# uart_rx_flat

uart_rx_flat/class_map.png
Scale: 2 px per um.
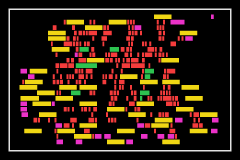

<file path="src/rtl/uart_rx_if.sv">
// Byte-side bus of the UART receiver: received byte handshake plus error/status flags.
// master = receiver side, slave = consumer side.
interface uart_rx_if;
  logic [7:0] dout;
  logic       dout_valid;
  logic       dout_ready;
  logic       frame_err;
  logic       break_det;
  logic       overrun;
  logic       clr_err;

  modport master (
    output dout, dout_valid, frame_err, break_det, overrun,
    input  dout_ready, clr_err
  );

  modport slave (
    input  dout, dout_valid, frame_err, break_det, overrun,
    output dout_ready, clr_err
  );
endinterface

</file>
<file path="src/rtl/uart_rx.sv">
// 8N1 UART receiver: mid-bit sampling from a falling-edge-aligned bit counter,
// one-byte output buffer with valid/ready handshake, frame/break/overrun reporting.
module uart_rx #(
  parameter int CLK_FREQ = 99_800_000,
  parameter int BAUD     = 115200
) (
  input  logic       clk,
  input  logic       sys_resetn,
  input  logic       uart_rxp,
  uart_rx_if.master  bus,
  output logic [2:0] fsm_state
);
  localparam int DIV  = (CLK_FREQ + BAUD / 2) / BAUD;
  localparam int HALF = DIV / 2;
  localparam int CW   = $clog2(DIV);
  localparam logic [CW-1:0] DIV_M1  = CW'(DIV - 1);
  localparam logic [CW-1:0] HALF_M1 = CW'(HALF - 1);

  typedef enum logic [2:0] {
    S_IDLE      = 3'd0,
    S_START     = 3'd1,
    S_DATA      = 3'd2,
    S_STOP      = 3'd3,
    S_WAIT_HIGH = 3'd4
  } state_t;

  state_t        state, state_next;
  logic          sync1, rx_s, rx_prev;
  logic [1:0]    fill;
  logic [CW-1:0] cnt;
  logic [2:0]    idx;
  logic [7:0]    shreg;
  logic          fall, bit_end, sample_bit, done, ferr_evt, brk_evt;

  // Synchronizer flops reset high; rx_prev is masked until the pipeline holds real
  // line samples so a line already low at reset release is never taken as an edge.
  always_ff @(posedge clk or negedge sys_resetn) begin
    if (!sys_resetn) begin
      sync1   <= 1'b1;
      rx_s    <= 1'b1;
      rx_prev <= 1'b0;
      fill    <= 2'b00;
    end else begin
      sync1   <= uart_rxp;
      rx_s    <= sync1;
      fill    <= {fill[0], 1'b1};
      rx_prev <= fill[1] ? rx_s : 1'b0;
    end
  end

  assign fall    = rx_prev & ~rx_s;
  assign bit_end = (cnt == DIV_M1);

  always_ff @(posedge clk or negedge sys_resetn) begin
    if (!sys_resetn) state <= S_IDLE;
    else             state <= state_next;
  end

  always_comb begin
    state_next = state;
    case (state)
      S_IDLE:      if (fall) state_next = S_START;
      S_START:     if (cnt == HALF_M1) state_next = rx_s ? S_IDLE : S_DATA;
      S_DATA:      if (bit_end && idx == 3'd7) state_next = S_STOP;
      S_STOP:      if (bit_end) state_next = rx_s ? S_IDLE : S_WAIT_HIGH;
      S_WAIT_HIGH: if (rx_s) state_next = S_IDLE;
      default:     state_next = S_IDLE;
    endcase
  end

  always_comb begin
    sample_bit = 1'b0;
    done       = 1'b0;
    ferr_evt   = 1'b0;
    brk_evt    = 1'b0;
    fsm_state  = state;
    if (state == S_DATA && bit_end) sample_bit = 1'b1;
    if (state == S_STOP && bit_end) begin
      done     = rx_s;
      ferr_evt = ~rx_s && (shreg != 8'h00);
      brk_evt  = ~rx_s && (shreg == 8'h00);
    end
  end

  // Bit counter restarts on every state change, so each phase is timed from its own entry.
  always_ff @(posedge clk or negedge sys_resetn) begin
    if (!sys_resetn) begin
      cnt   <= '0;
      idx   <= 3'd0;
      shreg <= 8'h00;
    end else begin
      if (state_next != state)
        cnt <= '0;
      else if (state == S_START || state == S_DATA || state == S_STOP)
        cnt <= bit_end ? '0 : cnt + 1'b1;

      if (state == S_START)
        idx <= 3'd0;
      else if (sample_bit) begin
        shreg[idx] <= rx_s;
        idx        <= idx + 3'd1;
      end
    end
  end

  // Handshake: a byte transfers on any edge where dout_valid and dout_ready are both high.
  // A completed byte is accepted whenever the buffer is empty or being drained this edge.
  always_ff @(posedge clk or negedge sys_resetn) begin
    if (!sys_resetn) begin
      bus.dout       <= 8'h00;
      bus.dout_valid <= 1'b0;
      bus.overrun    <= 1'b0;
      bus.frame_err  <= 1'b0;
      bus.break_det  <= 1'b0;
    end else begin
      bus.frame_err <= ferr_evt;
      bus.break_det <= brk_evt;
      if (done && (!bus.dout_valid || bus.dout_ready)) begin
        bus.dout       <= shreg;
        bus.dout_valid <= 1'b1;
      end else if (bus.dout_valid && bus.dout_ready) begin
        bus.dout_valid <= 1'b0;
      end
      if (done && bus.dout_valid && !bus.dout_ready)
        bus.overrun <= 1'b1;
      else if (bus.clr_err)
        bus.overrun <= 1'b0;
    end
  end
endmodule

</file>
<file path="src/flat_wrapper.sv">
// flat-port wrapper written by rule: the top's interface ports become plain ports
module uart_rx_flat 
#(
  parameter int CLK_FREQ = 99_800_000,
  parameter int BAUD     = 115200
)
  (clk, sys_resetn, uart_rxp, fsm_state, bus_dout, bus_dout_valid, bus_frame_err, bus_break_det, bus_overrun, bus_dout_ready, bus_clr_err);
  uart_rx_if bus_i ();
  input  logic clk;
  input  logic sys_resetn;
  input  logic uart_rxp;
  output logic [2:0] fsm_state;
  output wire logic [$bits(bus_i.dout)-1:0] bus_dout;
  output wire logic [$bits(bus_i.dout_valid)-1:0] bus_dout_valid;
  output wire logic [$bits(bus_i.frame_err)-1:0] bus_frame_err;
  output wire logic [$bits(bus_i.break_det)-1:0] bus_break_det;
  output wire logic [$bits(bus_i.overrun)-1:0] bus_overrun;
  input wire logic [$bits(bus_i.dout_ready)-1:0] bus_dout_ready;
  input wire logic [$bits(bus_i.clr_err)-1:0] bus_clr_err;
  assign bus_dout = bus_i.dout;
  assign bus_dout_valid = bus_i.dout_valid;
  assign bus_frame_err = bus_i.frame_err;
  assign bus_break_det = bus_i.break_det;
  assign bus_overrun = bus_i.overrun;
  assign bus_i.dout_ready = bus_dout_ready;
  assign bus_i.clr_err = bus_clr_err;
  uart_rx #(.CLK_FREQ(CLK_FREQ), .BAUD(BAUD)) u_core (.clk(clk), .sys_resetn(sys_resetn), .uart_rxp(uart_rxp), .bus(bus_i), .fsm_state(fsm_state));
endmodule
</file>
<file path="config.mk">
export PLATFORM = sky130hd
export DESIGN_NAME = uart_rx_flat
export DESIGN_NICKNAME = d
export VERILOG_FILES = /design/src/rtl/uart_rx_if.sv /design/src/rtl/uart_rx.sv /design/src/flat_wrapper.sv
export SDC_FILE = /design/constraint.sdc
export NUM_CORES = 1
export LEC_CHECK = 0
export ABC_AREA = 1
export CAP_MARGIN = 10
export CORE_AREA = 2 2 108 68
export DETAILED_ROUTE_END_ITERATION = 16
export DIE_AREA = 0 0 110 70
export GPL_TIMING_DRIVEN = 0
export PLACE_DENSITY_LB_ADDON = 0.12
export SLEW_MARGIN = 20
export SYNTH_ARGS = -nofsm -noshare
export SYNTH_HDL_FRONTEND = slang
export SYNTH_SLANG_ARGS = --single-unit
export TNS_END_PERCENT = 100
</file>
<file path="constraint.sdc">
create_clock -name clk -period 4.4 [get_ports clk]
set_input_delay 0.88 -clock clk [delete_from_list [all_inputs] [get_ports clk]]
set_output_delay 0.88 -clock clk [all_outputs]
set_load 0.01 [all_outputs]
</file>
# ripple_count_sampler_flat

$ cat src/rtl/ripple_count_sampler_if.sv
// Result port of ripple_count_sampler: valid/ready handshake carrying the running total and the delta.
// The master drives the result and the slave consumes it.
interface ripple_count_sampler_if #(
    parameter int ACC_W   = 16,
    parameter int DELTA_W = 8
);
    logic               out_valid;
    logic               out_ready;
    logic [ACC_W-1:0]   out_total;
    logic [DELTA_W-1:0] out_delta;

    modport master (
        output out_valid,
        output out_total,
        output out_delta,
        input  out_ready
    );

    modport slave (
        input  out_valid,
        input  out_total,
        input  out_delta,
        output out_ready
    );
endinterface

$ cat src/rtl/ripple_count_sampler.sv
// Synchronises and de-glitches a 4-bit ripple counter, accumulates modulo-16 deltas, presents them on valid/ready.
// Optional sticky accumulator-overflow flag acc_wrap is enabled by defining RCS_WRAP_FLAG_EN.
module ripple_count_sampler #(
    parameter int ACC_W      = 16,
    parameter int DELTA_W    = 8,
    parameter int STABLE_CNT = 2
) (
    input  logic                   clk,
    input  logic                   reset,
    input  logic [3:0]             cnt_in,
    input  logic                   enable,
    ripple_count_sampler_if.master out_bus
`ifdef RCS_WRAP_FLAG_EN
    ,
    output logic                   acc_wrap
`endif
);
    localparam int HOLD_W = $clog2(STABLE_CNT + 1);
    localparam logic [HOLD_W-1:0] HOLD_MAX = HOLD_W'(STABLE_CNT);

    logic [3:0]         sync1;
    logic [3:0]         sync2;
    logic [3:0]         baseline;
    logic [HOLD_W-1:0]  hold;
    logic [HOLD_W-1:0]  hold_next;
    logic               primed;
    logic [ACC_W-1:0]   acc;
    logic [ACC_W-1:0]   acc_next;
    logic [DELTA_W-1:0] pend;
    logic [DELTA_W-1:0] pend_sat;
    logic [DELTA_W:0]   pend_sum;
    logic [3:0]         delta;
    logic               stable_hit;
    logic               event_fire;
`ifdef RCS_WRAP_FLAG_EN
    logic               acc_carry;
`endif

    // hold counts edges the value entering sync2 (sync1) has been held; stable_hit fires once per new value
    always_comb begin
        hold_next = HOLD_W'(1);
        if (sync1 == sync2) begin
            hold_next = (hold == HOLD_MAX) ? hold : hold + HOLD_W'(1);
        end
        stable_hit = (hold_next == HOLD_MAX) && ((hold != HOLD_MAX) || (sync1 != sync2));
        event_fire = stable_hit && primed && enable && (sync1 != baseline);
        delta      = sync1 - baseline;
`ifdef RCS_WRAP_FLAG_EN
        {acc_carry, acc_next} = {1'b0, acc} + (ACC_W + 1)'(delta);
`else
        acc_next = acc + ACC_W'(delta);
`endif
        pend_sum = {1'b0, pend} + (DELTA_W + 1)'(delta);
        pend_sat = pend_sum[DELTA_W] ? {DELTA_W{1'b1}} : pend_sum[DELTA_W-1:0];
    end

    always_ff @(posedge clk) begin
        if (reset) begin
            sync1    <= '0;
            sync2    <= '0;
            hold     <= '0;
            baseline <= '0;
            primed   <= 1'b0;
            acc      <= '0;
        end else begin
            sync1 <= cnt_in;
            sync2 <= sync1;
            hold  <= hold_next;
            if (stable_hit) begin
                baseline <= sync1;
                primed   <= 1'b1;
            end
            if (event_fire) begin
                acc <= acc_next;
            end
        end
    end

    // A held result absorbs new deltas into pend; a handshake re-presents pend before dropping valid
    always_ff @(posedge clk) begin
        if (reset) begin
            out_bus.out_valid <= 1'b0;
            out_bus.out_total <= '0;
            out_bus.out_delta <= '0;
            pend              <= '0;
        end else if (event_fire && (!out_bus.out_valid || out_bus.out_ready)) begin
            out_bus.out_valid <= 1'b1;
            out_bus.out_total <= acc_next;
            out_bus.out_delta <= pend_sat;
            pend              <= '0;
        end else if (event_fire) begin
            pend <= pend_sat;
        end else if (out_bus.out_valid && out_bus.out_ready) begin
            if (pend != '0) begin
                out_bus.out_total <= acc;
                out_bus.out_delta <= pend;
                pend              <= '0;
            end else begin
                out_bus.out_valid <= 1'b0;
            end
        end
    end

`ifdef RCS_WRAP_FLAG_EN
    always_ff @(posedge clk) begin
        if (reset) begin
            acc_wrap <= 1'b0;
        end else if (event_fire && acc_carry) begin
            acc_wrap <= 1'b1;
        end
    end
`endif
endmodule

$ cat src/flat_wrapper.sv
// flat-port wrapper written by rule: the top's interface ports become plain ports
module ripple_count_sampler_flat 
#(
    parameter int ACC_W      = 16,
    parameter int DELTA_W    = 8,
    parameter int STABLE_CNT = 2
)
  (clk, reset, cnt_in, enable, out_bus_out_valid, out_bus_out_total, out_bus_out_delta, out_bus_out_ready);
  ripple_count_sampler_if #(.ACC_W(ACC_W), .DELTA_W(DELTA_W)) out_bus_i ();
  input  logic clk;
  input  logic reset;
  input  logic [3:0] cnt_in;
  input  logic enable;
  output wire logic [$bits(out_bus_i.out_valid)-1:0] out_bus_out_valid;
  output wire logic [$bits(out_bus_i.out_total)-1:0] out_bus_out_total;
  output wire logic [$bits(out_bus_i.out_delta)-1:0] out_bus_out_delta;
  input wire logic [$bits(out_bus_i.out_ready)-1:0] out_bus_out_ready;
  assign out_bus_out_valid = out_bus_i.out_valid;
  assign out_bus_out_total = out_bus_i.out_total;
  assign out_bus_out_delta = out_bus_i.out_delta;
  assign out_bus_i.out_ready = out_bus_out_ready;
  ripple_count_sampler #(.ACC_W(ACC_W), .DELTA_W(DELTA_W), .STABLE_CNT(STABLE_CNT)) u_core (.clk(clk), .reset(reset), .cnt_in(cnt_in), .enable(enable), .out_bus(out_bus_i));
endmodule
$ cat config.mk
export PLATFORM = sky130hd
export DESIGN_NAME = ripple_count_sampler_flat
export DESIGN_NICKNAME = d
export VERILOG_FILES = /design/src/rtl/ripple_count_sampler_if.sv /design/src/rtl/ripple_count_sampler.sv /design/src/flat_wrapper.sv
export SDC_FILE = /design/constraint.sdc
export NUM_CORES = 1
export LEC_CHECK = 0
export CORE_MARGIN = 8
export CORE_UTILIZATION = 41
export DETAILED_ROUTE_END_ITERATION = 8
export PLACE_DENSITY = 0.62
export SLEW_MARGIN = 20
export SYNTH_ARGS = -nofsm -noshare
export SYNTH_HDL_FRONTEND = slang
export SYNTH_SLANG_ARGS = --single-unit
$ cat constraint.sdc
create_clock -name clk -period 8.95 [get_ports clk]
set_input_delay 2.2375 -clock clk [delete_from_list [all_inputs] [get_ports clk]]
set_output_delay 2.2375 -clock clk [all_outputs]
set_load 0.05 [all_outputs]
uart_rx_flat/ff_map.png
Scale: 4 px per um. Other sequential cells in the stronger grey, the rest of the logic in the fainter grey.
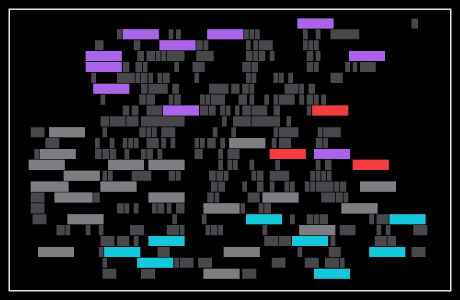
colour	name in the netlist	flops
cyan	`u_core.bus.dout`	8
purple	`u_core.cnt`	10
red	`u_core.idx`	3
not coloured	20
sequential power: 419 uW
Seq area share: 0.398
FF+latch area: 1030 um^2
final core utilization: 0.376

About uart_rx_flat/class_map.png:
colour	class	cells	share of their area
green	clock drivers and dummy loads	8	4.5%
yellow	registers	41	42%
magenta	remaining buffers and delay cells	24	9.6%
red	remaining logic cells	214	44%
design area: 2580 um^2
std cell rows: 24
core area: 6880 um^2

==> reports/metrics.cfg, uart_rx_flat <==
[cts]
insertion_delay_ns = 0.30

[sta]
finalHoldViolations = 0
holdWs_ns = 0.353

[final_layout]
layout-drive-gt1-share = 0.171
synthToLayoutAreaGrowth_pct = 20.0
buffer_area_frac = 0.0921
seq_cell_count = 41

[synthesis]
top_cell_area_share = 0.453
ys.flops = 41
adder_share = 0.0291
logic_family = simple AND/OR/NAND/NOR gates
synth-simple-area-share = 0.303

[routing]
drt-met1-wl_um = 2740
met2_length_um = 1860

[power]
power.leakage_nw = 1.15
maxPowerGroup = registers

[setup_path]
startpoint_type = register
cpPeakStageDelay_ns = 0.58

[min_path]
hold_depth = 0

[grt]
grt_remaining_overflow = 0
grt_max_degree = 24

[floorplan]
chipArea_um2 = 7700

[run_status]
status = completed

ripple_count_sampler_flat/ff_map.png
Scale: 4 px per um. Other sequential cells in the stronger grey, the rest of the logic in the fainter grey.
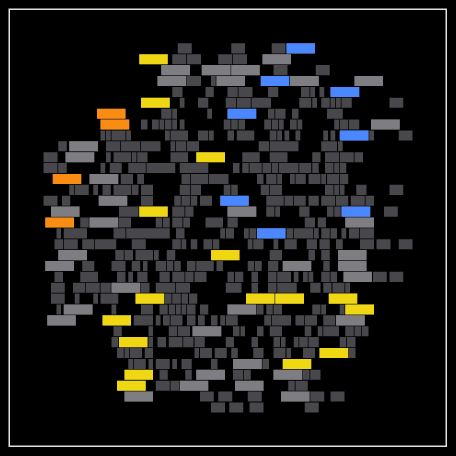
colour	name in the netlist	flops
yellow	`u_core.acc`	16
orange	`u_core.baseline`	4
blue	`u_core.pend`	8
sequential power: 290 uW
FF+latch area: 1280 um^2
final core utilization: 0.484
Seq area share: 0.310

==> reports/metrics.cfg, ripple_count_sampler_flat <==
[grt]
antenna_found_initial = 0
grt_pass1_vias = 3116
grt_remaining_overflow = 0
grt_usage = 0.163
use_met3 = 0.0372

[synthesis]
synth_cells = 414
fp_nets = 438
synthTopCellsByArea = dfxtp_1 36%, ha_1 4.6%, a211oi_1 4.0%
synth-edff-count = 0
synth_seq_share = 0.362
ys.flops = 64
synth-main-ff-cell = dfxtp_1
synth.cell_area_um2 = 3540
ys_sh_mux = 0.0432
async_flop_share = 0

[final_layout]
largestClassByArea = multi-input combinational cells
top_regs = u_core.acc (16), u_core.out_bus.out_total (16)
antenna_cells = 0
signal_buffers = 35
seq_cell_count = 64
fillers = 803
layout.nets = 464
layout-drive-gt1-share = 0.0719
comb_area_um2 = 2120
design_area_um2 = 4140
clkbuf_count = 13

[routing]
met2_length_um = 4260
first_pass_iters = 6
wirelength_um = 9210
route.detailed.drc = 0

[power]
seq_power_share = 0.487
switching_share = 0.248
maxPowerGroup = registers
pwr-share-clk = 0.434
p_per_area_nw_per_um2 = 144
p_total_uw = 596

[floorplan]
die_x_um = 109
taps = 108
fp_util = 0.414
chipArea_um2 = 11900
core_area_um2 = 8550

[run_status]
status = completed

[cts]
cts_buffer_depth = 2
cts_hold_buf = 0
htreeDepth = 3
cts_tree = done
path_clk_slew_ns = 0.07

[sta]
setup_viol = 0
fin_setup_tns_ns = 0
fin_skew_ns = 0.0138
slew_viol_final = 0
slew_headroom = 0.210
setup_ws_ns = 4.65

[setup_path]
cp_top_family = simple AND/OR/NAND/NOR gates
critPathKind = in -> reg
required_ns = 9.21
cp-endpoint = u_core.out_bus.out_total[8]
startpoint = enable
r2r-end = u_core.out_bus.out_total[11]

[job]
maxCapViolCount = 0

[placement]
dp_slack_ns = 4.32
place_congestion = 0.865


# sync_fifo_prog

`config.mk`:
```
export PLATFORM = sky130hd
export DESIGN_NAME = sync_fifo_prog
export DESIGN_NICKNAME = d
export VERILOG_FILES = /design/src/rtl/sync_fifo_pkg.sv /design/src/rtl/fifo_ram.sv /design/src/rtl/sync_fifo_prog.sv
export SDC_FILE = /design/constraint.sdc
export NUM_CORES = 1
export LEC_CHECK = 0
export CORE_MARGIN = 2
export CORE_UTILIZATION = 55
export CTS_BUF_LIST = sky130_fd_sc_hd__clkbuf_4 sky130_fd_sc_hd__clkbuf_8
export DETAILED_ROUTE_END_ITERATION = 16
export PLACE_DENSITY = 0.78
export SLEW_MARGIN = 20
export SYNTH_ARGS = -nofsm -noshare
export SYNTH_HDL_FRONTEND = slang
export SYNTH_SLANG_ARGS = --single-unit
```
`constraint.sdc`:
```
create_clock -name clk -period 2.8 [get_ports clk]
set_clock_uncertainty 0.1 [all_clocks]
set_input_delay 0.42 -clock clk [delete_from_list [all_inputs] [get_ports clk]]
set_output_delay 0.42 -clock clk [all_outputs]
set_load 0.02 [all_outputs]
```
`src/rtl/sync_fifo_pkg.sv`:
```
// Shared constants and helpers for the single-clock programmable FIFO.
package sync_fifo_pkg;

  // Output-mode selector values for the FWFT parameter.
  localparam int FWFT_OFF = 0;
  localparam int FWFT_ON  = 1;

  // Pointer comparison result.
  typedef struct packed {
    logic full;
    logic empty;
  } ptr_status_t;

  // Number of words addressed by an asize-bit RAM address.
  function automatic int unsigned fifo_depth(input int unsigned asize);
    return 32'd1 << asize;
  endfunction

  // Full/empty from two (asize+1)-bit pointers, zero-extended to 32 bits.
  // Empty when the pointers match; full when only the wrap bit differs.
  function automatic ptr_status_t ptr_compare(input logic [31:0] wptr,
                                              input logic [31:0] rptr,
                                              input int unsigned asize);
    ptr_status_t s;
    logic [31:0] mask;
    logic [31:0] diff;
    mask    = (32'd1 << (asize + 32'd1)) - 32'd1;
    diff    = (wptr ^ rptr) & mask;
    s.empty = (diff == 32'd0);
    s.full  = (diff == (32'd1 << asize));
    return s;
  endfunction

endpackage

```
`src/rtl/fifo_ram.sv`:
```
// DSIZE x 2^ASIZE storage: synchronous write, asynchronous read, no reset.
module fifo_ram
  import sync_fifo_pkg::*;
#(
  parameter int DSIZE = 8,
  parameter int ASIZE = 4
) (
  input  logic             clk,
  input  logic             wr_en,
  input  logic [ASIZE-1:0] wr_addr,
  input  logic [DSIZE-1:0] wr_data,
  input  logic [ASIZE-1:0] rd_addr,
  output logic [DSIZE-1:0] rd_data
);

  localparam int DEPTH = int'(fifo_depth(ASIZE));

  logic [DSIZE-1:0] mem [DEPTH];

  // Store the write word at the rising edge when enabled.
  always_ff @(posedge clk) begin
    if (wr_en) begin
      mem[wr_addr] <= wr_data;
    end
  end

  assign rd_data = mem[rd_addr];

endmodule

```
`src/rtl/sync_fifo_prog.sv`:
```
// Single-clock FIFO with fill level, programmable almost-full/almost-empty
// thresholds, sticky overflow/underflow flags and a build-time choice of
// registered-read or first-word-fall-through output.
//
// Handshake: a write is taken at the rising edge iff wr_en && !o_fifo_full;
// a read is taken iff rd_en && !o_fifo_empty. A request that is not taken
// leaves the FIFO unchanged and raises the matching sticky error flag.
// Full blocks writes even when a read is taken in the same cycle.
module sync_fifo_prog
  import sync_fifo_pkg::*;
#(
  parameter int DSIZE = 8,
  parameter int ASIZE = 4,
  parameter int FWFT  = FWFT_OFF
) (
  input  logic             clk,
  input  logic             rst,
  input  logic             wr_en,
  input  logic [DSIZE-1:0] wr_data,
  input  logic             rd_en,
  output logic [DSIZE-1:0] rd_data,
  output logic             rd_valid,
  input  logic [ASIZE:0]   afull_thresh,
  input  logic [ASIZE:0]   aempty_thresh,
  input  logic             err_clr,
  output logic             o_fifo_full,
  output logic             o_fifo_empty,
  output logic             o_almost_full,
  output logic             o_almost_empty,
  output logic [ASIZE:0]   fill_level,
  output logic             o_overflow,
  output logic             o_underflow
);

  logic [ASIZE:0]   wptr;
  logic [ASIZE:0]   rptr;
  ptr_status_t      status;
  logic             wr_accept;
  logic             rd_accept;
  logic [DSIZE-1:0] ram_q;

  assign status         = ptr_compare(32'(wptr), 32'(rptr), ASIZE);
  assign o_fifo_full    = status.full;
  assign o_fifo_empty   = status.empty;
  assign fill_level     = wptr - rptr;
  assign o_almost_full  = (fill_level >= afull_thresh);
  assign o_almost_empty = (fill_level <= aempty_thresh);

  assign wr_accept = wr_en && !status.full;
  assign rd_accept = rd_en && !status.empty;

  // Advance each pointer on an accepted transfer; both wrap naturally.
  always_ff @(posedge clk or negedge rst) begin
    if (!rst) begin
      wptr <= '0;
      rptr <= '0;
    end else begin
      if (wr_accept) wptr <= wptr + 1'b1;
      if (rd_accept) rptr <= rptr + 1'b1;
    end
  end

  // Sticky error flags; a new error outranks a clear in the same cycle.
  always_ff @(posedge clk or negedge rst) begin
    if (!rst) begin
      o_overflow  <= 1'b0;
      o_underflow <= 1'b0;
    end else begin
      if (wr_en && status.full) o_overflow <= 1'b1;
      else if (err_clr)         o_overflow <= 1'b0;
      if (rd_en && status.empty) o_underflow <= 1'b1;
      else if (err_clr)          o_underflow <= 1'b0;
    end
  end

  fifo_ram #(
    .DSIZE(DSIZE),
    .ASIZE(ASIZE)
  ) u_ram (
    .clk    (clk),
    .wr_en  (wr_accept),
    .wr_addr(wptr[ASIZE-1:0]),
    .wr_data(wr_data),
    .rd_addr(rptr[ASIZE-1:0]),
    .rd_data(ram_q)
  );

  generate
    if (FWFT == FWFT_ON) begin : g_fwft
      // Head word is presented straight from the RAM whenever data is stored.
      assign rd_data  = ram_q;
      assign rd_valid = !status.empty;
    end else begin : g_regread
      logic [DSIZE-1:0] rd_data_q;
      logic             rd_valid_q;

      // Capture the head word on an accepted read; hold data otherwise.
      always_ff @(posedge clk or negedge rst) begin
        if (!rst) begin
          rd_data_q  <= '0;
          rd_valid_q <= 1'b0;
        end else begin
          rd_valid_q <= rd_accept;
          if (rd_accept) rd_data_q <= ram_q;
        end
      end

      assign rd_data  = rd_data_q;
      assign rd_valid = rd_valid_q;
    end
  endgenerate

endmodule

```
# lcd_capture

File: config.mk
export PLATFORM = sky130hd
export DESIGN_NAME = lcd_capture
export DESIGN_NICKNAME = d
export VERILOG_FILES = /design/src/rtl/lcd_capture.sv
export SDC_FILE = /design/constraint.sdc
export NUM_CORES = 1
export LEC_CHECK = 0
export CORE_ASPECT_RATIO = 0.75
export CORE_MARGIN = 8
export CORE_UTILIZATION = 30
export DETAILED_ROUTE_END_ITERATION = 7
export DONT_BUFFER_PORTS = 1
export GPL_TIMING_DRIVEN = 0
export RECOVER_POWER = 25
export SYNTH_ARGS = -nofsm -noshare
export SYNTH_HDL_FRONTEND = slang
export SYNTH_SLANG_ARGS = --single-unit
File: constraint.sdc
create_clock -name clk -period 4.7 [get_ports clk]
set_clock_uncertainty 0.15 [all_clocks]
set_input_delay 0.94 -clock clk [delete_from_list [all_inputs] [get_ports clk]]
set_output_delay 0.94 -clock clk [all_outputs]
set_load 0.01 [all_outputs]
File: src/rtl/lcd_capture.sv
// Captures a sampled LCD pixel stream into framebuffer write strobes.
// The pixel clock is edge-detected in the clk domain; sync edges re-align the x/y raster position.
//
// state    | meaning
// UNSYNCED | no vsync rise seen since reset; pixels ignored
// ACTIVE   | raster position valid; pixels written or flagged as overrun
module lcd_capture #(
  parameter int WIDTH  = 160,
  parameter int HEIGHT = 144
) (
  input  logic        clk,
  input  logic        rst,
  input  logic        lcd_clk,
  input  logic        lcd_ena,
  input  logic        lcd_hsync,
  input  logic        lcd_vsync,
  input  logic [1:0]  lcd_color,
  input  logic        err_clear,
  output logic [14:0] fb_addr,
  output logic [1:0]  fb_data,
  output logic        fb_write,
  output logic        frame_done,
  output logic        synced,
  output logic        err_overrun
);

  typedef enum logic {UNSYNCED = 1'b0, ACTIVE = 1'b1} state_t;

  localparam logic [7:0]  W_X   = 8'(WIDTH);
  localparam logic [7:0]  H_Y   = 8'(HEIGHT);
  localparam logic [14:0] W_ROW = 15'(WIDTH);

  state_t      state, state_nxt;
  logic        lcd_clk_q, hs_q, vs_q;
  logic        strobe, vs_rise, hs_rise;
  logic [7:0]  x, y, x_sync, y_sync;
  logic [14:0] row_base, base_sync;
  logic        pix_evt, pix_ok, pix_ovr;

  assign strobe  = lcd_clk & ~lcd_clk_q;
  assign vs_rise = strobe & lcd_vsync & ~vs_q;
  assign hs_rise = strobe & lcd_hsync & ~hs_q;

  always_ff @(posedge clk) begin
    if (rst) state <= UNSYNCED;
    else     state <= state_nxt;
  end

  always_comb begin
    state_nxt = state;
    if (vs_rise) state_nxt = ACTIVE;
  end

  always_comb begin
    synced = (state == ACTIVE);
  end

  // Raster position after applying any sync edge of this strobe, so a
  // coincident pixel lands at the re-aligned position.
  always_comb begin
    x_sync    = x;
    y_sync    = y;
    base_sync = row_base;
    if (vs_rise) begin
      x_sync    = '0;
      y_sync    = '0;
      base_sync = '0;
    end else if (hs_rise && state == ACTIVE) begin
      x_sync = '0;
      if (x != 8'd0 && y < H_Y) begin
        y_sync    = y + 8'd1;
        base_sync = row_base + W_ROW;
      end
    end
  end

  assign pix_evt = strobe & lcd_ena & (state_nxt == ACTIVE);
  assign pix_ok  = pix_evt & (x_sync < W_X) & (y_sync < H_Y);
  assign pix_ovr = pix_evt & ~pix_ok;

  always_ff @(posedge clk) begin
    if (rst) begin
      lcd_clk_q   <= 1'b1;
      hs_q        <= 1'b1;
      vs_q        <= 1'b1;
      x           <= '0;
      y           <= '0;
      row_base    <= '0;
      fb_addr     <= '0;
      fb_data     <= '0;
      fb_write    <= 1'b0;
      frame_done  <= 1'b0;
      err_overrun <= 1'b0;
    end else begin
      lcd_clk_q <= lcd_clk;
      if (strobe) begin
        hs_q <= lcd_hsync;
        vs_q <= lcd_vsync;
      end
      x        <= pix_ok ? x_sync + 8'd1 : x_sync;
      y        <= y_sync;
      row_base <= base_sync;
      fb_write <= pix_ok;
      if (pix_ok) begin
        fb_addr <= base_sync + {7'd0, x_sync};
        fb_data <= lcd_color;
      end
      frame_done <= vs_rise && (state == ACTIVE) && (y == H_Y);
      if (pix_ovr)        err_overrun <= 1'b1;
      else if (err_clear) err_overrun <= 1'b0;
    end
  end

endmodule

# spi_slave_tx

$ cat src/rtl/spi_pkg.sv
// Shared SPI definitions for the responder transmitter and the read master.
// Provides the FSM state encoding, SPI mode constants and the default frame length.
package spi_pkg;

  // Mode 0: clock idles low, data sampled on the rising edge.
  localparam bit          SPI_CPOL       = 1'b0;
  localparam bit          SPI_CPHA       = 1'b0;
  localparam int unsigned DEFAULT_DATA_W = 16;

  typedef enum logic [1:0] {
    IDLE  = 2'd0,
    SHIFT = 2'd1,
    TAIL  = 2'd2
  } spi_state_t;

endpackage

$ cat src/rtl/sync_edge.sv
// Synchronizes an asynchronous level into clk and derives one-cycle edge strobes.
// Ports: clk, rst (async active-high), din (async input), level (synced),
//        rise / fall (one clk wide, derived from the synced level and one
//        extra edge-detect flop).
module sync_edge #(
  parameter int unsigned SYNC_STAGES = 2,
  parameter bit          RST_VAL     = 1'b0
) (
  input  logic clk,
  input  logic rst,
  input  logic din,
  output logic level,
  output logic rise,
  output logic fall
);

  logic [SYNC_STAGES-1:0] sync_q;
  logic                   prev_q;

  // Synchronizer chain plus edge-detect flop.
  always_ff @(posedge clk or posedge rst) begin
    if (rst) begin
      sync_q <= {SYNC_STAGES{RST_VAL}};
      prev_q <= RST_VAL;
    end else begin
      sync_q <= {sync_q[SYNC_STAGES-2:0], din};
      prev_q <= sync_q[SYNC_STAGES-1];
    end
  end

  assign level = sync_q[SYNC_STAGES-1];
  assign rise  = sync_q[SYNC_STAGES-1] & ~prev_q;
  assign fall  = ~sync_q[SYNC_STAGES-1] & prev_q;

endmodule

$ cat src/rtl/spi_slave_tx.sv
// SPI mode-0 responder transmitter with a one-deep holding register.
// Ports: clk, rst (async active-high); SCLK, CS (from master, async to clk);
//        SDO (serial out, MSB first, registered); d_in/wr (word queue write);
//        ready (hold empty); busy (frame shifting); done, underrun, abort
//        (one-cycle status pulses).
module spi_slave_tx
  import spi_pkg::*;
#(
  parameter int unsigned        DATA_W      = DEFAULT_DATA_W,
  parameter int unsigned        SYNC_STAGES = 2,
  parameter logic [DATA_W-1:0]  IDLE_WORD   = '0
) (
  input  logic              clk,
  input  logic              rst,
  input  logic              SCLK,
  input  logic              CS,
  output logic              SDO,
  input  logic [DATA_W-1:0] d_in,
  input  logic              wr,
  output logic              ready,
  output logic              busy,
  output logic              done,
  output logic              underrun,
  output logic              abort
);

  localparam int unsigned CNT_W = $clog2(DATA_W + 1);

  logic sclk_level, sclk_rise, sclk_fall;
  logic cs_level, cs_rise, cs_fall;

  sync_edge #(.SYNC_STAGES(SYNC_STAGES), .RST_VAL(1'b0)) u_sclk_sync (
    .clk  (clk),
    .rst  (rst),
    .din  (SCLK),
    .level(sclk_level),
    .rise (sclk_rise),
    .fall (sclk_fall)
  );

  sync_edge #(.SYNC_STAGES(SYNC_STAGES), .RST_VAL(1'b1)) u_cs_sync (
    .clk  (clk),
    .rst  (rst),
    .din  (CS),
    .level(cs_level),
    .rise (cs_rise),
    .fall (cs_fall)
  );

  spi_state_t        state;
  logic [DATA_W-1:0] hold;
  logic              hold_full;
  logic [DATA_W-1:0] shift;
  logic [CNT_W-1:0]  bit_cnt;

  logic take_c;
  logic load_c;
  logic last_rise_c;

  // A frame start empties the hold, so a write in that same cycle is accepted
  // even though ready is still low.
  assign take_c      = (state == IDLE) && cs_fall;
  assign load_c      = wr && (!hold_full || take_c);
  assign last_rise_c = sclk_rise && (bit_cnt == CNT_W'(DATA_W - 1));

  // Holding register.
  always_ff @(posedge clk or posedge rst) begin
    if (rst) begin
      hold      <= '0;
      hold_full <= 1'b0;
      ready     <= 1'b1;
    end else if (load_c) begin
      hold      <= d_in;
      hold_full <= 1'b1;
      ready     <= 1'b0;
    end else if (take_c) begin
      hold_full <= 1'b0;
      ready     <= 1'b1;
    end
  end

  // Frame FSM, shift register, bit counter and status strobes.
  always_ff @(posedge clk or posedge rst) begin
    if (rst) begin
      state    <= IDLE;
      shift    <= '0;
      bit_cnt  <= '0;
      SDO      <= 1'b0;
      busy     <= 1'b0;
      done     <= 1'b0;
      underrun <= 1'b0;
      abort    <= 1'b0;
    end else begin
      done     <= 1'b0;
      underrun <= 1'b0;
      abort    <= 1'b0;
      case (state)
        IDLE: begin
          if (cs_fall) begin
            if (hold_full) begin
              shift <= hold;
              SDO   <= hold[DATA_W-1];
            end else begin
              shift    <= IDLE_WORD;
              SDO      <= IDLE_WORD[DATA_W-1];
              underrun <= 1'b1;
            end
            bit_cnt <= '0;
            state   <= SHIFT;
            busy    <= 1'b1;
          end
        end

        SHIFT: begin
          if (last_rise_c) begin
            // Completion wins over a coincident CS release.
            bit_cnt <= CNT_W'(DATA_W);
            done    <= 1'b1;
            SDO     <= 1'b0;
            busy    <= 1'b0;
            state   <= cs_rise ? IDLE : TAIL;
          end else if (cs_rise) begin
            abort <= 1'b1;
            SDO   <= 1'b0;
            busy  <= 1'b0;
            state <= IDLE;
          end else if (sclk_rise) begin
            bit_cnt <= bit_cnt + CNT_W'(1);
          end else if (sclk_fall && (bit_cnt != '0) && (bit_cnt < CNT_W'(DATA_W))) begin
            // A fall before the first rise is the idle-low clock settling; skip it.
            shift <= {shift[DATA_W-2:0], 1'b0};
            SDO   <= shift[DATA_W-2];
          end
        end

        TAIL: begin
          SDO <= 1'b0;
          if (cs_rise) begin
            state <= IDLE;
          end
        end

        default: begin
          state <= IDLE;
          SDO   <= 1'b0;
          busy  <= 1'b0;
        end
      endcase
    end
  end

endmodule
$ cat config.mk
export PLATFORM = sky130hd
export DESIGN_NAME = spi_slave_tx
export DESIGN_NICKNAME = d
export VERILOG_FILES = /design/src/rtl/spi_pkg.sv /design/src/rtl/sync_edge.sv /design/src/rtl/spi_slave_tx.sv
export SDC_FILE = /design/constraint.sdc
export NUM_CORES = 1
export LEC_CHECK = 0
export CAP_MARGIN = 40
export CORE_UTILIZATION = 55
export DETAILED_ROUTE_END_ITERATION = 7
export GPL_TIMING_DRIVEN = 0
export PLACE_DENSITY = 0.79
export SETUP_SLACK_MARGIN = 0.2
export SYNTH_ARGS = -nofsm -noshare
export SYNTH_HDL_FRONTEND = slang
export SYNTH_SLANG_ARGS = --single-unit
$ cat constraint.sdc
create_clock -name clk -period 3.7 [get_ports clk]
set_input_delay 0.555 -clock clk [delete_from_list [all_inputs] [get_ports clk]]
set_output_delay 0.555 -clock clk [all_outputs]
set_load 0.005 [all_outputs]
sync_fifo_prog/m3.png
Scale: 3 px per um.
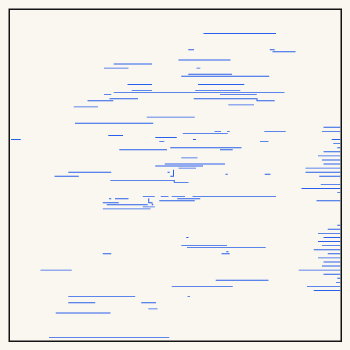
nets with wire on the layer	84
main direction	horizontal
longest straight run	56.6 um
wire length on this layer	1010 um
drt total wl: 12600 um
Vias: 3586

==> reports/metrics.cfg, sync_fifo_prog <==
[run_status]
status = complete, but fails checks
violations = setup timing

[final_layout]
comb_area_frac = 0.229
comb_area_um2 = 1710
antenna_cells = 0
clk_share = 0.0532
lay_top_cells = 128 x edfxtp_1, 47 x buf_4, 34 x clkdlybuf4s50_1
signal_buffers = 86
design_area_um2 = 7450
layout.nets = 509

[sta]
max_freq_mhz = 319
post-route-period-util = 1.12
slew_viol_final = 0
setup_viol = 2
setup_ws_ns = -0.331

[floorplan]
taps = 140
core_area_um2 = 10900

[synthesis]
syn_area_per_cell_um2 = 16.5
top_cell = edfxtp_1
synth_cells = 376
xor_area_frac = 0.0184
synth.cell_area_um2 = 6200
logic_family = multiplexers
synth-edff-count = 128
synthTopCellsByArea = edfxtp_1 62%, dfrtp_1 8.5%, mux2i_1 5.2%
synth_seq_share = 0.705
ys_cells = 376

[cts]
cts_sinks = 149
cts_resized = 25
cts_tree = done
root_buffer = clkbuf_8
postCtsSetupRepairBufs = 6
insertion_delay_ns = 0.44

[setup_path]
cp_top_family = adder cells
rr_startpoint = rptr[0]
regToRegSetupSlack_ns = 0.22
crit_path_max_fanout = 2
startpoint = wptr[0]
required_ns = 2.28
critPathKind = reg -> out

[placement]
dp.cells = 580
place_area_um2 = 6990
dp_slack_ns = -0.375

[routing]
wl_per_cell_um = 20.3
route.detailed.drc = 0

[job]
warnings = 31
maxCapViolCount = 0

[power]
power.switching_mw = 3.08
p_comb_mw = 4.00
p_comb_frac = 0.470
power.leakage_nw = 2.76

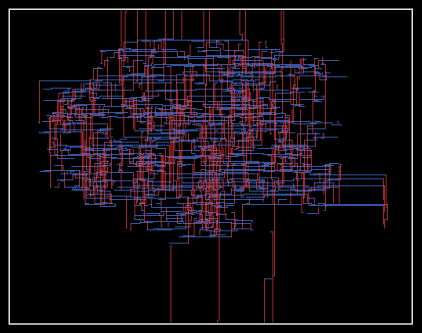
lcd_capture/layers.png
Scale: 3 px per um. Two of the layers only.
colour	layer	wire length
blue	M1	4210 um
red	M2	3600 um
Vias: 2863
Avg WL per Cell: 16.1 um
drt total wl: 8570 um

lcd_capture/m3.png
Scale: 3 px per um.
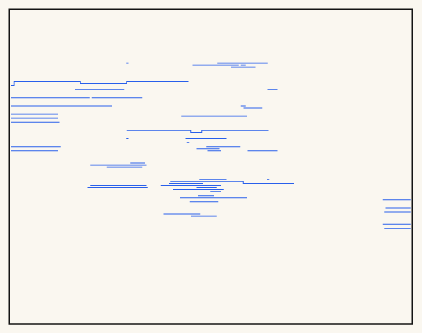
main direction	horizontal
share of all routed wire	7.9%
longest straight run	33.4 um
met3 usage: 0.0299

==> reports/metrics.cfg, lcd_capture <==
[run_status]
status = completed

[grt]
grt_util_met1 = 0.177
antenna_found_initial = 0
grt_pass1_wl_um = 13900
grt_max_degree = 17
use_met2 = 0.176

[setup_path]
cp-endpoint = fb_addr[14]
critPathKind = in -> reg

[synthesis]
adder_share = 0.0456
synth-edff-count = 0
synth-simple-area-share = 0.296
ys_cells = 389
ys.flops = 55
synthTopCellsByCount = 55 x dfxtp_1, 47 x nor2_1, 38 x nand2_1
synthDistinctLibCells = 58

[floorplan]
die_x_um = 134
core_area_um2 = 10200
fp.dieH_um = 104
io_pins = 30

[final_layout]
layout.cells.non_filler = 531
clk_share = 0.0463
utilization = 0.338
synthToLayoutAreaGrowth_pct = 10.6
inv_count = 9
comb_area_frac = 0.553

[min_path]
hold_end = row_base[2]
hold_class = reg -> reg

[sta]
period_needed_ns = 4.52

[routing]
drt-met1-wl_um = 4210
first_pass_iters = 5
route.detailed.drc = 0

[placement]
hpwl_um = 6450
port_buffers = 0
dp_slack_ns = -0.548

[power]
p_seq_uw = 468
p_int_uw = 698
power.switching_uw = 185

[cts]
cts_buffer_depth = 2

spi_slave_tx/placed.png
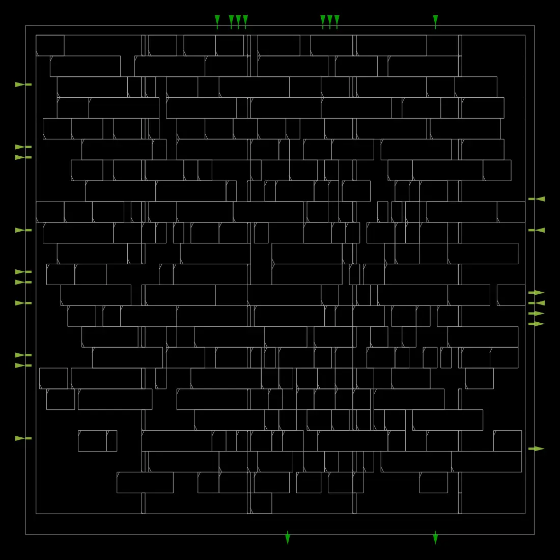
# fillers: 295
std cell rows: 23
Seq area share: 0.470
final core utilization: 0.681

spi_slave_tx/class_map.png
Scale: 4 px per um.
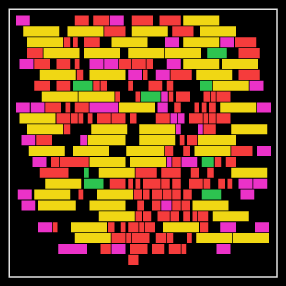
colour	class	cells	share of their area
yellow	registers	51	48%
green	clock drivers and dummy loads	8	3.4%
red	remaining logic cells	120	35%
magenta	remaining buffers and delay cells	39	14%
design area: 2720 um^2
core area: 4000 um^2

==> reports/metrics.cfg, spi_slave_tx <==
[run_status]
status = completed

[synthesis]
ys_area_um2 = 2290
ys_cells = 183
synth-main-ff-cell = dfrtp_1
top_cell = dfrtp_1

[power]
power.leakage_nw = 1.24
clk-power_uw = 318
pwr-share-clk = 0.207

[setup_path]
worst_setup_path_end_kind = register
startpoint = bit_cnt[0]
startpoint_type = register
required_ns = 3.90
rr_startpoint = bit_cnt[0]
path_cells = inv_1 > ha_1 > nor3b_1 > nor4b_2 > clkbuf_1 > a21oi_1 > a221o_1

[final_layout]
comb_area_um2 = 902
clkbuf_count = 6
buffer_area_frac = 0.136
seq_cell_count = 51
antenna_cells = 0
signal_buffers = 39
layout.cells.non_filler = 268

[grt]
use_met2 = 0.366

[cts]
insertion_delay_ns = 0.31
root_buffer = clkbuf_8

[sta]
max_freq_mhz = 415

[routing]
first_pass_iters = 5

[job]
warnings = 27

[floorplan]
taps = 50

[placement]
place_area_um2 = 2630


## Gallery

Sequential cells coloured by netlist name.
picture 1
Scale: 4 px per um. Other sequential cells in the stronger grey, the rest of the logic in the fainter grey.
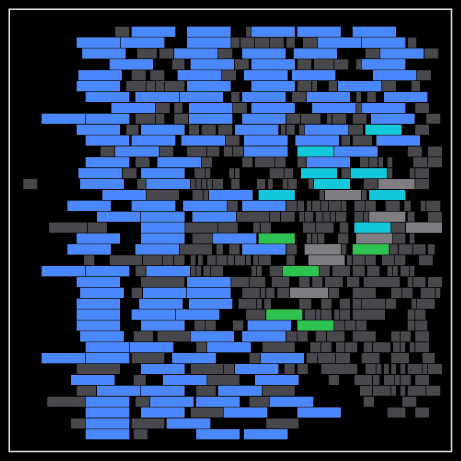
picture 2
Scale: 4 px per um. Other sequential cells in the stronger grey, the rest of the logic in the fainter grey.
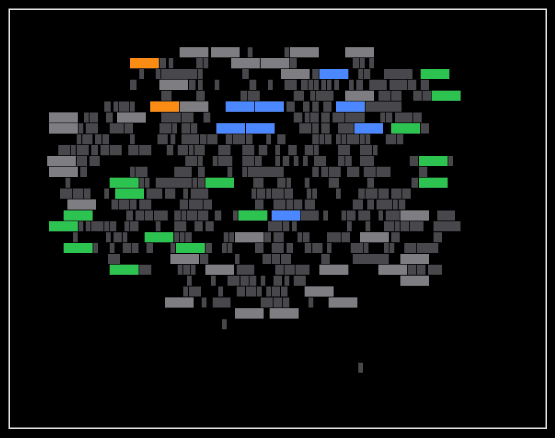
picture 3
Scale: 8 px per um. Other sequential cells in the stronger grey, the rest of the logic in the fainter grey.
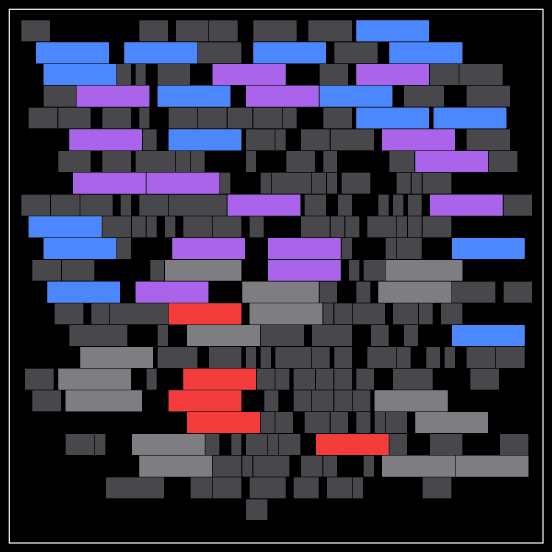
- most cells: picture 1
- picture 1 = sync_fifo_prog
- picture 3 = spi_slave_tx
- picture 2 = lcd_capture


# lfsr_gen

### src/rtl/lfsr_gen.sv
// Run-time selectable Fibonacci/Galois LFSR with seed load, zero-seed protection
// and tracking of the sequence period (steps taken to return to the start state).
module lfsr_gen #(
  parameter int          W          = 8,
  parameter logic [W-1:0] POLY       = 8'h1D,
  parameter logic [W-1:0] RESET_SEED = 8'h01
) (
  input  logic         clock,
  input  logic         rst,
  input  logic         en,
  input  logic         load,
  input  logic [W-1:0] seed,
  input  logic         galois,
  output logic [W-1:0] q,
  output logic         out_bit,
  output logic         wrap,
  output logic [W-1:0] period,
  output logic         period_vld,
  output logic         seed_fixed
);

  localparam logic [W-1:0] ONE     = W'(1);
  localparam logic [W-1:0] CNT_MAX = '1;

  // Feedback taps: POLY[i] selects state bit W-1-i.
  function automatic logic [W-1:0] fib_step(input logic [W-1:0] s);
    logic fb;
    fb = 1'b0;
    for (int i = 0; i < W; i++) begin
      if (POLY[i]) fb ^= s[W-1-i];
    end
    return {s[W-2:0], fb};
  endfunction

  function automatic logic [W-1:0] galois_step(input logic [W-1:0] s);
    return {s[W-2:0], 1'b0} ^ (s[W-1] ? POLY : '0);
  endfunction

  logic [W-1:0] start;
  logic [W-1:0] cnt;
  logic [W-1:0] step_q;
  logic [W-1:0] cnt_n;
  logic [W-1:0] load_val;
  logic         seed_zero;
  logic         hit_start;

  // NOTE: every signal assigned here gets a value on every path, so no latch is inferred.
  always_comb begin
    step_q    = galois ? galois_step(q) : fib_step(q);
    cnt_n     = (cnt == CNT_MAX) ? cnt : cnt + ONE;
    hit_start = (step_q == start);
    seed_zero = (seed == '0);
    load_val  = seed_zero ? ONE : seed;
  end

  // NOTE: non-blocking assignments so every register samples pre-edge values.
  always_ff @(posedge clock or posedge rst) begin
    if (rst) begin
      q          <= RESET_SEED;
      start      <= RESET_SEED;
      cnt        <= '0;
      period     <= '0;
      period_vld <= 1'b0;
      wrap       <= 1'b0;
      seed_fixed <= 1'b0;
    end else begin
      wrap       <= 1'b0;
      seed_fixed <= 1'b0;
      if (load) begin
        // Load overrides a coincident step, so a wrap on this edge is suppressed.
        q          <= load_val;
        start      <= load_val;
        cnt        <= '0;
        period_vld <= 1'b0;
        seed_fixed <= seed_zero;
      end else if (en) begin
        q <= step_q;
        if (hit_start) begin
          wrap       <= 1'b1;
          period     <= cnt_n;
          period_vld <= 1'b1;
          cnt        <= '0;
        end else begin
          cnt <= cnt_n;
        end
      end
    end
  end

  assign out_bit = q[W-1];

endmodule

### config.mk
export PLATFORM = sky130hd
export DESIGN_NAME = lfsr_gen
export DESIGN_NICKNAME = d
export VERILOG_FILES = /design/src/rtl/lfsr_gen.sv
export SDC_FILE = /design/constraint.sdc
export NUM_CORES = 1
export LEC_CHECK = 0
export ABC_AREA = 1
export CORE_AREA = 2 2 78 80
export DETAILED_ROUTE_END_ITERATION = 8
export DIE_AREA = 0 0 80 82
export GPL_TIMING_DRIVEN = 0
export PLACE_DENSITY = 0.61
export SLEW_MARGIN = 40
export SYNTH_ARGS = -nofsm -noshare
export SYNTH_HDL_FRONTEND = slang
export SYNTH_SLANG_ARGS = --single-unit
### constraint.sdc
create_clock -name clock -period 4.15 [get_ports clock]
set_input_delay 0.6225 -clock clock [delete_from_list [all_inputs] [get_ports clock]]
set_output_delay 0.6225 -clock clock [all_outputs]
set_load 0.05 [all_outputs]
# wrr_table_scheduler

### src/rtl/qos_pkg.sv
// Shared QoS scheduler definitions: sizes, FSM state encoding and the slot lookup helper.
package qos_pkg;

  localparam int NUM_Q     = 4;
  localparam int NUM_SLOTS = 16;
  localparam int QID_W     = 2;
  localparam int W_BITS    = 2;
  localparam int PTR_W     = $clog2(NUM_SLOTS);

  localparam logic [1:0] ST_IDLE  = 2'd0;
  localparam logic [1:0] ST_SCAN  = 2'd1;
  localparam logic [1:0] ST_GRANT = 2'd2;

  typedef enum logic [1:0] {
    S_IDLE  = ST_IDLE,
    S_SCAN  = ST_SCAN,
    S_GRANT = ST_GRANT
  } state_t;

  // Queue ID stored in slot ptr; each slot is a 2-bit field packed LSB first.
  function automatic logic [QID_W-1:0] slot_qid(input logic [QID_W*NUM_SLOTS-1:0] tbl,
                                                input logic [PTR_W-1:0]            ptr);
    return tbl[{ptr, 1'b0} +: QID_W];
  endfunction

endpackage

### src/rtl/wrr_burst_counter.sv
// Per-burst packet credit: loaded with the queue weight on a grant, counts down on pkt_done.
module wrr_burst_counter
  import qos_pkg::*;
(
  input  logic              clk,
  input  logic              reset,
  input  logic              clear,
  input  logic              load,
  input  logic [W_BITS-1:0] load_val,
  input  logic              dec,
  output logic [W_BITS-1:0] credit,
  output logic              last
);

  // NOTE: sequential state uses non-blocking (<=) so every register samples pre-edge values.
  always_ff @(posedge clk) begin
    if (reset || clear) begin
      credit <= '0;
    end else if (load) begin
      credit <= load_val;
    end else if (dec && credit != '0) begin
      credit <= credit - 1'b1;
    end
  end

  assign last = (credit == '0);

endmodule

### src/rtl/wrr_table_scheduler.sv
// Table-driven weighted round-robin scheduler for the 4 QoS queues feeding the PCIe TX mux.
module wrr_table_scheduler
  import qos_pkg::*;
(
  input  logic                       clk,
  input  logic                       reset,
  input  logic                       enb,
  input  logic [NUM_Q-1:0]           req,
  input  logic [QID_W*NUM_SLOTS-1:0] slot_table,
  input  logic [W_BITS*NUM_Q-1:0]    weight,
  input  logic                       pkt_done,
  output logic [NUM_Q-1:0]           gnt,
  output logic                       gnt_vld,
  output logic [QID_W-1:0]           sel,
  output logic [PTR_W-1:0]           slot_ptr,
  output logic                       table_miss
);

  state_t             state;
  logic [PTR_W-1:0]   miss_cnt;
  logic [QID_W-1:0]   slot_q;
  logic [W_BITS-1:0]  slot_w;
  logic               slot_hit;
  logic               sel_req;
  logic               burst_load;
  logic               burst_dec;
  logic [W_BITS-1:0]  credit;
  logic               credit_last;

  // Table and weight are sampled live only at lookup; the running burst depends on sel/credit.
  assign slot_q   = slot_qid(slot_table, slot_ptr);
  assign slot_w   = weight[{slot_q, 1'b0} +: W_BITS];
  assign slot_hit = req[slot_q];
  assign sel_req  = req[sel];

  assign burst_load = enb && (state == S_SCAN) && (req != '0) && slot_hit;
  assign burst_dec  = enb && (state == S_GRANT) && pkt_done && sel_req && !credit_last;

  wrr_burst_counter u_burst (
    .clk      (clk),
    .reset    (reset),
    .clear    (!enb),
    .load     (burst_load),
    .load_val (slot_w),
    .dec      (burst_dec),
    .credit   (credit),
    .last     (credit_last)
  );

  always_ff @(posedge clk) begin
    if (reset) begin
      state      <= S_IDLE;
      slot_ptr   <= '0;
      miss_cnt   <= '0;
      gnt        <= '0;
      gnt_vld    <= 1'b0;
      sel        <= '0;
      table_miss <= 1'b0;
    end else begin
      table_miss <= 1'b0;
      if (!enb) begin
        // Disable parks the FSM but keeps slot_ptr and sel so the scan resumes in place.
        state    <= S_IDLE;
        gnt      <= '0;
        gnt_vld  <= 1'b0;
        miss_cnt <= '0;
      end else begin
        case (state)
          S_IDLE: begin
            if (req != '0) state <= S_SCAN;
          end
          S_SCAN: begin
            if (req == '0) begin
              state    <= S_IDLE;
              miss_cnt <= '0;
            end else if (slot_hit) begin
              state    <= S_GRANT;
              gnt      <= NUM_Q'(1) << slot_q;
              gnt_vld  <= 1'b1;
              sel      <= slot_q;
              miss_cnt <= '0;
            end else begin
              slot_ptr <= slot_ptr + 1'b1;
              if (miss_cnt == PTR_W'(NUM_SLOTS - 1)) begin
                table_miss <= 1'b1;
                miss_cnt   <= '0;
                state      <= S_IDLE;
              end else begin
                miss_cnt <= miss_cnt + 1'b1;
              end
            end
          end
          S_GRANT: begin
            // Burst ends on the last credited packet or when the granted queue withdraws.
            if (!sel_req || (pkt_done && credit_last)) begin
              state    <= S_SCAN;
              gnt      <= '0;
              gnt_vld  <= 1'b0;
              slot_ptr <= slot_ptr + 1'b1;
            end
          end
          default: begin
            state   <= S_IDLE;
            gnt     <= '0;
            gnt_vld <= 1'b0;
          end
        endcase
      end
    end
  end

endmodule
### config.mk
export PLATFORM = sky130hd
export DESIGN_NAME = wrr_table_scheduler
export DESIGN_NICKNAME = d
export VERILOG_FILES = /design/src/rtl/qos_pkg.sv /design/src/rtl/wrr_burst_counter.sv /design/src/rtl/wrr_table_scheduler.sv
export SDC_FILE = /design/constraint.sdc
export NUM_CORES = 1
export LEC_CHECK = 0
export ABC_CLOCK_PERIOD_IN_PS = 7600
export CELL_PAD_IN_SITES_DETAIL_PLACEMENT = 1
export CELL_PAD_IN_SITES_GLOBAL_PLACEMENT = 1
export CORE_MARGIN = 2
export CORE_UTILIZATION = 34
export DETAILED_ROUTE_END_ITERATION = 12
export PLACE_DENSITY_LB_ADDON = 0.1
export SYNTH_ARGS = -nofsm -noshare
export SYNTH_HDL_FRONTEND = slang
export SYNTH_SLANG_ARGS = --single-unit
export TNS_END_PERCENT = 10
### constraint.sdc
create_clock -name clk -period 7.6 [get_ports clk]
set_input_delay 1.52 -clock clk [delete_from_list [all_inputs] [get_ports clk]]
set_output_delay 1.52 -clock clk [all_outputs]
set_load 0.1 [all_outputs]
# convolutional_encoder

==> config.mk <==
export PLATFORM = sky130hd
export DESIGN_NAME = convolutional_encoder
export DESIGN_NICKNAME = d
export VERILOG_FILES = /design/src/rtl/convolutional_encoder.sv
export SDC_FILE = /design/constraint.sdc
export NUM_CORES = 1
export LEC_CHECK = 0
export ABC_AREA = 1
export CAP_MARGIN = 40
export CORE_MARGIN = 5
export CORE_UTILIZATION = 32
export DETAILED_ROUTE_END_ITERATION = 8
export SLEW_MARGIN = 20
export SYNTH_ARGS = -nofsm -noshare
export SYNTH_HDL_FRONTEND = slang
export SYNTH_SLANG_ARGS = --single-unit
==> constraint.sdc <==
create_clock -name i_clk -period 1.1 [get_ports i_clk]
set_input_delay 0.22 -clock i_clk [delete_from_list [all_inputs] [get_ports i_clk]]
set_output_delay 0.22 -clock i_clk [all_outputs]
set_load 0.1 [all_outputs]
==> src/rtl/convolutional_encoder.sv <==
// Rate-1/2, K=3 convolutional encoder (default generators 7,5 octal) with optional
// zero-tail termination so every frame ends in the all-zero state.
module convolutional_encoder #(
    parameter logic [2:0] G0      = 3'b111,
    parameter logic [2:0] G1      = 3'b101,
    parameter bit         TAIL_EN = 1'b1
) (
    input  logic       i_clk,
    input  logic       i_rst,
    input  logic       i_valid,
    input  logic       i_bit,
    input  logic       i_last,
    output logic       o_ready,
    output logic       o_valid,
    output logic [1:0] o_data,
    output logic       o_last,
    input  logic       i_ready,
    output logic       o_busy
);

    typedef enum logic {
        StData,
        StTail
    } state_e;

    state_e     state_q;
    logic       s1_q;
    logic       s2_q;
    logic       tail_cnt_q;
    logic       rst_done_q;

    logic       ld;
    logic       accept;
    logic       gen_tail;
    logic       gen;
    logic       cur;
    logic [2:0] win;
    logic [1:0] sym;

    always_comb begin
        ld       = !o_valid || i_ready;
        // Input side stays closed for the first cycle after reset release.
        o_ready  = rst_done_q && (state_q == StData) && ld;
        accept   = i_valid && o_ready;
        gen_tail = (state_q == StTail) && ld;
        gen      = accept || gen_tail;
        cur      = accept ? i_bit : 1'b0;
        win      = {cur, s1_q, s2_q};
        sym      = {^(win & G0), ^(win & G1)};
        o_busy   = (state_q == StTail) || o_valid;
    end

    always_ff @(posedge i_clk or posedge i_rst) begin
        if (i_rst) begin
            state_q    <= StData;
            s1_q       <= 1'b0;
            s2_q       <= 1'b0;
            tail_cnt_q <= 1'b0;
            rst_done_q <= 1'b0;
            o_valid    <= 1'b0;
            o_data     <= 2'b00;
            o_last     <= 1'b0;
        end else begin
            rst_done_q <= 1'b1;
            if (gen) begin
                o_valid <= 1'b1;
                o_data  <= sym;
                o_last  <= 1'b0;
                s1_q    <= cur;
                s2_q    <= s1_q;
                if (gen_tail) begin
                    tail_cnt_q <= 1'b1;
                    // Two zero shifts have flushed the register; no explicit clear needed.
                    if (tail_cnt_q) begin
                        o_last     <= 1'b1;
                        state_q    <= StData;
                        tail_cnt_q <= 1'b0;
                    end
                end else if (i_last) begin
                    if (TAIL_EN) begin
                        state_q    <= StTail;
                        tail_cnt_q <= 1'b0;
                    end else begin
                        o_last <= 1'b1;
                        s1_q   <= 1'b0;
                        s2_q   <= 1'b0;
                    end
                end
            end else if (i_ready) begin
                o_valid <= 1'b0;
                o_last  <= 1'b0;
            end
        end
    end

endmodule


==> gallery <==
Placed cells, one colour a class.
shot_01.png
Scale: 6 px per um.
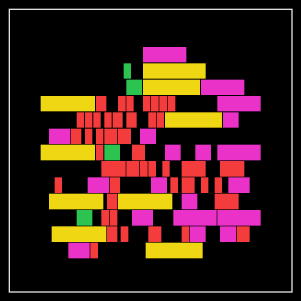
shot_02.png
Scale: 3 px per um.
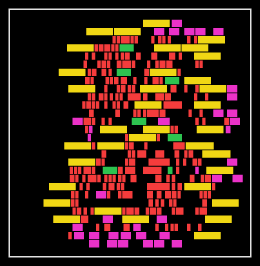
shot_03.png
Scale: 4 px per um.
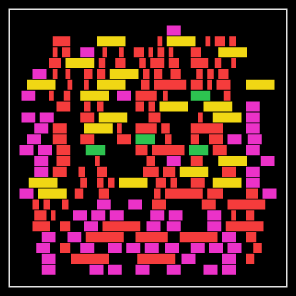
- convolutional_encoder = shot_01.png
- lfsr_gen = shot_02.png
- wrr_table_scheduler = shot_03.png
- most sequential cells: shot_02.png
- lowest utilization: shot_02.png

Key to shot_02.png:
colour	class	cells	share of their area
red	remaining logic cells	212	44%
magenta	remaining buffers and delay cells	37	15%
green	clock drivers and dummy loads	7	3.7%
yellow	registers	35	37%

wrr_table_scheduler/layers.png
Scale: 6 px per um. Two of the layers only.
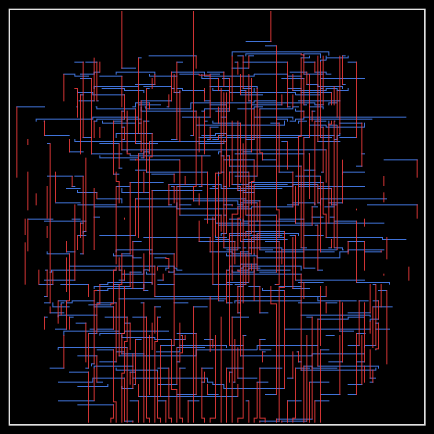
colour	layer	wire length
blue	M1	1990 um
red	M2	2320 um
Avg WL per Cell: 18.4 um
Vias: 1397

wrr_table_scheduler/placed.png
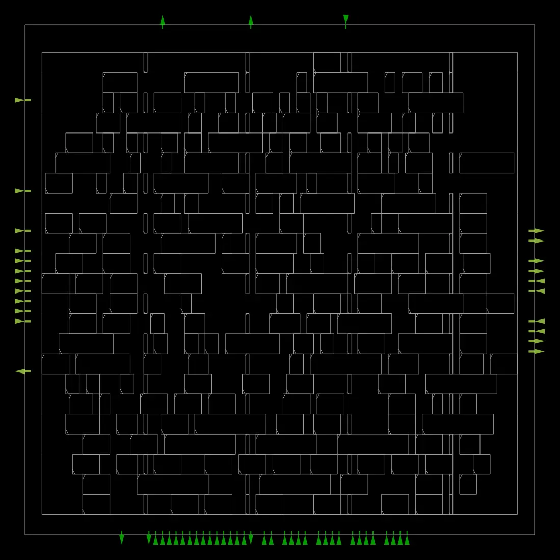
Finished Layout Cells: 246
Seq area share: 0.190
Well-Tap Cells: 50
# fillers: 443

==> reports/metrics.cfg, wrr_table_scheduler <==
[synthesis]
ys.flops = 20
ys_area_um2 = 1440
logic_family = multiplexers
synth-edff-count = 0
async_flop_share = 0
synth-simple-area-share = 0.164
synth_cells = 139
synthTopCellsByArea = dfxtp_1 28%, mux4_1 15%, mux2i_1 7.7%

[cts]
root_buffer = clkbuf_8
path_clk_slew_ns = 0.08
postCtsSetupRepairBufs = 0
cts_sinks = 20
cts_buffer_depth = 2

[final_layout]
layout.comb_gates.multi_input = 109
antenna_cells = 0
synthToLayoutAreaGrowth_pct = 46.6
buffer_area_frac = 0.280
flop_area_um2 = 400
clk_share = 0.0261

[grt]
use_met3 = 0.0424
grt_max_degree = 17
grt_util_met1 = 0.245

[setup_path]
required_ns = 7.74
startpoint = slot_table[10]
crit_path_max_fanout = 10
cp.buffers_inverters = 1
path_cells = clkdlybuf4s50_1 > mux4_1 > mux4_2 > mux2i_4 > a221oi_2 > or4_1 > a21oi_1
cpPeakStageDelay_ns = 0.66
critPathKind = in -> reg

[routing]
drt-met1-wl_um = 1990
viasPerCell = 5.68
drt-initial-drc-count = 92
wirelength_um = 4520
highest_layer = met4
met2_length_um = 2320
first_pass_iters = 4
route.detailed.drc = 0

[sta]
slew_headroom = 0.344
slew_viol_final = 0
fin_skew_ns = 0.00443
rsz0062_at_grt = false
post-route-period-util = 0.526
finalHoldViolations = 0

[min_path]
hold_class = reg -> reg

[placement]
port_buffers = 59
dp_slack_ns = 3.28
place_congestion = 0.826

[run_status]
status = completed

[floorplan]
die_x_um = 69.0
fp_util = 0.357

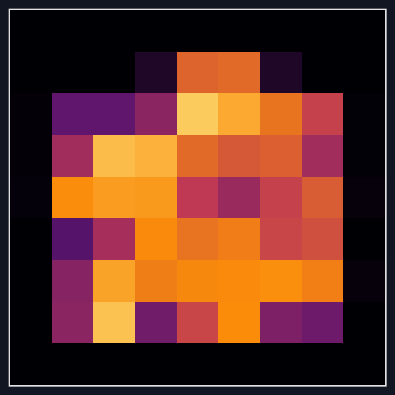
convolutional_encoder/util_map.png
Scale: 8 px per um. 9 x 9 tiles, from black (low) to pale yellow (high), 0 to 100% covered.
fullest tile	89%
emptiest ninth of the die	upper left
mean over tiles	33%
densest ninth of the die	centre
final core utilization: 0.563
FP Util: 0.335
core area: 1300 um^2

convolutional_encoder/layers.png
Scale: 8 px per um. Two of the layers only.
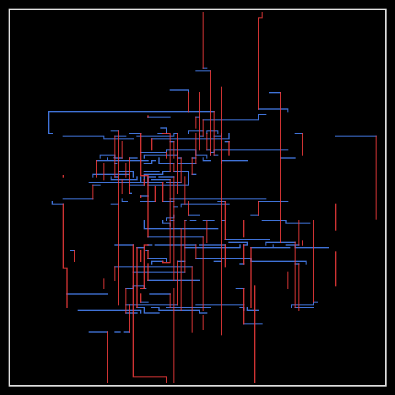
colour	layer	wire length
blue	M1	409 um
red	M2	438 um
Avg WL per Cell: 10.1 um
Vias: 402
drt total wl: 929 um

==> reports/metrics.cfg, convolutional_encoder <==
[synthesis]
async_flop_share = 1.00
post-synth-top-area-cell = dfrtp_1
synth_cells = 54
synth-simple-area-share = 0.328
ys_warn_count = 0
ys_cells = 54
synth-edff-count = 0
synth-main-ff-cell = dfrtp_1
top_cell_area_share = 0.517
synth_seq_share = 0.517

[sta]
slew_viol_final = 0
fin_setup_tns_ns = -1.58
setup_ws_ns = -0.273
fin_skew_ns = 0.00139
setup_viol = 11
post-route-period-util = 1.25

[run_status]
status = complete, but fails checks
violations = setup timing

[placement]
dp.cells = 87
place_area_um2 = 692

[final_layout]
fillers = 129
layout_top_cell = nand2_1
comb_area_um2 = 185
clk_share = 0.0358
layout.comb_gates.multi_input = 35
synthToLayoutAreaGrowth_pct = 68.4
clkbuf_count = 4
layout.cells.non_filler = 92
comb_area_frac = 0.253
buffer_area_frac = 0.314

[setup_path]
critPathMostFrequentCell = nor2_4
cp_slowest_cell = dfrtp_4
critPathKind = reg -> out
worstPathArrival_ns = 1.15
startpoint_type = register

[cts]
cts_tree = done
cts_hold_buf = 0
cts_resized = 2

[grt]
grt_busiest_layer = met2
grt_util_met1 = 0.129

[floorplan]
die_x_um = 46.9
io_pins = 12

[routing]
drt-met1-wl_um = 408
dr_wl_met3_um = 51

[min_path]
hold_class = in -> async

lfsr_gen/util_map.png
Scale: 4 px per um. 8 x 8 tiles, from black (low) to pale yellow (high), 0 to 100% covered.
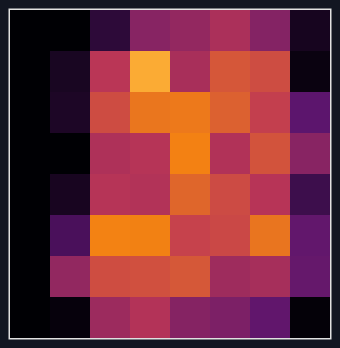
tiles over 75% full	1.6%
densest ninth of the die	centre
mean over tiles	36%
fullest tile	82%
core area: 5750 um^2
FP Util: 0.340
final core utilization: 0.426

==> reports/metrics.cfg, lfsr_gen <==
[run_status]
status = completed

[setup_path]
cp_slowest_cell = clkdlybuf4s50_1
rr_startpoint = cnt[0]
cp_top_family = buffers and inverters
worstPathArrival_ns = 1.78
cp.buffers_inverters = 2
r2r-end = cnt[3]
cp-endpoint = q[7]

[sta]
fin_skew_ns = 0.00607
post-route-period-util = 0.578
setup_viol = 0
slew_viol_final = 0

[min_path]
hold_class = reg -> reg
hold_depth = 2

[synthesis]
synth-main-ff-cell = dfrtp_1
ys_cells = 253
synthDistinctLibCells = 29
top_cell = nand2_1
adder_share = 0.00641
post-synth-top-area-cell = dfrtp_1
synth_seq_share = 0.450
ys.flops = 35
synth-edff-count = 0
compound_area_frac = 0.0513
synthTopCellsByCount = 95 x nand2_1, 33 x dfrtp_1, 27 x inv_1
syn_area_per_cell_um2 = 7.71

[routing]
postRouteAntennaNets = 0
drt-initial-drc-count = 66
met2_length_um = 2140
wl_per_cell_um = 12.4
via_count = 1724
wirelength_um = 4560

[grt]
grt_remaining_overflow = 0
use_met2 = 0.256
grt_pass1_wl_um = 7860
grt_pass1_vias = 1696

[placement]
port_buffers = 31

[final_layout]
layout.comb_gates.multi_input = 183
largestClassByArea = multi-input combinational cells
layout_top_cell = nand2_1
design_area_um2 = 2440
seq_cell_count = 35
clk_share = 0.0358
comb_area_frac = 0.380
lay_top_cells = 95 x nand2_1, 33 x dfrtp_1, 31 x clkdlybuf4s50_1
clkbuf_count = 6
signal_buffers = 37
inv_count = 29
synthToLayoutAreaGrowth_pct = 25.3
layout-drive-gt1-share = 0.110

[cts]
postCtsSetupRepairBufs = 0
cts_sinks = 35
root_buffer = clkbuf_8

[floorplan]
die_x_um = 80


# ram_write_buffer

### config.mk
export PLATFORM = sky130hd
export DESIGN_NAME = ram_write_buffer
export DESIGN_NICKNAME = d
export VERILOG_FILES = /design/src/rtl/ram_write_buffer.sv
export SDC_FILE = /design/constraint.sdc
export NUM_CORES = 1
export LEC_CHECK = 0
export CORE_MARGIN = 1
export CORE_UTILIZATION = 50
export CTS_CLUSTER_SIZE = 10
export DETAILED_ROUTE_END_ITERATION = 10
export PLACE_DENSITY = 0.73
export SYNTH_ARGS = -nofsm -noshare
export SYNTH_HDL_FRONTEND = slang
export SYNTH_SLANG_ARGS = --single-unit
### constraint.sdc
create_clock -name clock -period 4.9 [get_ports clock]
set_input_delay 0.49 -clock clock [delete_from_list [all_inputs] [get_ports clock]]
set_output_delay 0.49 -clock clock [all_outputs]
set_load 0.01 [all_outputs]
### src/rtl/ram_write_buffer.sv
// rtl/ram_write_buffer.sv - CPU store buffer draining to a single-ported data RAM
// Stores queue in a FIFO and drain on cycles the RAM is not serving a read; RAW hits stall the CPU.
module ram_write_buffer #(
  parameter int DEPTH       = 4,
  parameter int COUNT_WIDTH = 3
) (
  input  logic                   clock,
  input  logic                   reset,
  input  logic                   cpu_write_enable,
  input  logic [31:0]            cpu_write_address,
  input  logic [31:0]            cpu_write_data,
  input  logic [3:0]             cpu_write_select,
  input  logic                   cpu_read_enable,
  input  logic [31:0]            cpu_read_address,
  output logic                   stall_request,
  output logic                   ram_write_enable,
  output logic [31:0]            ram_write_address,
  output logic [31:0]            ram_write_data,
  output logic [3:0]             ram_write_select,
  output logic                   buffer_empty,
  output logic [COUNT_WIDTH-1:0] buffer_count
);

  localparam int PTR_W = COUNT_WIDTH - 1;

  logic [31:0]            addr_q [DEPTH];
  logic [31:0]            data_q [DEPTH];
  logic [3:0]             sel_q  [DEPTH];
  logic [PTR_W-1:0]       head_q, head_d;
  logic [PTR_W-1:0]       tail_q, tail_d;
  logic [COUNT_WIDTH-1:0] count_q, count_d;

  logic full, empty, hazard, pop, accept;
  logic unused_read_lsbs;

  assign unused_read_lsbs = ^cpu_read_address[1:0];

  assign full  = (count_q == COUNT_WIDTH'(DEPTH));
  assign empty = (count_q == '0);

  // A slot is live when its distance from head (mod DEPTH) is below count.
  always_comb begin
    logic [PTR_W-1:0] offset;
    hazard = 1'b0;
    offset = '0;
    for (int i = 0; i < DEPTH; i++) begin
      offset = PTR_W'(i) - head_q;
      if (cpu_read_enable && (COUNT_WIDTH'(offset) < count_q) &&
          (addr_q[i][31:2] == cpu_read_address[31:2])) begin
        hazard = 1'b1;
      end
    end
  end

  // A hazard must win over the read, or the stalled load could never complete.
  assign pop           = !empty && (!cpu_read_enable || hazard);
  assign stall_request = hazard || (cpu_write_enable && full && !pop);
  assign accept        = cpu_write_enable && !stall_request && (cpu_write_select != 4'b0000);

  always_comb begin
    head_d  = head_q;
    tail_d  = tail_q;
    count_d = count_q + COUNT_WIDTH'(accept) - COUNT_WIDTH'(pop);
    if (pop) begin
      head_d = head_q + PTR_W'(1);
    end
    if (accept) begin
      tail_d = tail_q + PTR_W'(1);
    end
  end

  always_ff @(posedge clock or negedge reset) begin
    if (!reset) begin
      head_q  <= '0;
      tail_q  <= '0;
      count_q <= '0;
      for (int i = 0; i < DEPTH; i++) begin
        addr_q[i] <= '0;
        data_q[i] <= '0;
        sel_q[i]  <= '0;
      end
    end else begin
      head_q  <= head_d;
      tail_q  <= tail_d;
      count_q <= count_d;
      if (accept) begin
        addr_q[tail_q] <= cpu_write_address;
        data_q[tail_q] <= cpu_write_data;
        sel_q[tail_q]  <= cpu_write_select;
      end
    end
  end

  assign ram_write_enable  = pop;
  assign ram_write_address = addr_q[head_q];
  assign ram_write_data    = data_q[head_q];
  assign ram_write_select  = sel_q[head_q];
  assign buffer_empty      = empty;
  assign buffer_count      = count_q;

endmodule

# alu_pipe

`src/rtl/alu_pkg.sv`:
```
// Shared definitions for the pipelined ALU: opcodes, FSM states and flag helpers.
package alu_pkg;

  localparam logic [3:0] OP_ADD   = 4'h0;
  localparam logic [3:0] OP_INC   = 4'h1;
  localparam logic [3:0] OP_NEG   = 4'h2;
  localparam logic [3:0] OP_SUB   = 4'h3;
  localparam logic [3:0] OP_PASSA = 4'h4;
  localparam logic [3:0] OP_AND   = 4'h5;
  localparam logic [3:0] OP_OR    = 4'h6;
  localparam logic [3:0] OP_XOR   = 4'h7;
  localparam logic [3:0] OP_SLL   = 4'h8;
  localparam logic [3:0] OP_SRL   = 4'h9;
  localparam logic [3:0] OP_SRA   = 4'hA;
  localparam logic [3:0] OP_MUL   = 4'hB;

  typedef enum logic {
    IDLE,
    MULB
  } state_t;

  // Signed overflow of x + y (+cin): both addends share a sign the sum does not.
  function automatic logic add_overflow(input logic x_sign, input logic y_sign,
                                        input logic sum_sign);
    return (x_sign == y_sign) && (sum_sign != x_sign);
  endfunction

endpackage

```
`src/rtl/alu_mul_iter.sv`:
```
// Iterative shift-add multiplier: one partial product per clock, low WIDTH bits kept.
module alu_mul_iter #(
  parameter int WIDTH = 32
) (
  input  logic             clk,
  input  logic             rst_n,
  input  logic             start,
  input  logic [WIDTH-1:0] a,
  input  logic [WIDTH-1:0] b,
  output logic             busy,
  output logic             done,
  output logic [WIDTH-1:0] product
);

  localparam int CW = $clog2(WIDTH) + 1;

  logic [WIDTH-1:0] ma, mb, acc, acc_next;
  logic [CW-1:0]    count;

  assign acc_next = mb[0] ? acc + ma : acc;
  // The final iteration's sum is presented directly so the top can register it on that edge.
  assign product  = acc_next;
  assign done     = busy && (count == CW'(1));

  // NOTE: sequential state uses non-blocking assignments so every register samples pre-edge values.
  always_ff @(posedge clk or negedge rst_n) begin
    if (!rst_n) begin
      ma    <= '0;
      mb    <= '0;
      acc   <= '0;
      count <= '0;
      busy  <= 1'b0;
    end else if (start) begin
      ma    <= a;
      mb    <= b;
      acc   <= '0;
      count <= CW'(WIDTH);
      busy  <= 1'b1;
    end else if (busy) begin
      acc   <= acc_next;
      ma    <= ma << 1;
      mb    <= mb >> 1;
      count <= count - 1'b1;
      if (count == CW'(1)) busy <= 1'b0;
    end
  end

endmodule

```
`src/rtl/alu_pipe.sv`:
```
// Registered ALU with valid/ready handshakes; single-cycle ops plus an iterative multiply.
module alu_pipe
  import alu_pkg::*;
#(
  parameter  int WIDTH = 32,
  localparam int SHW   = $clog2(WIDTH)
) (
  input  logic             clk,
  input  logic             rst_n,
  input  logic             in_valid,
  output logic             in_ready,
  input  logic [3:0]       opcode,
  input  logic [WIDTH-1:0] a,
  input  logic [WIDTH-1:0] b,
  output logic             out_valid,
  input  logic             out_ready,
  output logic [WIDTH-1:0] result,
  output logic             negative,
  output logic             zero,
  output logic             carry,
  output logic             overflow,
  output logic             illegal
);

  state_t           state, state_next;
  logic             accept, is_mul, mul_start;
  logic             mul_busy, mul_done;
  logic [WIDTH-1:0] mul_product;

  logic [WIDTH-1:0] add_x, add_y;
  logic             add_cin;
  logic [WIDTH:0]   sum;
  logic [SHW-1:0]   sh;
  logic [WIDTH-1:0] alu_res;
  logic             alu_c, alu_v, alu_ill;

  assign sh = b[SHW-1:0];

  // All four arithmetic ops share one WIDTH+1 adder; only its operands change.
  // NOTE: every always_comb output gets a default first so no path leaves it unassigned (no latch).
  always_comb begin
    add_x   = a;
    add_y   = b;
    add_cin = 1'b0;
    case (opcode)
      OP_INC: begin add_y = '0; add_cin = 1'b1; end
      OP_NEG: begin add_x = ~a; add_y = '0; add_cin = 1'b1; end
      OP_SUB: begin add_y = ~b; add_cin = 1'b1; end
      default: ;
    endcase
  end

  assign sum = {1'b0, add_x} + {1'b0, add_y} + {{WIDTH{1'b0}}, add_cin};

  always_comb begin
    alu_res = '0;
    alu_c   = 1'b0;
    alu_v   = 1'b0;
    alu_ill = 1'b0;
    case (opcode)
      OP_ADD, OP_INC, OP_NEG, OP_SUB: begin
        alu_res = sum[WIDTH-1:0];
        alu_c   = sum[WIDTH];
        alu_v   = add_overflow(add_x[WIDTH-1], add_y[WIDTH-1], sum[WIDTH-1]);
      end
      OP_PASSA: alu_res = a;
      OP_AND:   alu_res = a & b;
      OP_OR:    alu_res = a | b;
      OP_XOR:   alu_res = a ^ b;
      OP_SLL:   alu_res = a << sh;
      OP_SRL:   alu_res = a >> sh;
      OP_SRA:   alu_res = $signed(a) >>> sh;
      OP_MUL:   ;
      default:  alu_ill = 1'b1;
    endcase
  end

  alu_mul_iter #(.WIDTH(WIDTH)) u_mul (
    .clk     (clk),
    .rst_n   (rst_n),
    .start   (mul_start),
    .a       (a),
    .b       (b),
    .busy    (mul_busy),
    .done    (mul_done),
    .product (mul_product)
  );

  always_ff @(posedge clk or negedge rst_n) begin
    if (!rst_n) state <= IDLE;
    else        state <= state_next;
  end

  always_comb begin
    state_next = state;
    in_ready   = rst_n && (state == IDLE) && !mul_busy && (!out_valid || out_ready);
    case (state)
      IDLE:    if (mul_start) state_next = MULB;
      MULB:    if (mul_done)  state_next = IDLE;
      default: state_next = IDLE;
    endcase
  end

  assign is_mul    = (opcode == OP_MUL);
  assign accept    = in_valid && in_ready;
  assign mul_start = accept && is_mul;

  // zero is registered with the result so it reads 0 while in reset.
  always_ff @(posedge clk or negedge rst_n) begin
    if (!rst_n) begin
      result    <= '0;
      zero      <= 1'b0;
      carry     <= 1'b0;
      overflow  <= 1'b0;
      illegal   <= 1'b0;
      out_valid <= 1'b0;
    end else if (mul_done) begin
      result    <= mul_product;
      zero      <= (mul_product == '0);
      carry     <= 1'b0;
      overflow  <= 1'b0;
      illegal   <= 1'b0;
      out_valid <= 1'b1;
    end else if (mul_start) begin
      out_valid <= 1'b0;
    end else if (accept) begin
      result    <= alu_res;
      zero      <= (alu_res == '0);
      carry     <= alu_c;
      overflow  <= alu_v;
      illegal   <= alu_ill;
      out_valid <= 1'b1;
    end else if (out_ready) begin
      out_valid <= 1'b0;
    end
  end

  assign negative = result[WIDTH-1];

endmodule

```
`config.mk`:
```
export PLATFORM = sky130hd
export DESIGN_NAME = alu_pipe
export DESIGN_NICKNAME = d
export VERILOG_FILES = /design/src/rtl/alu_pkg.sv /design/src/rtl/alu_mul_iter.sv /design/src/rtl/alu_pipe.sv
export SDC_FILE = /design/constraint.sdc
export NUM_CORES = 1
export LEC_CHECK = 0
export CORE_MARGIN = 2
export CORE_UTILIZATION = 45
export DETAILED_ROUTE_END_ITERATION = 7
export MAX_ROUTING_LAYER = met4
export SYNTH_ARGS = -nofsm -noshare
export SYNTH_HDL_FRONTEND = slang
export SYNTH_SLANG_ARGS = --single-unit
```
`constraint.sdc`:
```
create_clock -name clk -period 7.9 [get_ports clk]
set_input_delay 0.79 -clock clk [delete_from_list [all_inputs] [get_ports clk]]
set_output_delay 0.79 -clock clk [all_outputs]
set_load 0.02 [all_outputs]
```
# keypad_scan_encoder

### config.mk
export PLATFORM = sky130hd
export DESIGN_NAME = keypad_scan_encoder
export DESIGN_NICKNAME = d
export VERILOG_FILES = /design/src/rtl/keypad_scan_encoder.sv
export SDC_FILE = /design/constraint.sdc
export NUM_CORES = 1
export LEC_CHECK = 0
export CORE_ASPECT_RATIO = 1.5
export CORE_UTILIZATION = 55
export CTS_CLUSTER_DIAMETER = 60
export DETAILED_ROUTE_END_ITERATION = 10
export GPL_TIMING_DRIVEN = 0
export PLACE_DENSITY_LB_ADDON = 0.15
export SKIP_CTS_REPAIR_TIMING = 1
export SYNTH_ARGS = -nofsm -noshare
export SYNTH_HDL_FRONTEND = slang
export SYNTH_SLANG_ARGS = --single-unit
### constraint.sdc
create_clock -name i_clk -period 2.9 [get_ports i_clk]
set_input_delay 0.58 -clock i_clk [delete_from_list [all_inputs] [get_ports i_clk]]
set_output_delay 0.58 -clock i_clk [all_outputs]
set_load 0.01 [all_outputs]
### src/rtl/keypad_scan_encoder.sv
// keypad_scan_encoder: scans a 4x4 active-low key matrix, debounces presses and emits 4-bit key codes over valid/ack.
// Define KEYPAD_AUTOREPEAT_EN to re-issue a held key every REPEAT_CNT scan ticks.
module keypad_scan_encoder #(
   parameter int SCAN_DIV     = 100000,
   parameter int DEBOUNCE_CNT = 20,
   parameter int REPEAT_CNT   = 500
) (
   input  logic       i_clk,
   input  logic       i_reset,
   input  logic [3:0] i_row,
   output logic [3:0] o_col,
   output logic [3:0] o_key,
   output logic       o_key_valid,
   input  logic       i_key_ack,
   output logic       o_overrun
);
   localparam int DW = $clog2(SCAN_DIV);
   localparam int CW = $clog2(DEBOUNCE_CNT + 1);
   localparam logic [DW-1:0] DIV_MAX = DW'(SCAN_DIV - 1);
   localparam logic [CW-1:0] DB_MAX = CW'(DEBOUNCE_CNT);
   localparam bit DB_ONE = DEBOUNCE_CNT == 1;
   // nibble {row, col} holds the code; row 0 is the least significant group
   localparam logic [63:0] KEY_MAP = {4'hD, 4'hF, 4'h0, 4'hE, 4'hC, 4'h9, 4'h8, 4'h7,
                                      4'hB, 4'h6, 4'h5, 4'h4, 4'hA, 4'h3, 4'h2, 4'h1};

   if (SCAN_DIV < 2 || DEBOUNCE_CNT < 1 || REPEAT_CNT < 1) begin : g_bad_param
      $error("keypad_scan_encoder: parameter out of range");
   end

   typedef enum logic [1:0] {SCAN, DEBOUNCE, HELD, RELEASE} state_t;

   state_t        state_q, state_d;
   logic [3:0]    row_s1_q, row_s2_q, col_q, col_d, key_q, key_d, col_nx;
   logic [DW-1:0] div_q, div_d;
   logic [CW-1:0] cnt_q, cnt_d;
   logic [1:0]    row_l_q, row_l_d, col_l_q, col_l_d, row_idx, col_idx;
   logic          valid_q, valid_d, ovr_q, ovr_d, tick, hit, row_up, issue, rpt;

   assign tick    = div_q == DIV_MAX;
   assign hit     = row_s2_q inside {4'b1110, 4'b1101, 4'b1011, 4'b0111};
   assign row_idx = !row_s2_q[0] ? 2'd0 : !row_s2_q[1] ? 2'd1 : !row_s2_q[2] ? 2'd2 : 2'd3;
   assign col_idx = !col_q[0] ? 2'd0 : !col_q[1] ? 2'd1 : !col_q[2] ? 2'd2 : 2'd3;
   assign row_up  = row_s2_q[row_l_q];
   assign col_nx  = {col_q[2:0], col_q[3]};

`ifdef KEYPAD_AUTOREPEAT_EN
   localparam int RW = $clog2(REPEAT_CNT + 1);
   localparam logic [RW-1:0] REP_MAX = RW'(REPEAT_CNT);
   logic [RW-1:0] rep_q, rep_d;
   always_comb begin
      rep_d = state_q == HELD ? rep_q : '0;
      rpt   = 1'b0;
      if (state_q == HELD && tick) begin
         rpt   = !row_up && rep_q + RW'(1) == REP_MAX;
         rep_d = (row_up || rpt) ? '0 : rep_q + RW'(1);
      end
   end
   always_ff @(posedge i_clk or posedge i_reset)
      if (i_reset) rep_q <= '0;
      else rep_q <= rep_d;
`else
   assign rpt = 1'b0;
`endif

   always_comb begin
      div_d   = tick ? '0 : div_q + DW'(1);
      state_d = state_q;
      col_d   = col_q;
      row_l_d = row_l_q;
      col_l_d = col_l_q;
      cnt_d   = cnt_q;
      issue   = 1'b0;
      if (tick)
         case (state_q)
            SCAN:
               if (hit) begin
                  row_l_d = row_idx;
                  col_l_d = col_idx;
                  cnt_d   = CW'(1);
                  issue   = DB_ONE;
                  state_d = DB_ONE ? HELD : DEBOUNCE;
               end else col_d = col_nx;
            DEBOUNCE:
               if (hit && row_idx == row_l_q) begin
                  cnt_d   = cnt_q + CW'(1);
                  issue   = cnt_d == DB_MAX;
                  state_d = issue ? HELD : DEBOUNCE;
               end else begin
                  cnt_d   = '0;
                  state_d = SCAN;
               end
            HELD:
               if (row_up) begin
                  cnt_d   = CW'(1);
                  state_d = DB_ONE ? SCAN : RELEASE;
                  col_d   = DB_ONE ? col_nx : col_q;
               end
            default:
               if (row_up) begin
                  cnt_d   = cnt_q + CW'(1);
                  state_d = cnt_d == DB_MAX ? SCAN : RELEASE;
                  col_d   = cnt_d == DB_MAX ? col_nx : col_q;
               end else state_d = HELD;
         endcase
      key_d   = key_q;
      valid_d = valid_q && !i_key_ack;
      ovr_d   = ovr_q;
      // an un-acked code blocks the new one; an ack in the same cycle frees the slot
      if (issue || rpt) begin
         if (valid_q && !i_key_ack) ovr_d = 1'b1;
         else begin
            key_d   = KEY_MAP[{row_l_d, col_l_d, 2'b00} +: 4];
            valid_d = 1'b1;
         end
      end
   end

   always_ff @(posedge i_clk or posedge i_reset)
      if (i_reset) begin
         row_s1_q <= 4'hF;
         row_s2_q <= 4'hF;
         div_q    <= '0;
         state_q  <= SCAN;
         col_q    <= 4'b1110;
         row_l_q  <= '0;
         col_l_q  <= '0;
         cnt_q    <= '0;
         key_q    <= 4'h0;
         valid_q  <= 1'b0;
         ovr_q    <= 1'b0;
      end else begin
         row_s1_q <= i_row;
         row_s2_q <= row_s1_q;
         div_q    <= div_d;
         state_q  <= state_d;
         col_q    <= col_d;
         row_l_q  <= row_l_d;
         col_l_q  <= col_l_d;
         cnt_q    <= cnt_d;
         key_q    <= key_d;
         valid_q  <= valid_d;
         ovr_q    <= ovr_d;
      end

   assign o_col       = col_q;
   assign o_key       = key_q;
   assign o_key_valid = valid_q;
   assign o_overrun   = ovr_q;
endmodule

# cp0_timer_unit

===== config.mk =====
export PLATFORM = sky130hd
export DESIGN_NAME = cp0_timer_unit
export DESIGN_NICKNAME = d
export VERILOG_FILES = /design/src/rtl/cp0_timer_unit.sv
export SDC_FILE = /design/constraint.sdc
export NUM_CORES = 1
export LEC_CHECK = 0
export ABC_AREA = 1
export CAP_MARGIN = 20
export CORE_MARGIN = 1
export CORE_UTILIZATION = 53
export DETAILED_ROUTE_END_ITERATION = 8
export PLACE_DENSITY = 0.82
export SLEW_MARGIN = 20
export SYNTH_ARGS = -nofsm -noshare
export SYNTH_HDL_FRONTEND = slang
export SYNTH_SLANG_ARGS = --single-unit
export TNS_END_PERCENT = 50

===== constraint.sdc =====
create_clock -name i_clk -period 8.9 [get_ports i_clk]
set_clock_uncertainty 0.1 [all_clocks]
set_input_delay 1.78 -clock i_clk [delete_from_list [all_inputs] [get_ports i_clk]]
set_output_delay 1.78 -clock i_clk [all_outputs]
set_load 0.03 [all_outputs]

===== src/rtl/cp0_timer_unit.sv =====
// Coprocessor 0 for the pipelined MIPS core: SR/Cause/EPC/PrID/BadVAddr plus Count/Compare
// with a timer interrupt on IP[7]. Entry/eret are decided combinationally from the M stage.
module cp0_timer_unit #(
  parameter int unsigned NUM_HWINT = 5,
  parameter logic [31:0] PRID      = 32'hbaad_face,
  parameter int unsigned TIMER_EN  = 1,
  parameter int unsigned COUNT_DIV = 1
) (
  input  logic                 i_clk,
  input  logic                 i_reset,
  input  logic [31:0]          i_mpc,
  input  logic                 i_mbd,
  input  logic [1:0]           i_op,
  input  logic [4:0]           i_regid,
  input  logic [31:0]          i_wdata,
  output logic [31:0]          o_rdata,
  input  logic [NUM_HWINT-1:0] i_hwint,
  input  logic [4:0]           i_exc_code,
  input  logic [31:0]          i_bad_vaddr,
  output logic [31:0]          o_epc,
  output logic [1:0]           o_exl_op,
  output logic                 o_timer_irq
);

  localparam logic [1:0] OpMfc0 = 2'b01;
  localparam logic [1:0] OpMtc0 = 2'b10;
  localparam logic [1:0] OpEret = 2'b11;
  localparam int unsigned PW = (COUNT_DIV > 1) ? $clog2(COUNT_DIV) : 1;
  localparam logic TimerOn = (TIMER_EN != 0);

  function automatic logic [5:0] f_im_impl();
    logic [5:0] m;
    m = '0;
    for (int i = 0; i < int'(NUM_HWINT); i++) m[i] = 1'b1;
    m[5] = TimerOn;
    return m;
  endfunction

  // IM[7:2] bits that correspond to wired interrupt sources
  localparam logic [5:0] ImImpl = f_im_impl();

  logic [5:0]    r_im;
  logic [5:0]    r_ip;
  logic          r_exl;
  logic          r_ie;
  logic          r_bd;
  logic [4:0]    r_exc_code;
  logic [31:0]   r_epc;
  logic [31:0]   r_bad_vaddr;
  logic [31:0]   r_count;
  logic [31:0]   r_compare;
  logic          r_ti;
  logic [PW-1:0] r_pre;

  logic [5:0]  w_ip_now;
  logic        w_interrupt;
  logic        w_exception;
  logic        w_entry;
  logic        w_eret;
  logic        w_mtc0;
  logic        w_wr_count;
  logic        w_wr_compare;
  logic        w_tick;
  logic [31:0] w_epc_next;

  always_comb begin
    w_ip_now                  = '0;
    w_ip_now[NUM_HWINT-1:0]   = i_hwint;
    w_ip_now[5]               = r_ti & TimerOn;
  end

  assign w_interrupt  = (|(r_im & w_ip_now)) & r_ie & ~r_exl;
  assign w_exception  = |i_exc_code;
  assign w_entry      = w_interrupt | w_exception;
  assign w_eret       = (i_op == OpEret) & ~w_entry;
  assign w_mtc0       = (i_op == OpMtc0) & ~w_entry;
  assign w_wr_count   = w_mtc0 & (i_regid == 5'd9) & TimerOn;
  assign w_wr_compare = w_mtc0 & (i_regid == 5'd11) & TimerOn;
  assign w_tick       = (r_pre == PW'(COUNT_DIV - 1));
  // Delay-slot instructions restart at the branch
  assign w_epc_next   = (i_mbd ? i_mpc - 32'd4 : i_mpc) & 32'hffff_fffc;

  assign o_epc       = r_epc;
  assign o_timer_irq = r_ti;

  always_comb begin
    o_exl_op = 2'b00;
    if (!i_reset) begin
      if (w_entry) o_exl_op = 2'b01;
      else if (i_op == OpEret) o_exl_op = 2'b10;
    end
  end

  always_comb begin
    o_rdata = 32'd0;
    if (!i_reset && i_op == OpMfc0) begin
      case (i_regid)
        5'd8:    o_rdata = r_bad_vaddr;
        5'd9:    o_rdata = TimerOn ? r_count : 32'd0;
        5'd11:   o_rdata = TimerOn ? r_compare : 32'd0;
        5'd12:   o_rdata = {16'd0, r_im, 8'd0, r_exl, r_ie};
        5'd13:   o_rdata = {r_bd, 15'd0, r_ip, 3'd0, r_exc_code, 2'd0};
        5'd14:   o_rdata = r_epc;
        5'd15:   o_rdata = PRID;
        default: o_rdata = 32'd0;
      endcase
    end
  end

  always_ff @(posedge i_clk or posedge i_reset) begin
    if (i_reset) begin
      r_im        <= ImImpl;
      r_ip        <= '0;
      r_exl       <= 1'b0;
      r_ie        <= 1'b1;
      r_bd        <= 1'b0;
      r_exc_code  <= '0;
      r_epc       <= '0;
      r_bad_vaddr <= '0;
    end else begin
      r_ip <= w_ip_now;
      if (w_entry) begin
        r_exl      <= 1'b1;
        r_exc_code <= w_interrupt ? 5'd0 : i_exc_code;
        // A nested exception must not lose the original return point
        if (!r_exl) begin
          r_bd  <= i_mbd;
          r_epc <= w_epc_next;
        end
        if (!w_interrupt && (i_exc_code == 5'd4 || i_exc_code == 5'd5)) begin
          r_bad_vaddr <= i_bad_vaddr;
        end
      end else if (w_eret) begin
        r_exl      <= 1'b0;
        r_exc_code <= '0;
        r_bd       <= 1'b0;
      end else if (w_mtc0) begin
        case (i_regid)
          5'd12: begin
            r_im  <= i_wdata[15:10] & ImImpl;
            r_exl <= i_wdata[1];
            r_ie  <= i_wdata[0];
          end
          5'd14:   r_epc <= i_wdata & 32'hffff_fffc;
          default: ;
        endcase
      end
    end
  end

  always_ff @(posedge i_clk or posedge i_reset) begin
    if (i_reset) begin
      r_count   <= '0;
      r_compare <= 32'hffff_ffff;
      r_ti      <= 1'b0;
      r_pre     <= '0;
    end else begin
      r_pre <= w_tick ? '0 : r_pre + PW'(1);
      if (w_wr_count) r_count <= i_wdata;
      else if (w_tick) r_count <= r_count + 32'd1;
      if (w_wr_compare) r_compare <= i_wdata;
      // Compare write acknowledges; a Count write masks the match for that cycle
      if (w_wr_compare) r_ti <= 1'b0;
      else if (!w_wr_count && TimerOn && r_count == r_compare) r_ti <= 1'b1;
    end
  end

endmodule



## Gallery

Placed cells, one colour a class.
(a)
Scale: 1.5 px per um.
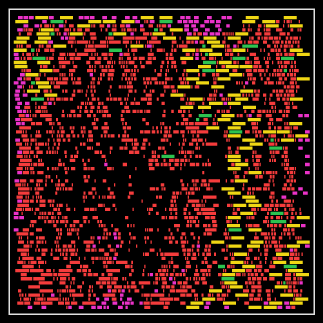
(b)
Scale: 3 px per um.
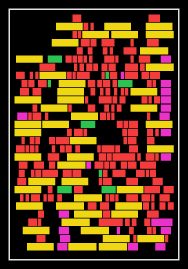
(c)
Scale: 2 px per um.
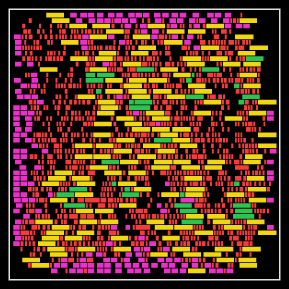
(d)
Scale: 1.5 px per um.
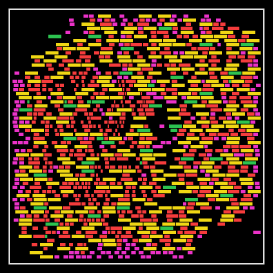
cp0_timer_unit -> (c)
ram_write_buffer -> (d)
alu_pipe -> (a)
keypad_scan_encoder -> (b)
Of these, largest die: (a)

Key to (c):
colour	class	cells	share of their area
green	clock drivers and dummy loads	32	5.5%
yellow	registers	147	32%
red	remaining logic cells	1171	46%
magenta	remaining buffers and delay cells	184	16%

cp0_timer_unit/ff_map.png
Scale: 4 px per um. Other sequential cells in the stronger grey, the rest of the logic in the fainter grey.
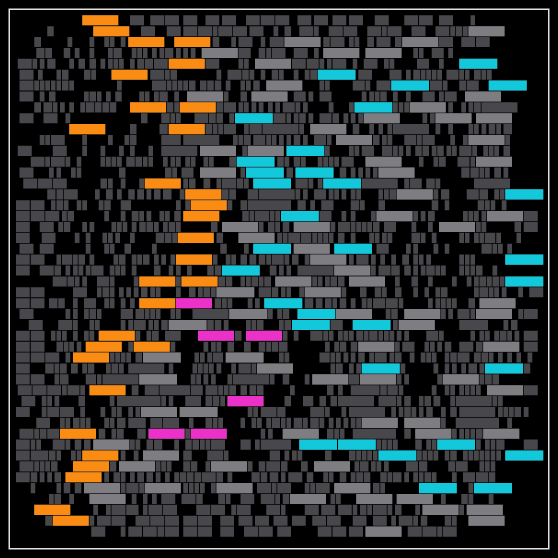
colour	name in the netlist	flops
orange	`o_epc`	30
cyan	`r_compare`	32
magenta	`r_ip`	6
final core utilization: 0.685
Seq area share: 0.316
sequential power: 824 uW
FF+latch area: 3730 um^2

cp0_timer_unit/placed.png
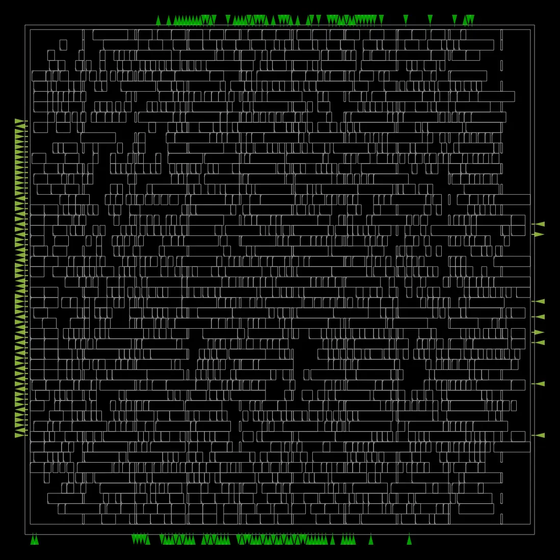
# fillers: 1468
Finished Layout Cells: 1759
flop count: 147
Well-Tap Cells: 225

==> reports/metrics.cfg, cp0_timer_unit <==
[run_status]
status = completed

[routing]
dr_wl_met3_um = 3670
viasPerCell = 5.55
via_count = 9758
route.detailed.drc = 0
highest_layer = met4
wl_per_cell_um = 18.0
drt-initial-drc-count = 939

[min_path]
hold_end = r_bad_vaddr[27]
hold_class = reg -> reg

[synthesis]
logic_family = simple AND/OR/NAND/NOR gates
async_flop_share = 1.00
top_cell = nand2_1
synth_seq_share = 0.401
synthTopCellsByArea = dfrtp_1 29%, nand2_1 20%, dfstp_2 11%
synth-simple-area-share = 0.337
syn_area_per_cell_um2 = 6.82

[sta]
max_freq_mhz = 143
period_needed_ns = 7.02
tightestPinTransition_ns = 1.04
rsz0062_at_grt = false
post-route-period-util = 0.788
fin_setup_tns_ns = 0
slew_headroom = 0.306

[placement]
dp.cells = 1727
dp_slack_ns = 1.94
hpwl_um = 23600
place_congestion = 0.960

[cts]
cts_resized = 0
htreeDepth = 4
cts_buffer_depth = 2
postCtsSetupRepairBufs = 0
cts_tree = done
cts_hold_buf = 0
root_buffer = clkbuf_16

[final_layout]
synthToLayoutAreaGrowth_pct = 26.9
clk_share = 0.0542
top_regs = r_bad_vaddr (32), r_compare (32), r_count (32)
comb_area_frac = 0.401
layout.comb_gates.multi_input = 1016

[setup_path]
startpoint = i_regid[0]
cpPeakStageDelay_ns = 1.01
startpoint_type = primary input
cp-endpoint = o_rdata[15]
crit_cells = 10
worstPathArrival_ns = 5.14

[floorplan]
die_x_um = 134
row_count = 48

[grt]
grt_pass1_vias = 9093
grt_busiest_layer = met2

[power]
p_comb_frac = 0.198
clk-power_uw = 781

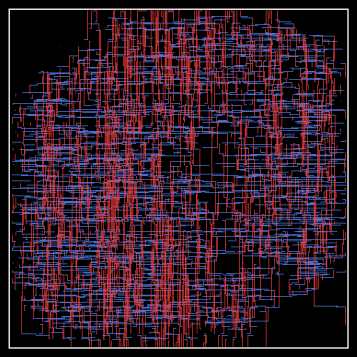
ram_write_buffer/layers.png
Scale: 2 px per um. Two of the layers only.
colour	layer	wire length
red	M2	15500 um
blue	M1	14400 um
All-Layer GR Usage: 0.237
Avg WL per Cell: 22.6 um

ram_write_buffer/placed.png
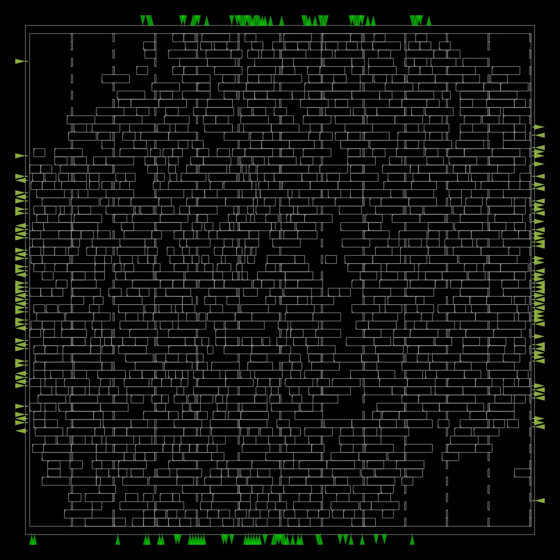
core area: 27100 um^2
flop count: 279
Well-Tap Cells: 372
# fillers: 2044
Seq area share: 0.411

==> reports/metrics.cfg, ram_write_buffer <==
[placement]
dp.cells = 1394
hpwl_um = 21500

[setup_path]
cp_top_family = buffers and inverters
rr_startpoint = head_q[1]
cpPeakStageDelay_ns = 0.65
cp.buffers_inverters = 3
crit_path_max_fanout = 20
worstPathArrival_ns = 3.61
regToRegSetupSlack_ns = 1.15
r2r-end = buffer_count[2]

[cts]
insertion_delay_ns = 0.51
htreeDepth = 2
cts_buffers = 34
cts_resized = 0
path_clk_slew_ns = 0.06
cts_sinks = 279

[synthesis]
synth_seq_share = 0.503
ys_warn_count = 0
synth-main-ff-cell = dfrtp_1
top_cell = dfrtp_1
synthTopCellsByCount = 279 x dfrtp_1, 193 x mux2_2, 92 x xor2_1
logic_family = multiplexers
adder_share = 0.0105
synth_cells = 879
fp_nets = 994
compound_area_frac = 0.00595
synthTopCellsByArea = dfrtp_1 50%, mux2_2 16%, mux4_2 11%
xor_area_frac = 0.0795

[job]
maxCapViolCount = 0

[routing]
met2_length_um = 15500
route.detailed.drc = 0
dr_wl_met3_um = 1800
postRouteAntennaNets = 0
wirelength_um = 32500

[final_layout]
comb_area_um2 = 6620
clk_share = 0.0556
layout.comb_gates.multi_input = 543
design_area_um2 = 17000
inv_count = 9
largestClassByArea = flip-flops and latches
layout-drive-gt1-share = 0.381
antenna_cells = 0

[run_status]
violations = hold timing
status = complete, but fails checks

[floorplan]
io_pins = 178

[grt]
antenna_found_initial = 3
grt_pass1_wl_um = 51100
use_met2 = 0.381
grt_remaining_overflow = 0
use_met3 = 0.0517
grt_pass1_vias = 8673

[sta]
tightestPinTransition_ns = 1.07
slew_viol_final = 0
max_freq_mhz = 244
finalHoldViolations = 10
holdWs_ns = -0.0340

[power]
p_per_area_nw_per_um2 = 739
pwr-share-clk = 0.176
p_seq_mw = 4.40
p_comb_mw = 5.94
p_comb_frac = 0.473
clk-power_mw = 2.21
switching_share = 0.323

[min_path]
hold_class = in -> async

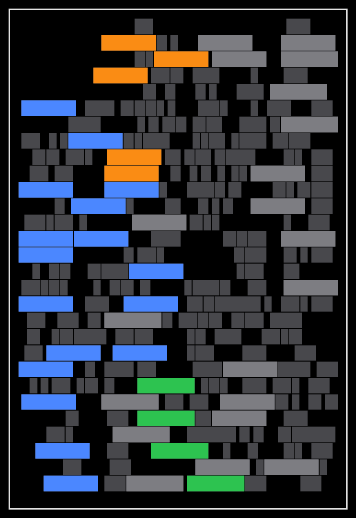
keypad_scan_encoder/ff_map.png
Scale: 6 px per um. Other sequential cells in the stronger grey, the rest of the logic in the fainter grey.
colour	name in the netlist	flops
green	`row_s2_q`	4
blue	`div_q`	17
orange	`cnt_q`	5
final core utilization: 0.647
FF+latch area: 1160 um^2
Seq area share: 0.428
sequential power: 656 uW

==> reports/metrics.cfg, keypad_scan_encoder <==
[run_status]
status = completed

[synthesis]
compound_area_frac = 0.132
ys_cells = 231
logic_family = simple AND/OR/NAND/NOR gates
synth.cell_area_um2 = 2410
synthDistinctLibCells = 52
synth-main-ff-cell = dfrtp_1
synthTopCellsByCount = 35 x dfrtp_1, 23 x nor2_1, 17 x nand2_1
post-synth-top-area-cell = dfrtp_1
ys_warn_count = 0
ys_sh_mux = 0.0645
top_cell_area_share = 0.364

[job]
maxCapViolCount = 0

[setup_path]
worstPathArrival_ns = 2.52
startpoint_type = register
cp_slowest_cell = dfstp_2
path_cells = clkbuf_1 > nand4b_1 > o21a_1 > a211oi_2 > nand3_1 > a2111oi_2 > nor3_1
crit_cells = 7
crit_path_max_fanout = 9
r2r-end = o_key[1]

[placement]
dp.cells = 294
hpwl_um = 3400
place_congestion = 0.878

[grt]
grt_util_met1 = 0.230
use_met2 = 0.390
grt_max_degree = 35
grt_remaining_overflow = 0
use_met3 = 0.0436
grt_usage = 0.216
antenna_found_initial = 0

[final_layout]
largestClassByArea = multi-input combinational cells
inv_count = 11
clkbuf_count = 8
fillers = 372
seq_cell_count = 46
comb_area_frac = 0.436
synthToLayoutAreaGrowth_pct = 13.2
signal_buffers = 20
antenna_cells = 0
lay_top_cells = 35 x dfrtp_1, 23 x nor2_1, 17 x nand2_1
layout.cells.non_filler = 302
buffer_area_frac = 0.0707

[min_path]
hold_depth = 0
hold_start = row_s1_q[1]

[sta]
fin_skew_ns = 0.00861
rsz0062_at_grt = false
post-route-period-util = 0.810
slew_viol_final = 0
holdWs_ns = 0.354

[routing]
route.detailed.drc = 0
via_count = 1792
drt-initial-drc-count = 45
postRouteAntennaNets = 0

[floorplan]
taps = 46
die_x_um = 56.0

[cts]
insertion_delay_ns = 0.30
cts_buffer_depth = 2
htreeDepth = 2
cts_buffers = 5
cts_tree = done
root_buffer = clkbuf_8

[power]
maxPowerGroup = registers
p_comb_uw = 42.5

alu_pipe/ff_map.png
Scale: 3 px per um. Other sequential cells in the stronger grey, the rest of the logic in the fainter grey.
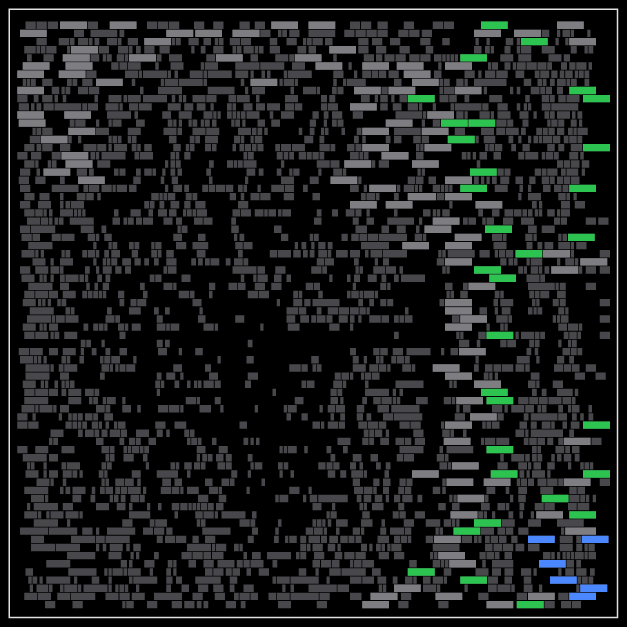
colour	name in the netlist	flops	where
blue	`u_mul.count`	6	lower right
green	`u_mul.acc`	32	a vertical strip on the right
not coloured	103
FF+latch area: 3530 um^2
sequential power: 1.06 mW
Seq area share: 0.182
final core utilization: 0.502

alu_pipe/placed.png
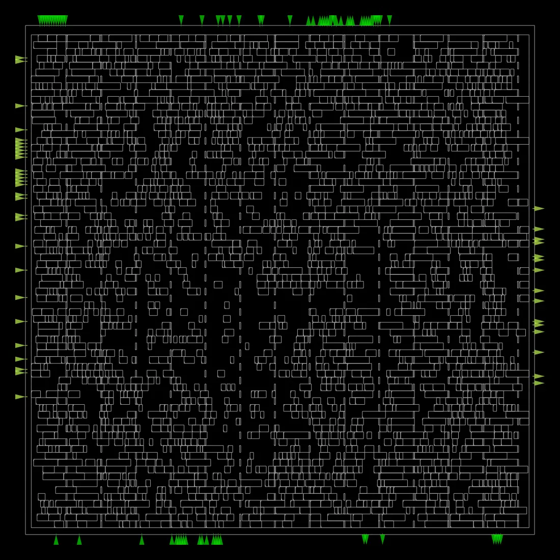
Well-Tap Cells: 518
# fillers: 3794
core area: 38700 um^2

==> reports/metrics.cfg, alu_pipe <==
[cts]
cts_resized = 0
postCtsSetupRepairBufs = 0
htreeDepth = 4
cts_buffers = 17

[final_layout]
buffer_area_frac = 0.0727
layout_top_cell = nand2_1
comb_area_um2 = 12800
signal_buffers = 155
comb_area_frac = 0.659
seq_cell_count = 141
clk_share = 0.0300
layout-drive-gt1-share = 0.0881
design_area_um2 = 19400
antenna_cells = 3
layout.nets = 2395

[sta]
fin_setup_tns_ns = 0
setup_viol = 0
rsz0062_at_grt = false
slew_viol_final = 0
tightestPinTransition_ns = 1.33
finalHoldViolations = 0
fin_skew_ns = 0.00802

[routing]
route.detailed.drc = 0
met2_length_um = 34600
highest_layer = met4
wirelength_um = 75200
dr_wl_met3_um = 6160
wl_per_cell_um = 27.6
first_pass_iters = 6
viasPerCell = 6.61

[grt]
grt_util_met1 = 0.472
use_met2 = 0.590
grt_usage = 0.379
grt_busiest_layer = met2
use_met3 = 0.0827

[power]
maxPowerGroup = combinational logic
pwr-share-clk = 0.216
switching_share = 0.441
p_total_mw = 3.78
ir_drop_mv = 0.146
seq_power_share = 0.281

[synthesis]
xor_area_frac = 0.0317
synthTopCellsByCount = 299 x nand2_1, 175 x nor2_1, 142 x o21ai_0
post-synth-top-area-cell = dfrtp_1
synth-main-ff-cell = dfrtp_1
ys_area_um2 = 17700
synth-simple-area-share = 0.191
syn_area_per_cell_um2 = 8.10
fp_nets = 2388
async_flop_share = 1.00
ys_sh_mux = 0.165
ys.flops = 141
logic_family = AND-OR/OR-AND gates
synthTopCellsByArea = dfrtp_1 20%, ha_1 9.1%, mux2i_1 7.0%
ys_cells = 2184
adder_share = 0.0946

[placement]
place_area_um2 = 18800

[setup_path]
cp_top_family = AND-OR/OR-AND gates
rr_startpoint = u_mul.ma[13]
required_ns = 8.30
startpoint = opcode[2]
reg2regPathDepth = 12
crit_path_max_fanout = 23
r2r-end = zero

[job]
maxCapViolCount = 0

[run_status]
status = completed

[floorplan]
chipArea_um2 = 40900


# mem_arbiter

mem_arbiter/ff_map.png
Scale: 4 px per um. Other sequential cells in the stronger grey, the rest of the logic in the fainter grey.
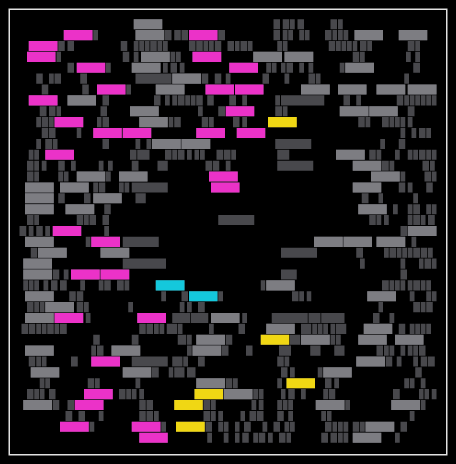
mem_arbiter/layers.png
Scale: 3 px per um. Two of the layers only.
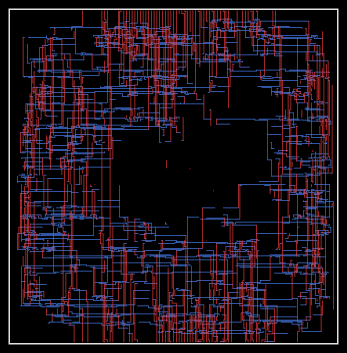
[src/rtl/mem_arb_pkg.sv]
// mem_arb_pkg: FSM state encoding and owner codes shared by mem_arbiter and mem_arb_pick
package mem_arb_pkg;
  typedef enum logic [1:0] {IDLE, ISSUE, WAIT, ACK} state_t;
  localparam logic OWN_CPU = 1'b0;
  localparam logic OWN_DBG = 1'b1;
endpackage

[src/rtl/mem_arb_pick.sv]
// mem_arb_pick: winner select, round-robin when MEM_ARB_RR_EN is defined, else fixed CPU priority
module mem_arb_pick
  import mem_arb_pkg::*;
(
  input  logic cpu_req,
  input  logic dbg_req,
  input  logic ptr,
  output logic win
);
`ifdef MEM_ARB_RR_EN
  assign win = (cpu_req && dbg_req) ? ptr : (dbg_req ? OWN_DBG : OWN_CPU);
`else
  assign win = cpu_req ? OWN_CPU : (dbg_req ? OWN_DBG : ptr);
`endif
endmodule

[src/rtl/mem_arbiter.sv]
// mem_arbiter: 4-state FSM sharing one synchronous memory port between cpu and dbg (MEM_ARB_RR_EN selects round-robin)
module mem_arbiter
  import mem_arb_pkg::*;
#(
  parameter int AW = 6,
  parameter int DW = 32
) (
  input  logic          clk,
  input  logic          rst,
  input  logic          cpu_req,
  input  logic          cpu_we,
  input  logic [31:0]   cpu_addr,
  input  logic [DW-1:0] cpu_wdata,
  output logic          cpu_ack,
  output logic [DW-1:0] cpu_rdata,
  input  logic          dbg_req,
  input  logic          dbg_we,
  input  logic [31:0]   dbg_addr,
  input  logic [DW-1:0] dbg_wdata,
  output logic          dbg_ack,
  output logic [DW-1:0] dbg_rdata,
  output logic [AW-1:0] mem_addr,
  output logic [DW-1:0] mem_wdata,
  output logic          mem_we,
  input  logic [DW-1:0] mem_rdata,
  output logic          busy,
  output logic          owner
);
  state_t state, state_n;
  logic win, ptr, we_q, go, grant, rd_done;
  logic unused;
  assign go = cpu_req | dbg_req;
  assign grant = state == IDLE && go;
  assign rd_done = state == WAIT && !we_q;
  assign busy = state != IDLE;
  assign unused = ^{cpu_addr[31:AW+2], cpu_addr[1:0], dbg_addr[31:AW+2], dbg_addr[1:0]};
  mem_arb_pick u_pick (
    .cpu_req(cpu_req),
    .dbg_req(dbg_req),
    .ptr(ptr),
    .win(win)
  );
  always_ff @(posedge clk) state <= rst ? IDLE : state_n;
  always_comb begin
    state_n = IDLE;
    case (state)
      IDLE:    state_n = go ? ISSUE : IDLE;
      ISSUE:   state_n = WAIT;
      WAIT:    state_n = ACK;
      default: state_n = IDLE;
    endcase
  end
  always_ff @(posedge clk) begin
    if (rst) begin
      owner     <= OWN_CPU;
      ptr       <= OWN_CPU;
      we_q      <= 1'b0;
      mem_we    <= 1'b0;
      mem_addr  <= '0;
      mem_wdata <= '0;
      cpu_ack   <= 1'b0;
      dbg_ack   <= 1'b0;
      cpu_rdata <= '0;
      dbg_rdata <= '0;
    end else begin
      mem_we  <= grant ? (win ? dbg_we : cpu_we) : 1'b0;
      cpu_ack <= state == WAIT && owner == OWN_CPU;
      dbg_ack <= state == WAIT && owner == OWN_DBG;
      if (grant) begin
        owner     <= win;
        ptr       <= ~win;
        we_q      <= win ? dbg_we : cpu_we;
        mem_addr  <= win ? dbg_addr[AW+1:2] : cpu_addr[AW+1:2];
        mem_wdata <= win ? dbg_wdata : cpu_wdata;
      end
      if (rd_done && owner == OWN_CPU) cpu_rdata <= mem_rdata;
      if (rd_done && owner == OWN_DBG) dbg_rdata <= mem_rdata;
    end
  end
endmodule

[config.mk]
export PLATFORM = sky130hd
export DESIGN_NAME = mem_arbiter
export DESIGN_NICKNAME = d
export VERILOG_FILES = /design/src/rtl/mem_arb_pkg.sv /design/src/rtl/mem_arb_pick.sv /design/src/rtl/mem_arbiter.sv
export SDC_FILE = /design/constraint.sdc
export NUM_CORES = 1
export LEC_CHECK = 0
export ABC_AREA = 1
export ABC_CLOCK_PERIOD_IN_PS = 2900
export CAP_MARGIN = 10
export CORE_AREA = 2 2 107 109
export CTS_CLUSTER_DIAMETER = 120
export DETAILED_ROUTE_END_ITERATION = 10
export DIE_AREA = 0 0 109 111
export DONT_BUFFER_PORTS = 1
export PLACE_DENSITY_LB_ADDON = 0.15
export RECOVER_POWER = 25
export SYNTH_ARGS = -nofsm -noshare
export SYNTH_HDL_FRONTEND = slang
export SYNTH_SLANG_ARGS = --single-unit
[constraint.sdc]
create_clock -name clk -period 2.9 [get_ports clk]
set_input_delay 0.58 -clock clk [delete_from_list [all_inputs] [get_ports clk]]
set_output_delay 0.58 -clock clk [all_outputs]
set_load 0.03 [all_outputs]
==> reports/metrics.cfg <==
[setup_path]
cpPeakStageDelay_ns = 0.33
rr_startpoint = state[0]
cp.buffers_inverters = 2

[final_layout]
clk_share = 0.0689
seq_cell_count = 110
lay_top_cells = 190 x nand2_1, 110 x dfxtp_1, 73 x nand3_1

[cts]
postCtsSetupRepairBufs = 0

[routing]
postRouteAntennaNets = 0
first_pass_iters = 6

[synthesis]
synth_cells = 613
post-synth-top-area-cell = dfxtp_1
ys.flops = 110

[power]
switching_share = 0.384

[run_status]
status = completed

[sta]
period_needed_ns = 1.81

About mem_arbiter/ff_map.png:
colour	name in the netlist	flops
cyan	`state`	2
yellow	`mem_addr`	6
magenta	`cpu_rdata`	32
final core utilization: 0.430
FF+latch area: 2200 um^2
Seq area share: 0.463
sequential power: 2.32 mW

About mem_arbiter/layers.png:
colour	layer	wire length
blue	M1	4570 um
red	M2	5520 um
All-Layer GR Usage: 0.190
Vias: 3843
Avg WL per Cell: 15.9 um
drt total wl: 11700 um



==> gallery <==
M3 wires.
image #1
Scale: 3 px per um.
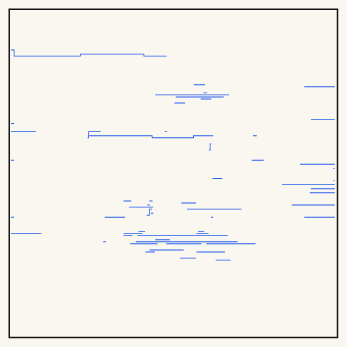
image #2
Scale: 4 px per um.
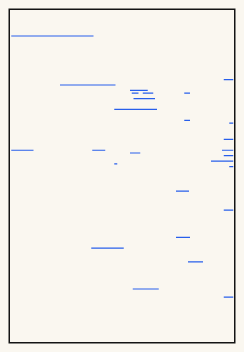
image #3
Scale: 3 px per um.
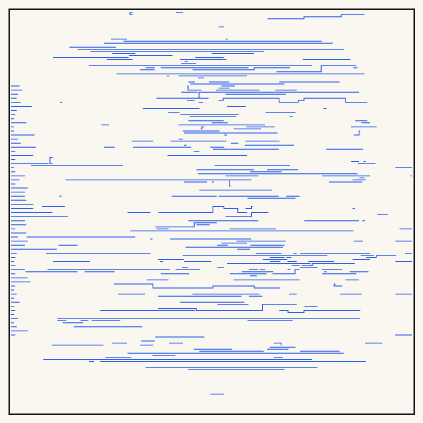
image #4
Scale: 6 px per um.
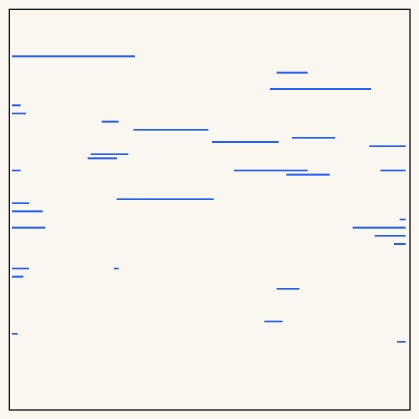
image #5
Scale: 2 px per um.
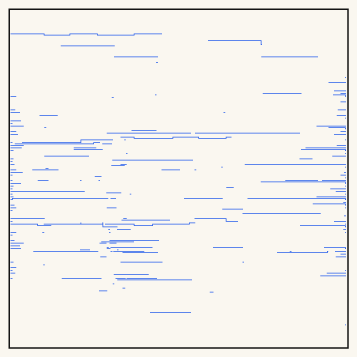
image #6
Scale: 6 px per um.
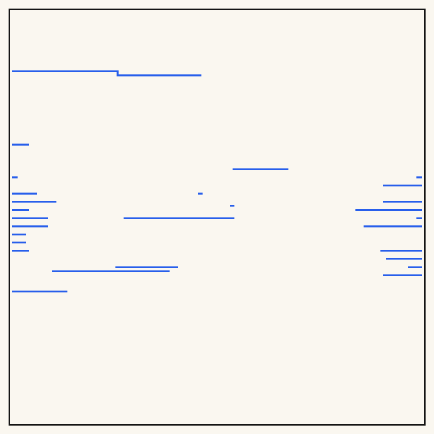
Of these, largest die: image #5
| picture | from |
|---|---|
| image #1 | ripple_count_sampler_flat |
| image #2 | keypad_scan_encoder |
| image #4 | spi_slave_tx |
| image #3 | cp0_timer_unit |
| image #5 | ram_write_buffer |
| image #6 | wrr_table_scheduler |


==> notes/layouts.md <==
Pictures saved along the way, in no particular order.

Routed metal, one colour a layer.
Plate I
Scale: 4 px per um. Two of the layers only.
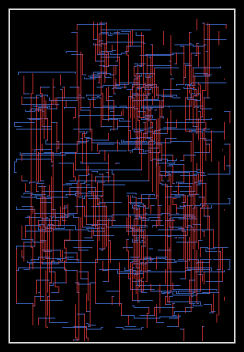
Plate II
Scale: 3 px per um. Two of the layers only.
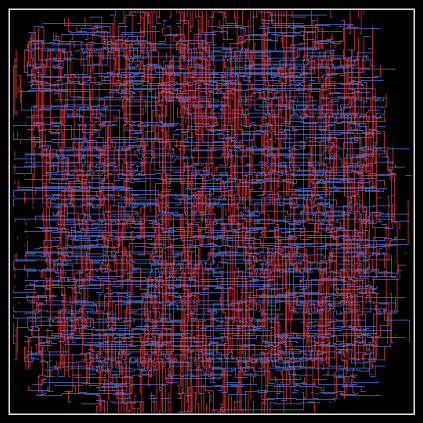
Plate III
Scale: 3 px per um. Two of the layers only.
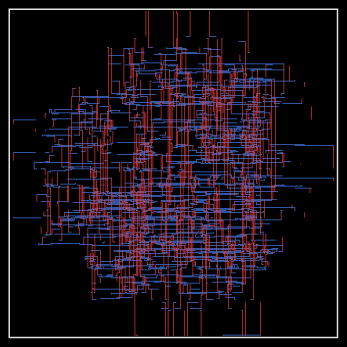
Plate IV
Scale: 6 px per um. Two of the layers only.
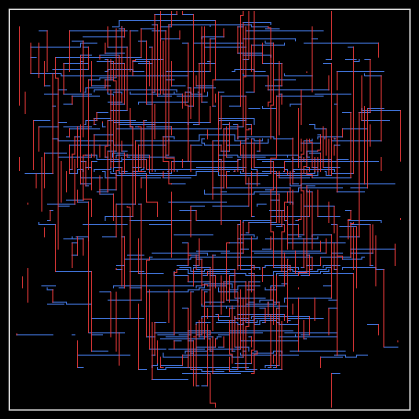
Plate V
Scale: 3 px per um. Two of the layers only.
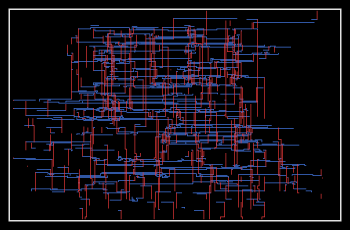
Plate VI
Scale: 3 px per um. Two of the layers only.
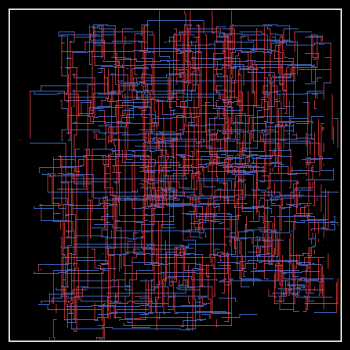
- most wire: Plate II
- largest die: Plate II
uart_rx_flat -> Plate V
sync_fifo_prog -> Plate VI
spi_slave_tx -> Plate IV
ripple_count_sampler_flat -> Plate III
keypad_scan_encoder -> Plate I
cp0_timer_unit -> Plate II

Key to Plate II:
colour	layer	wire length
red	M2	14100 um
blue	M1	13100 um

Power is estimated from default activity; no workload was simulated.
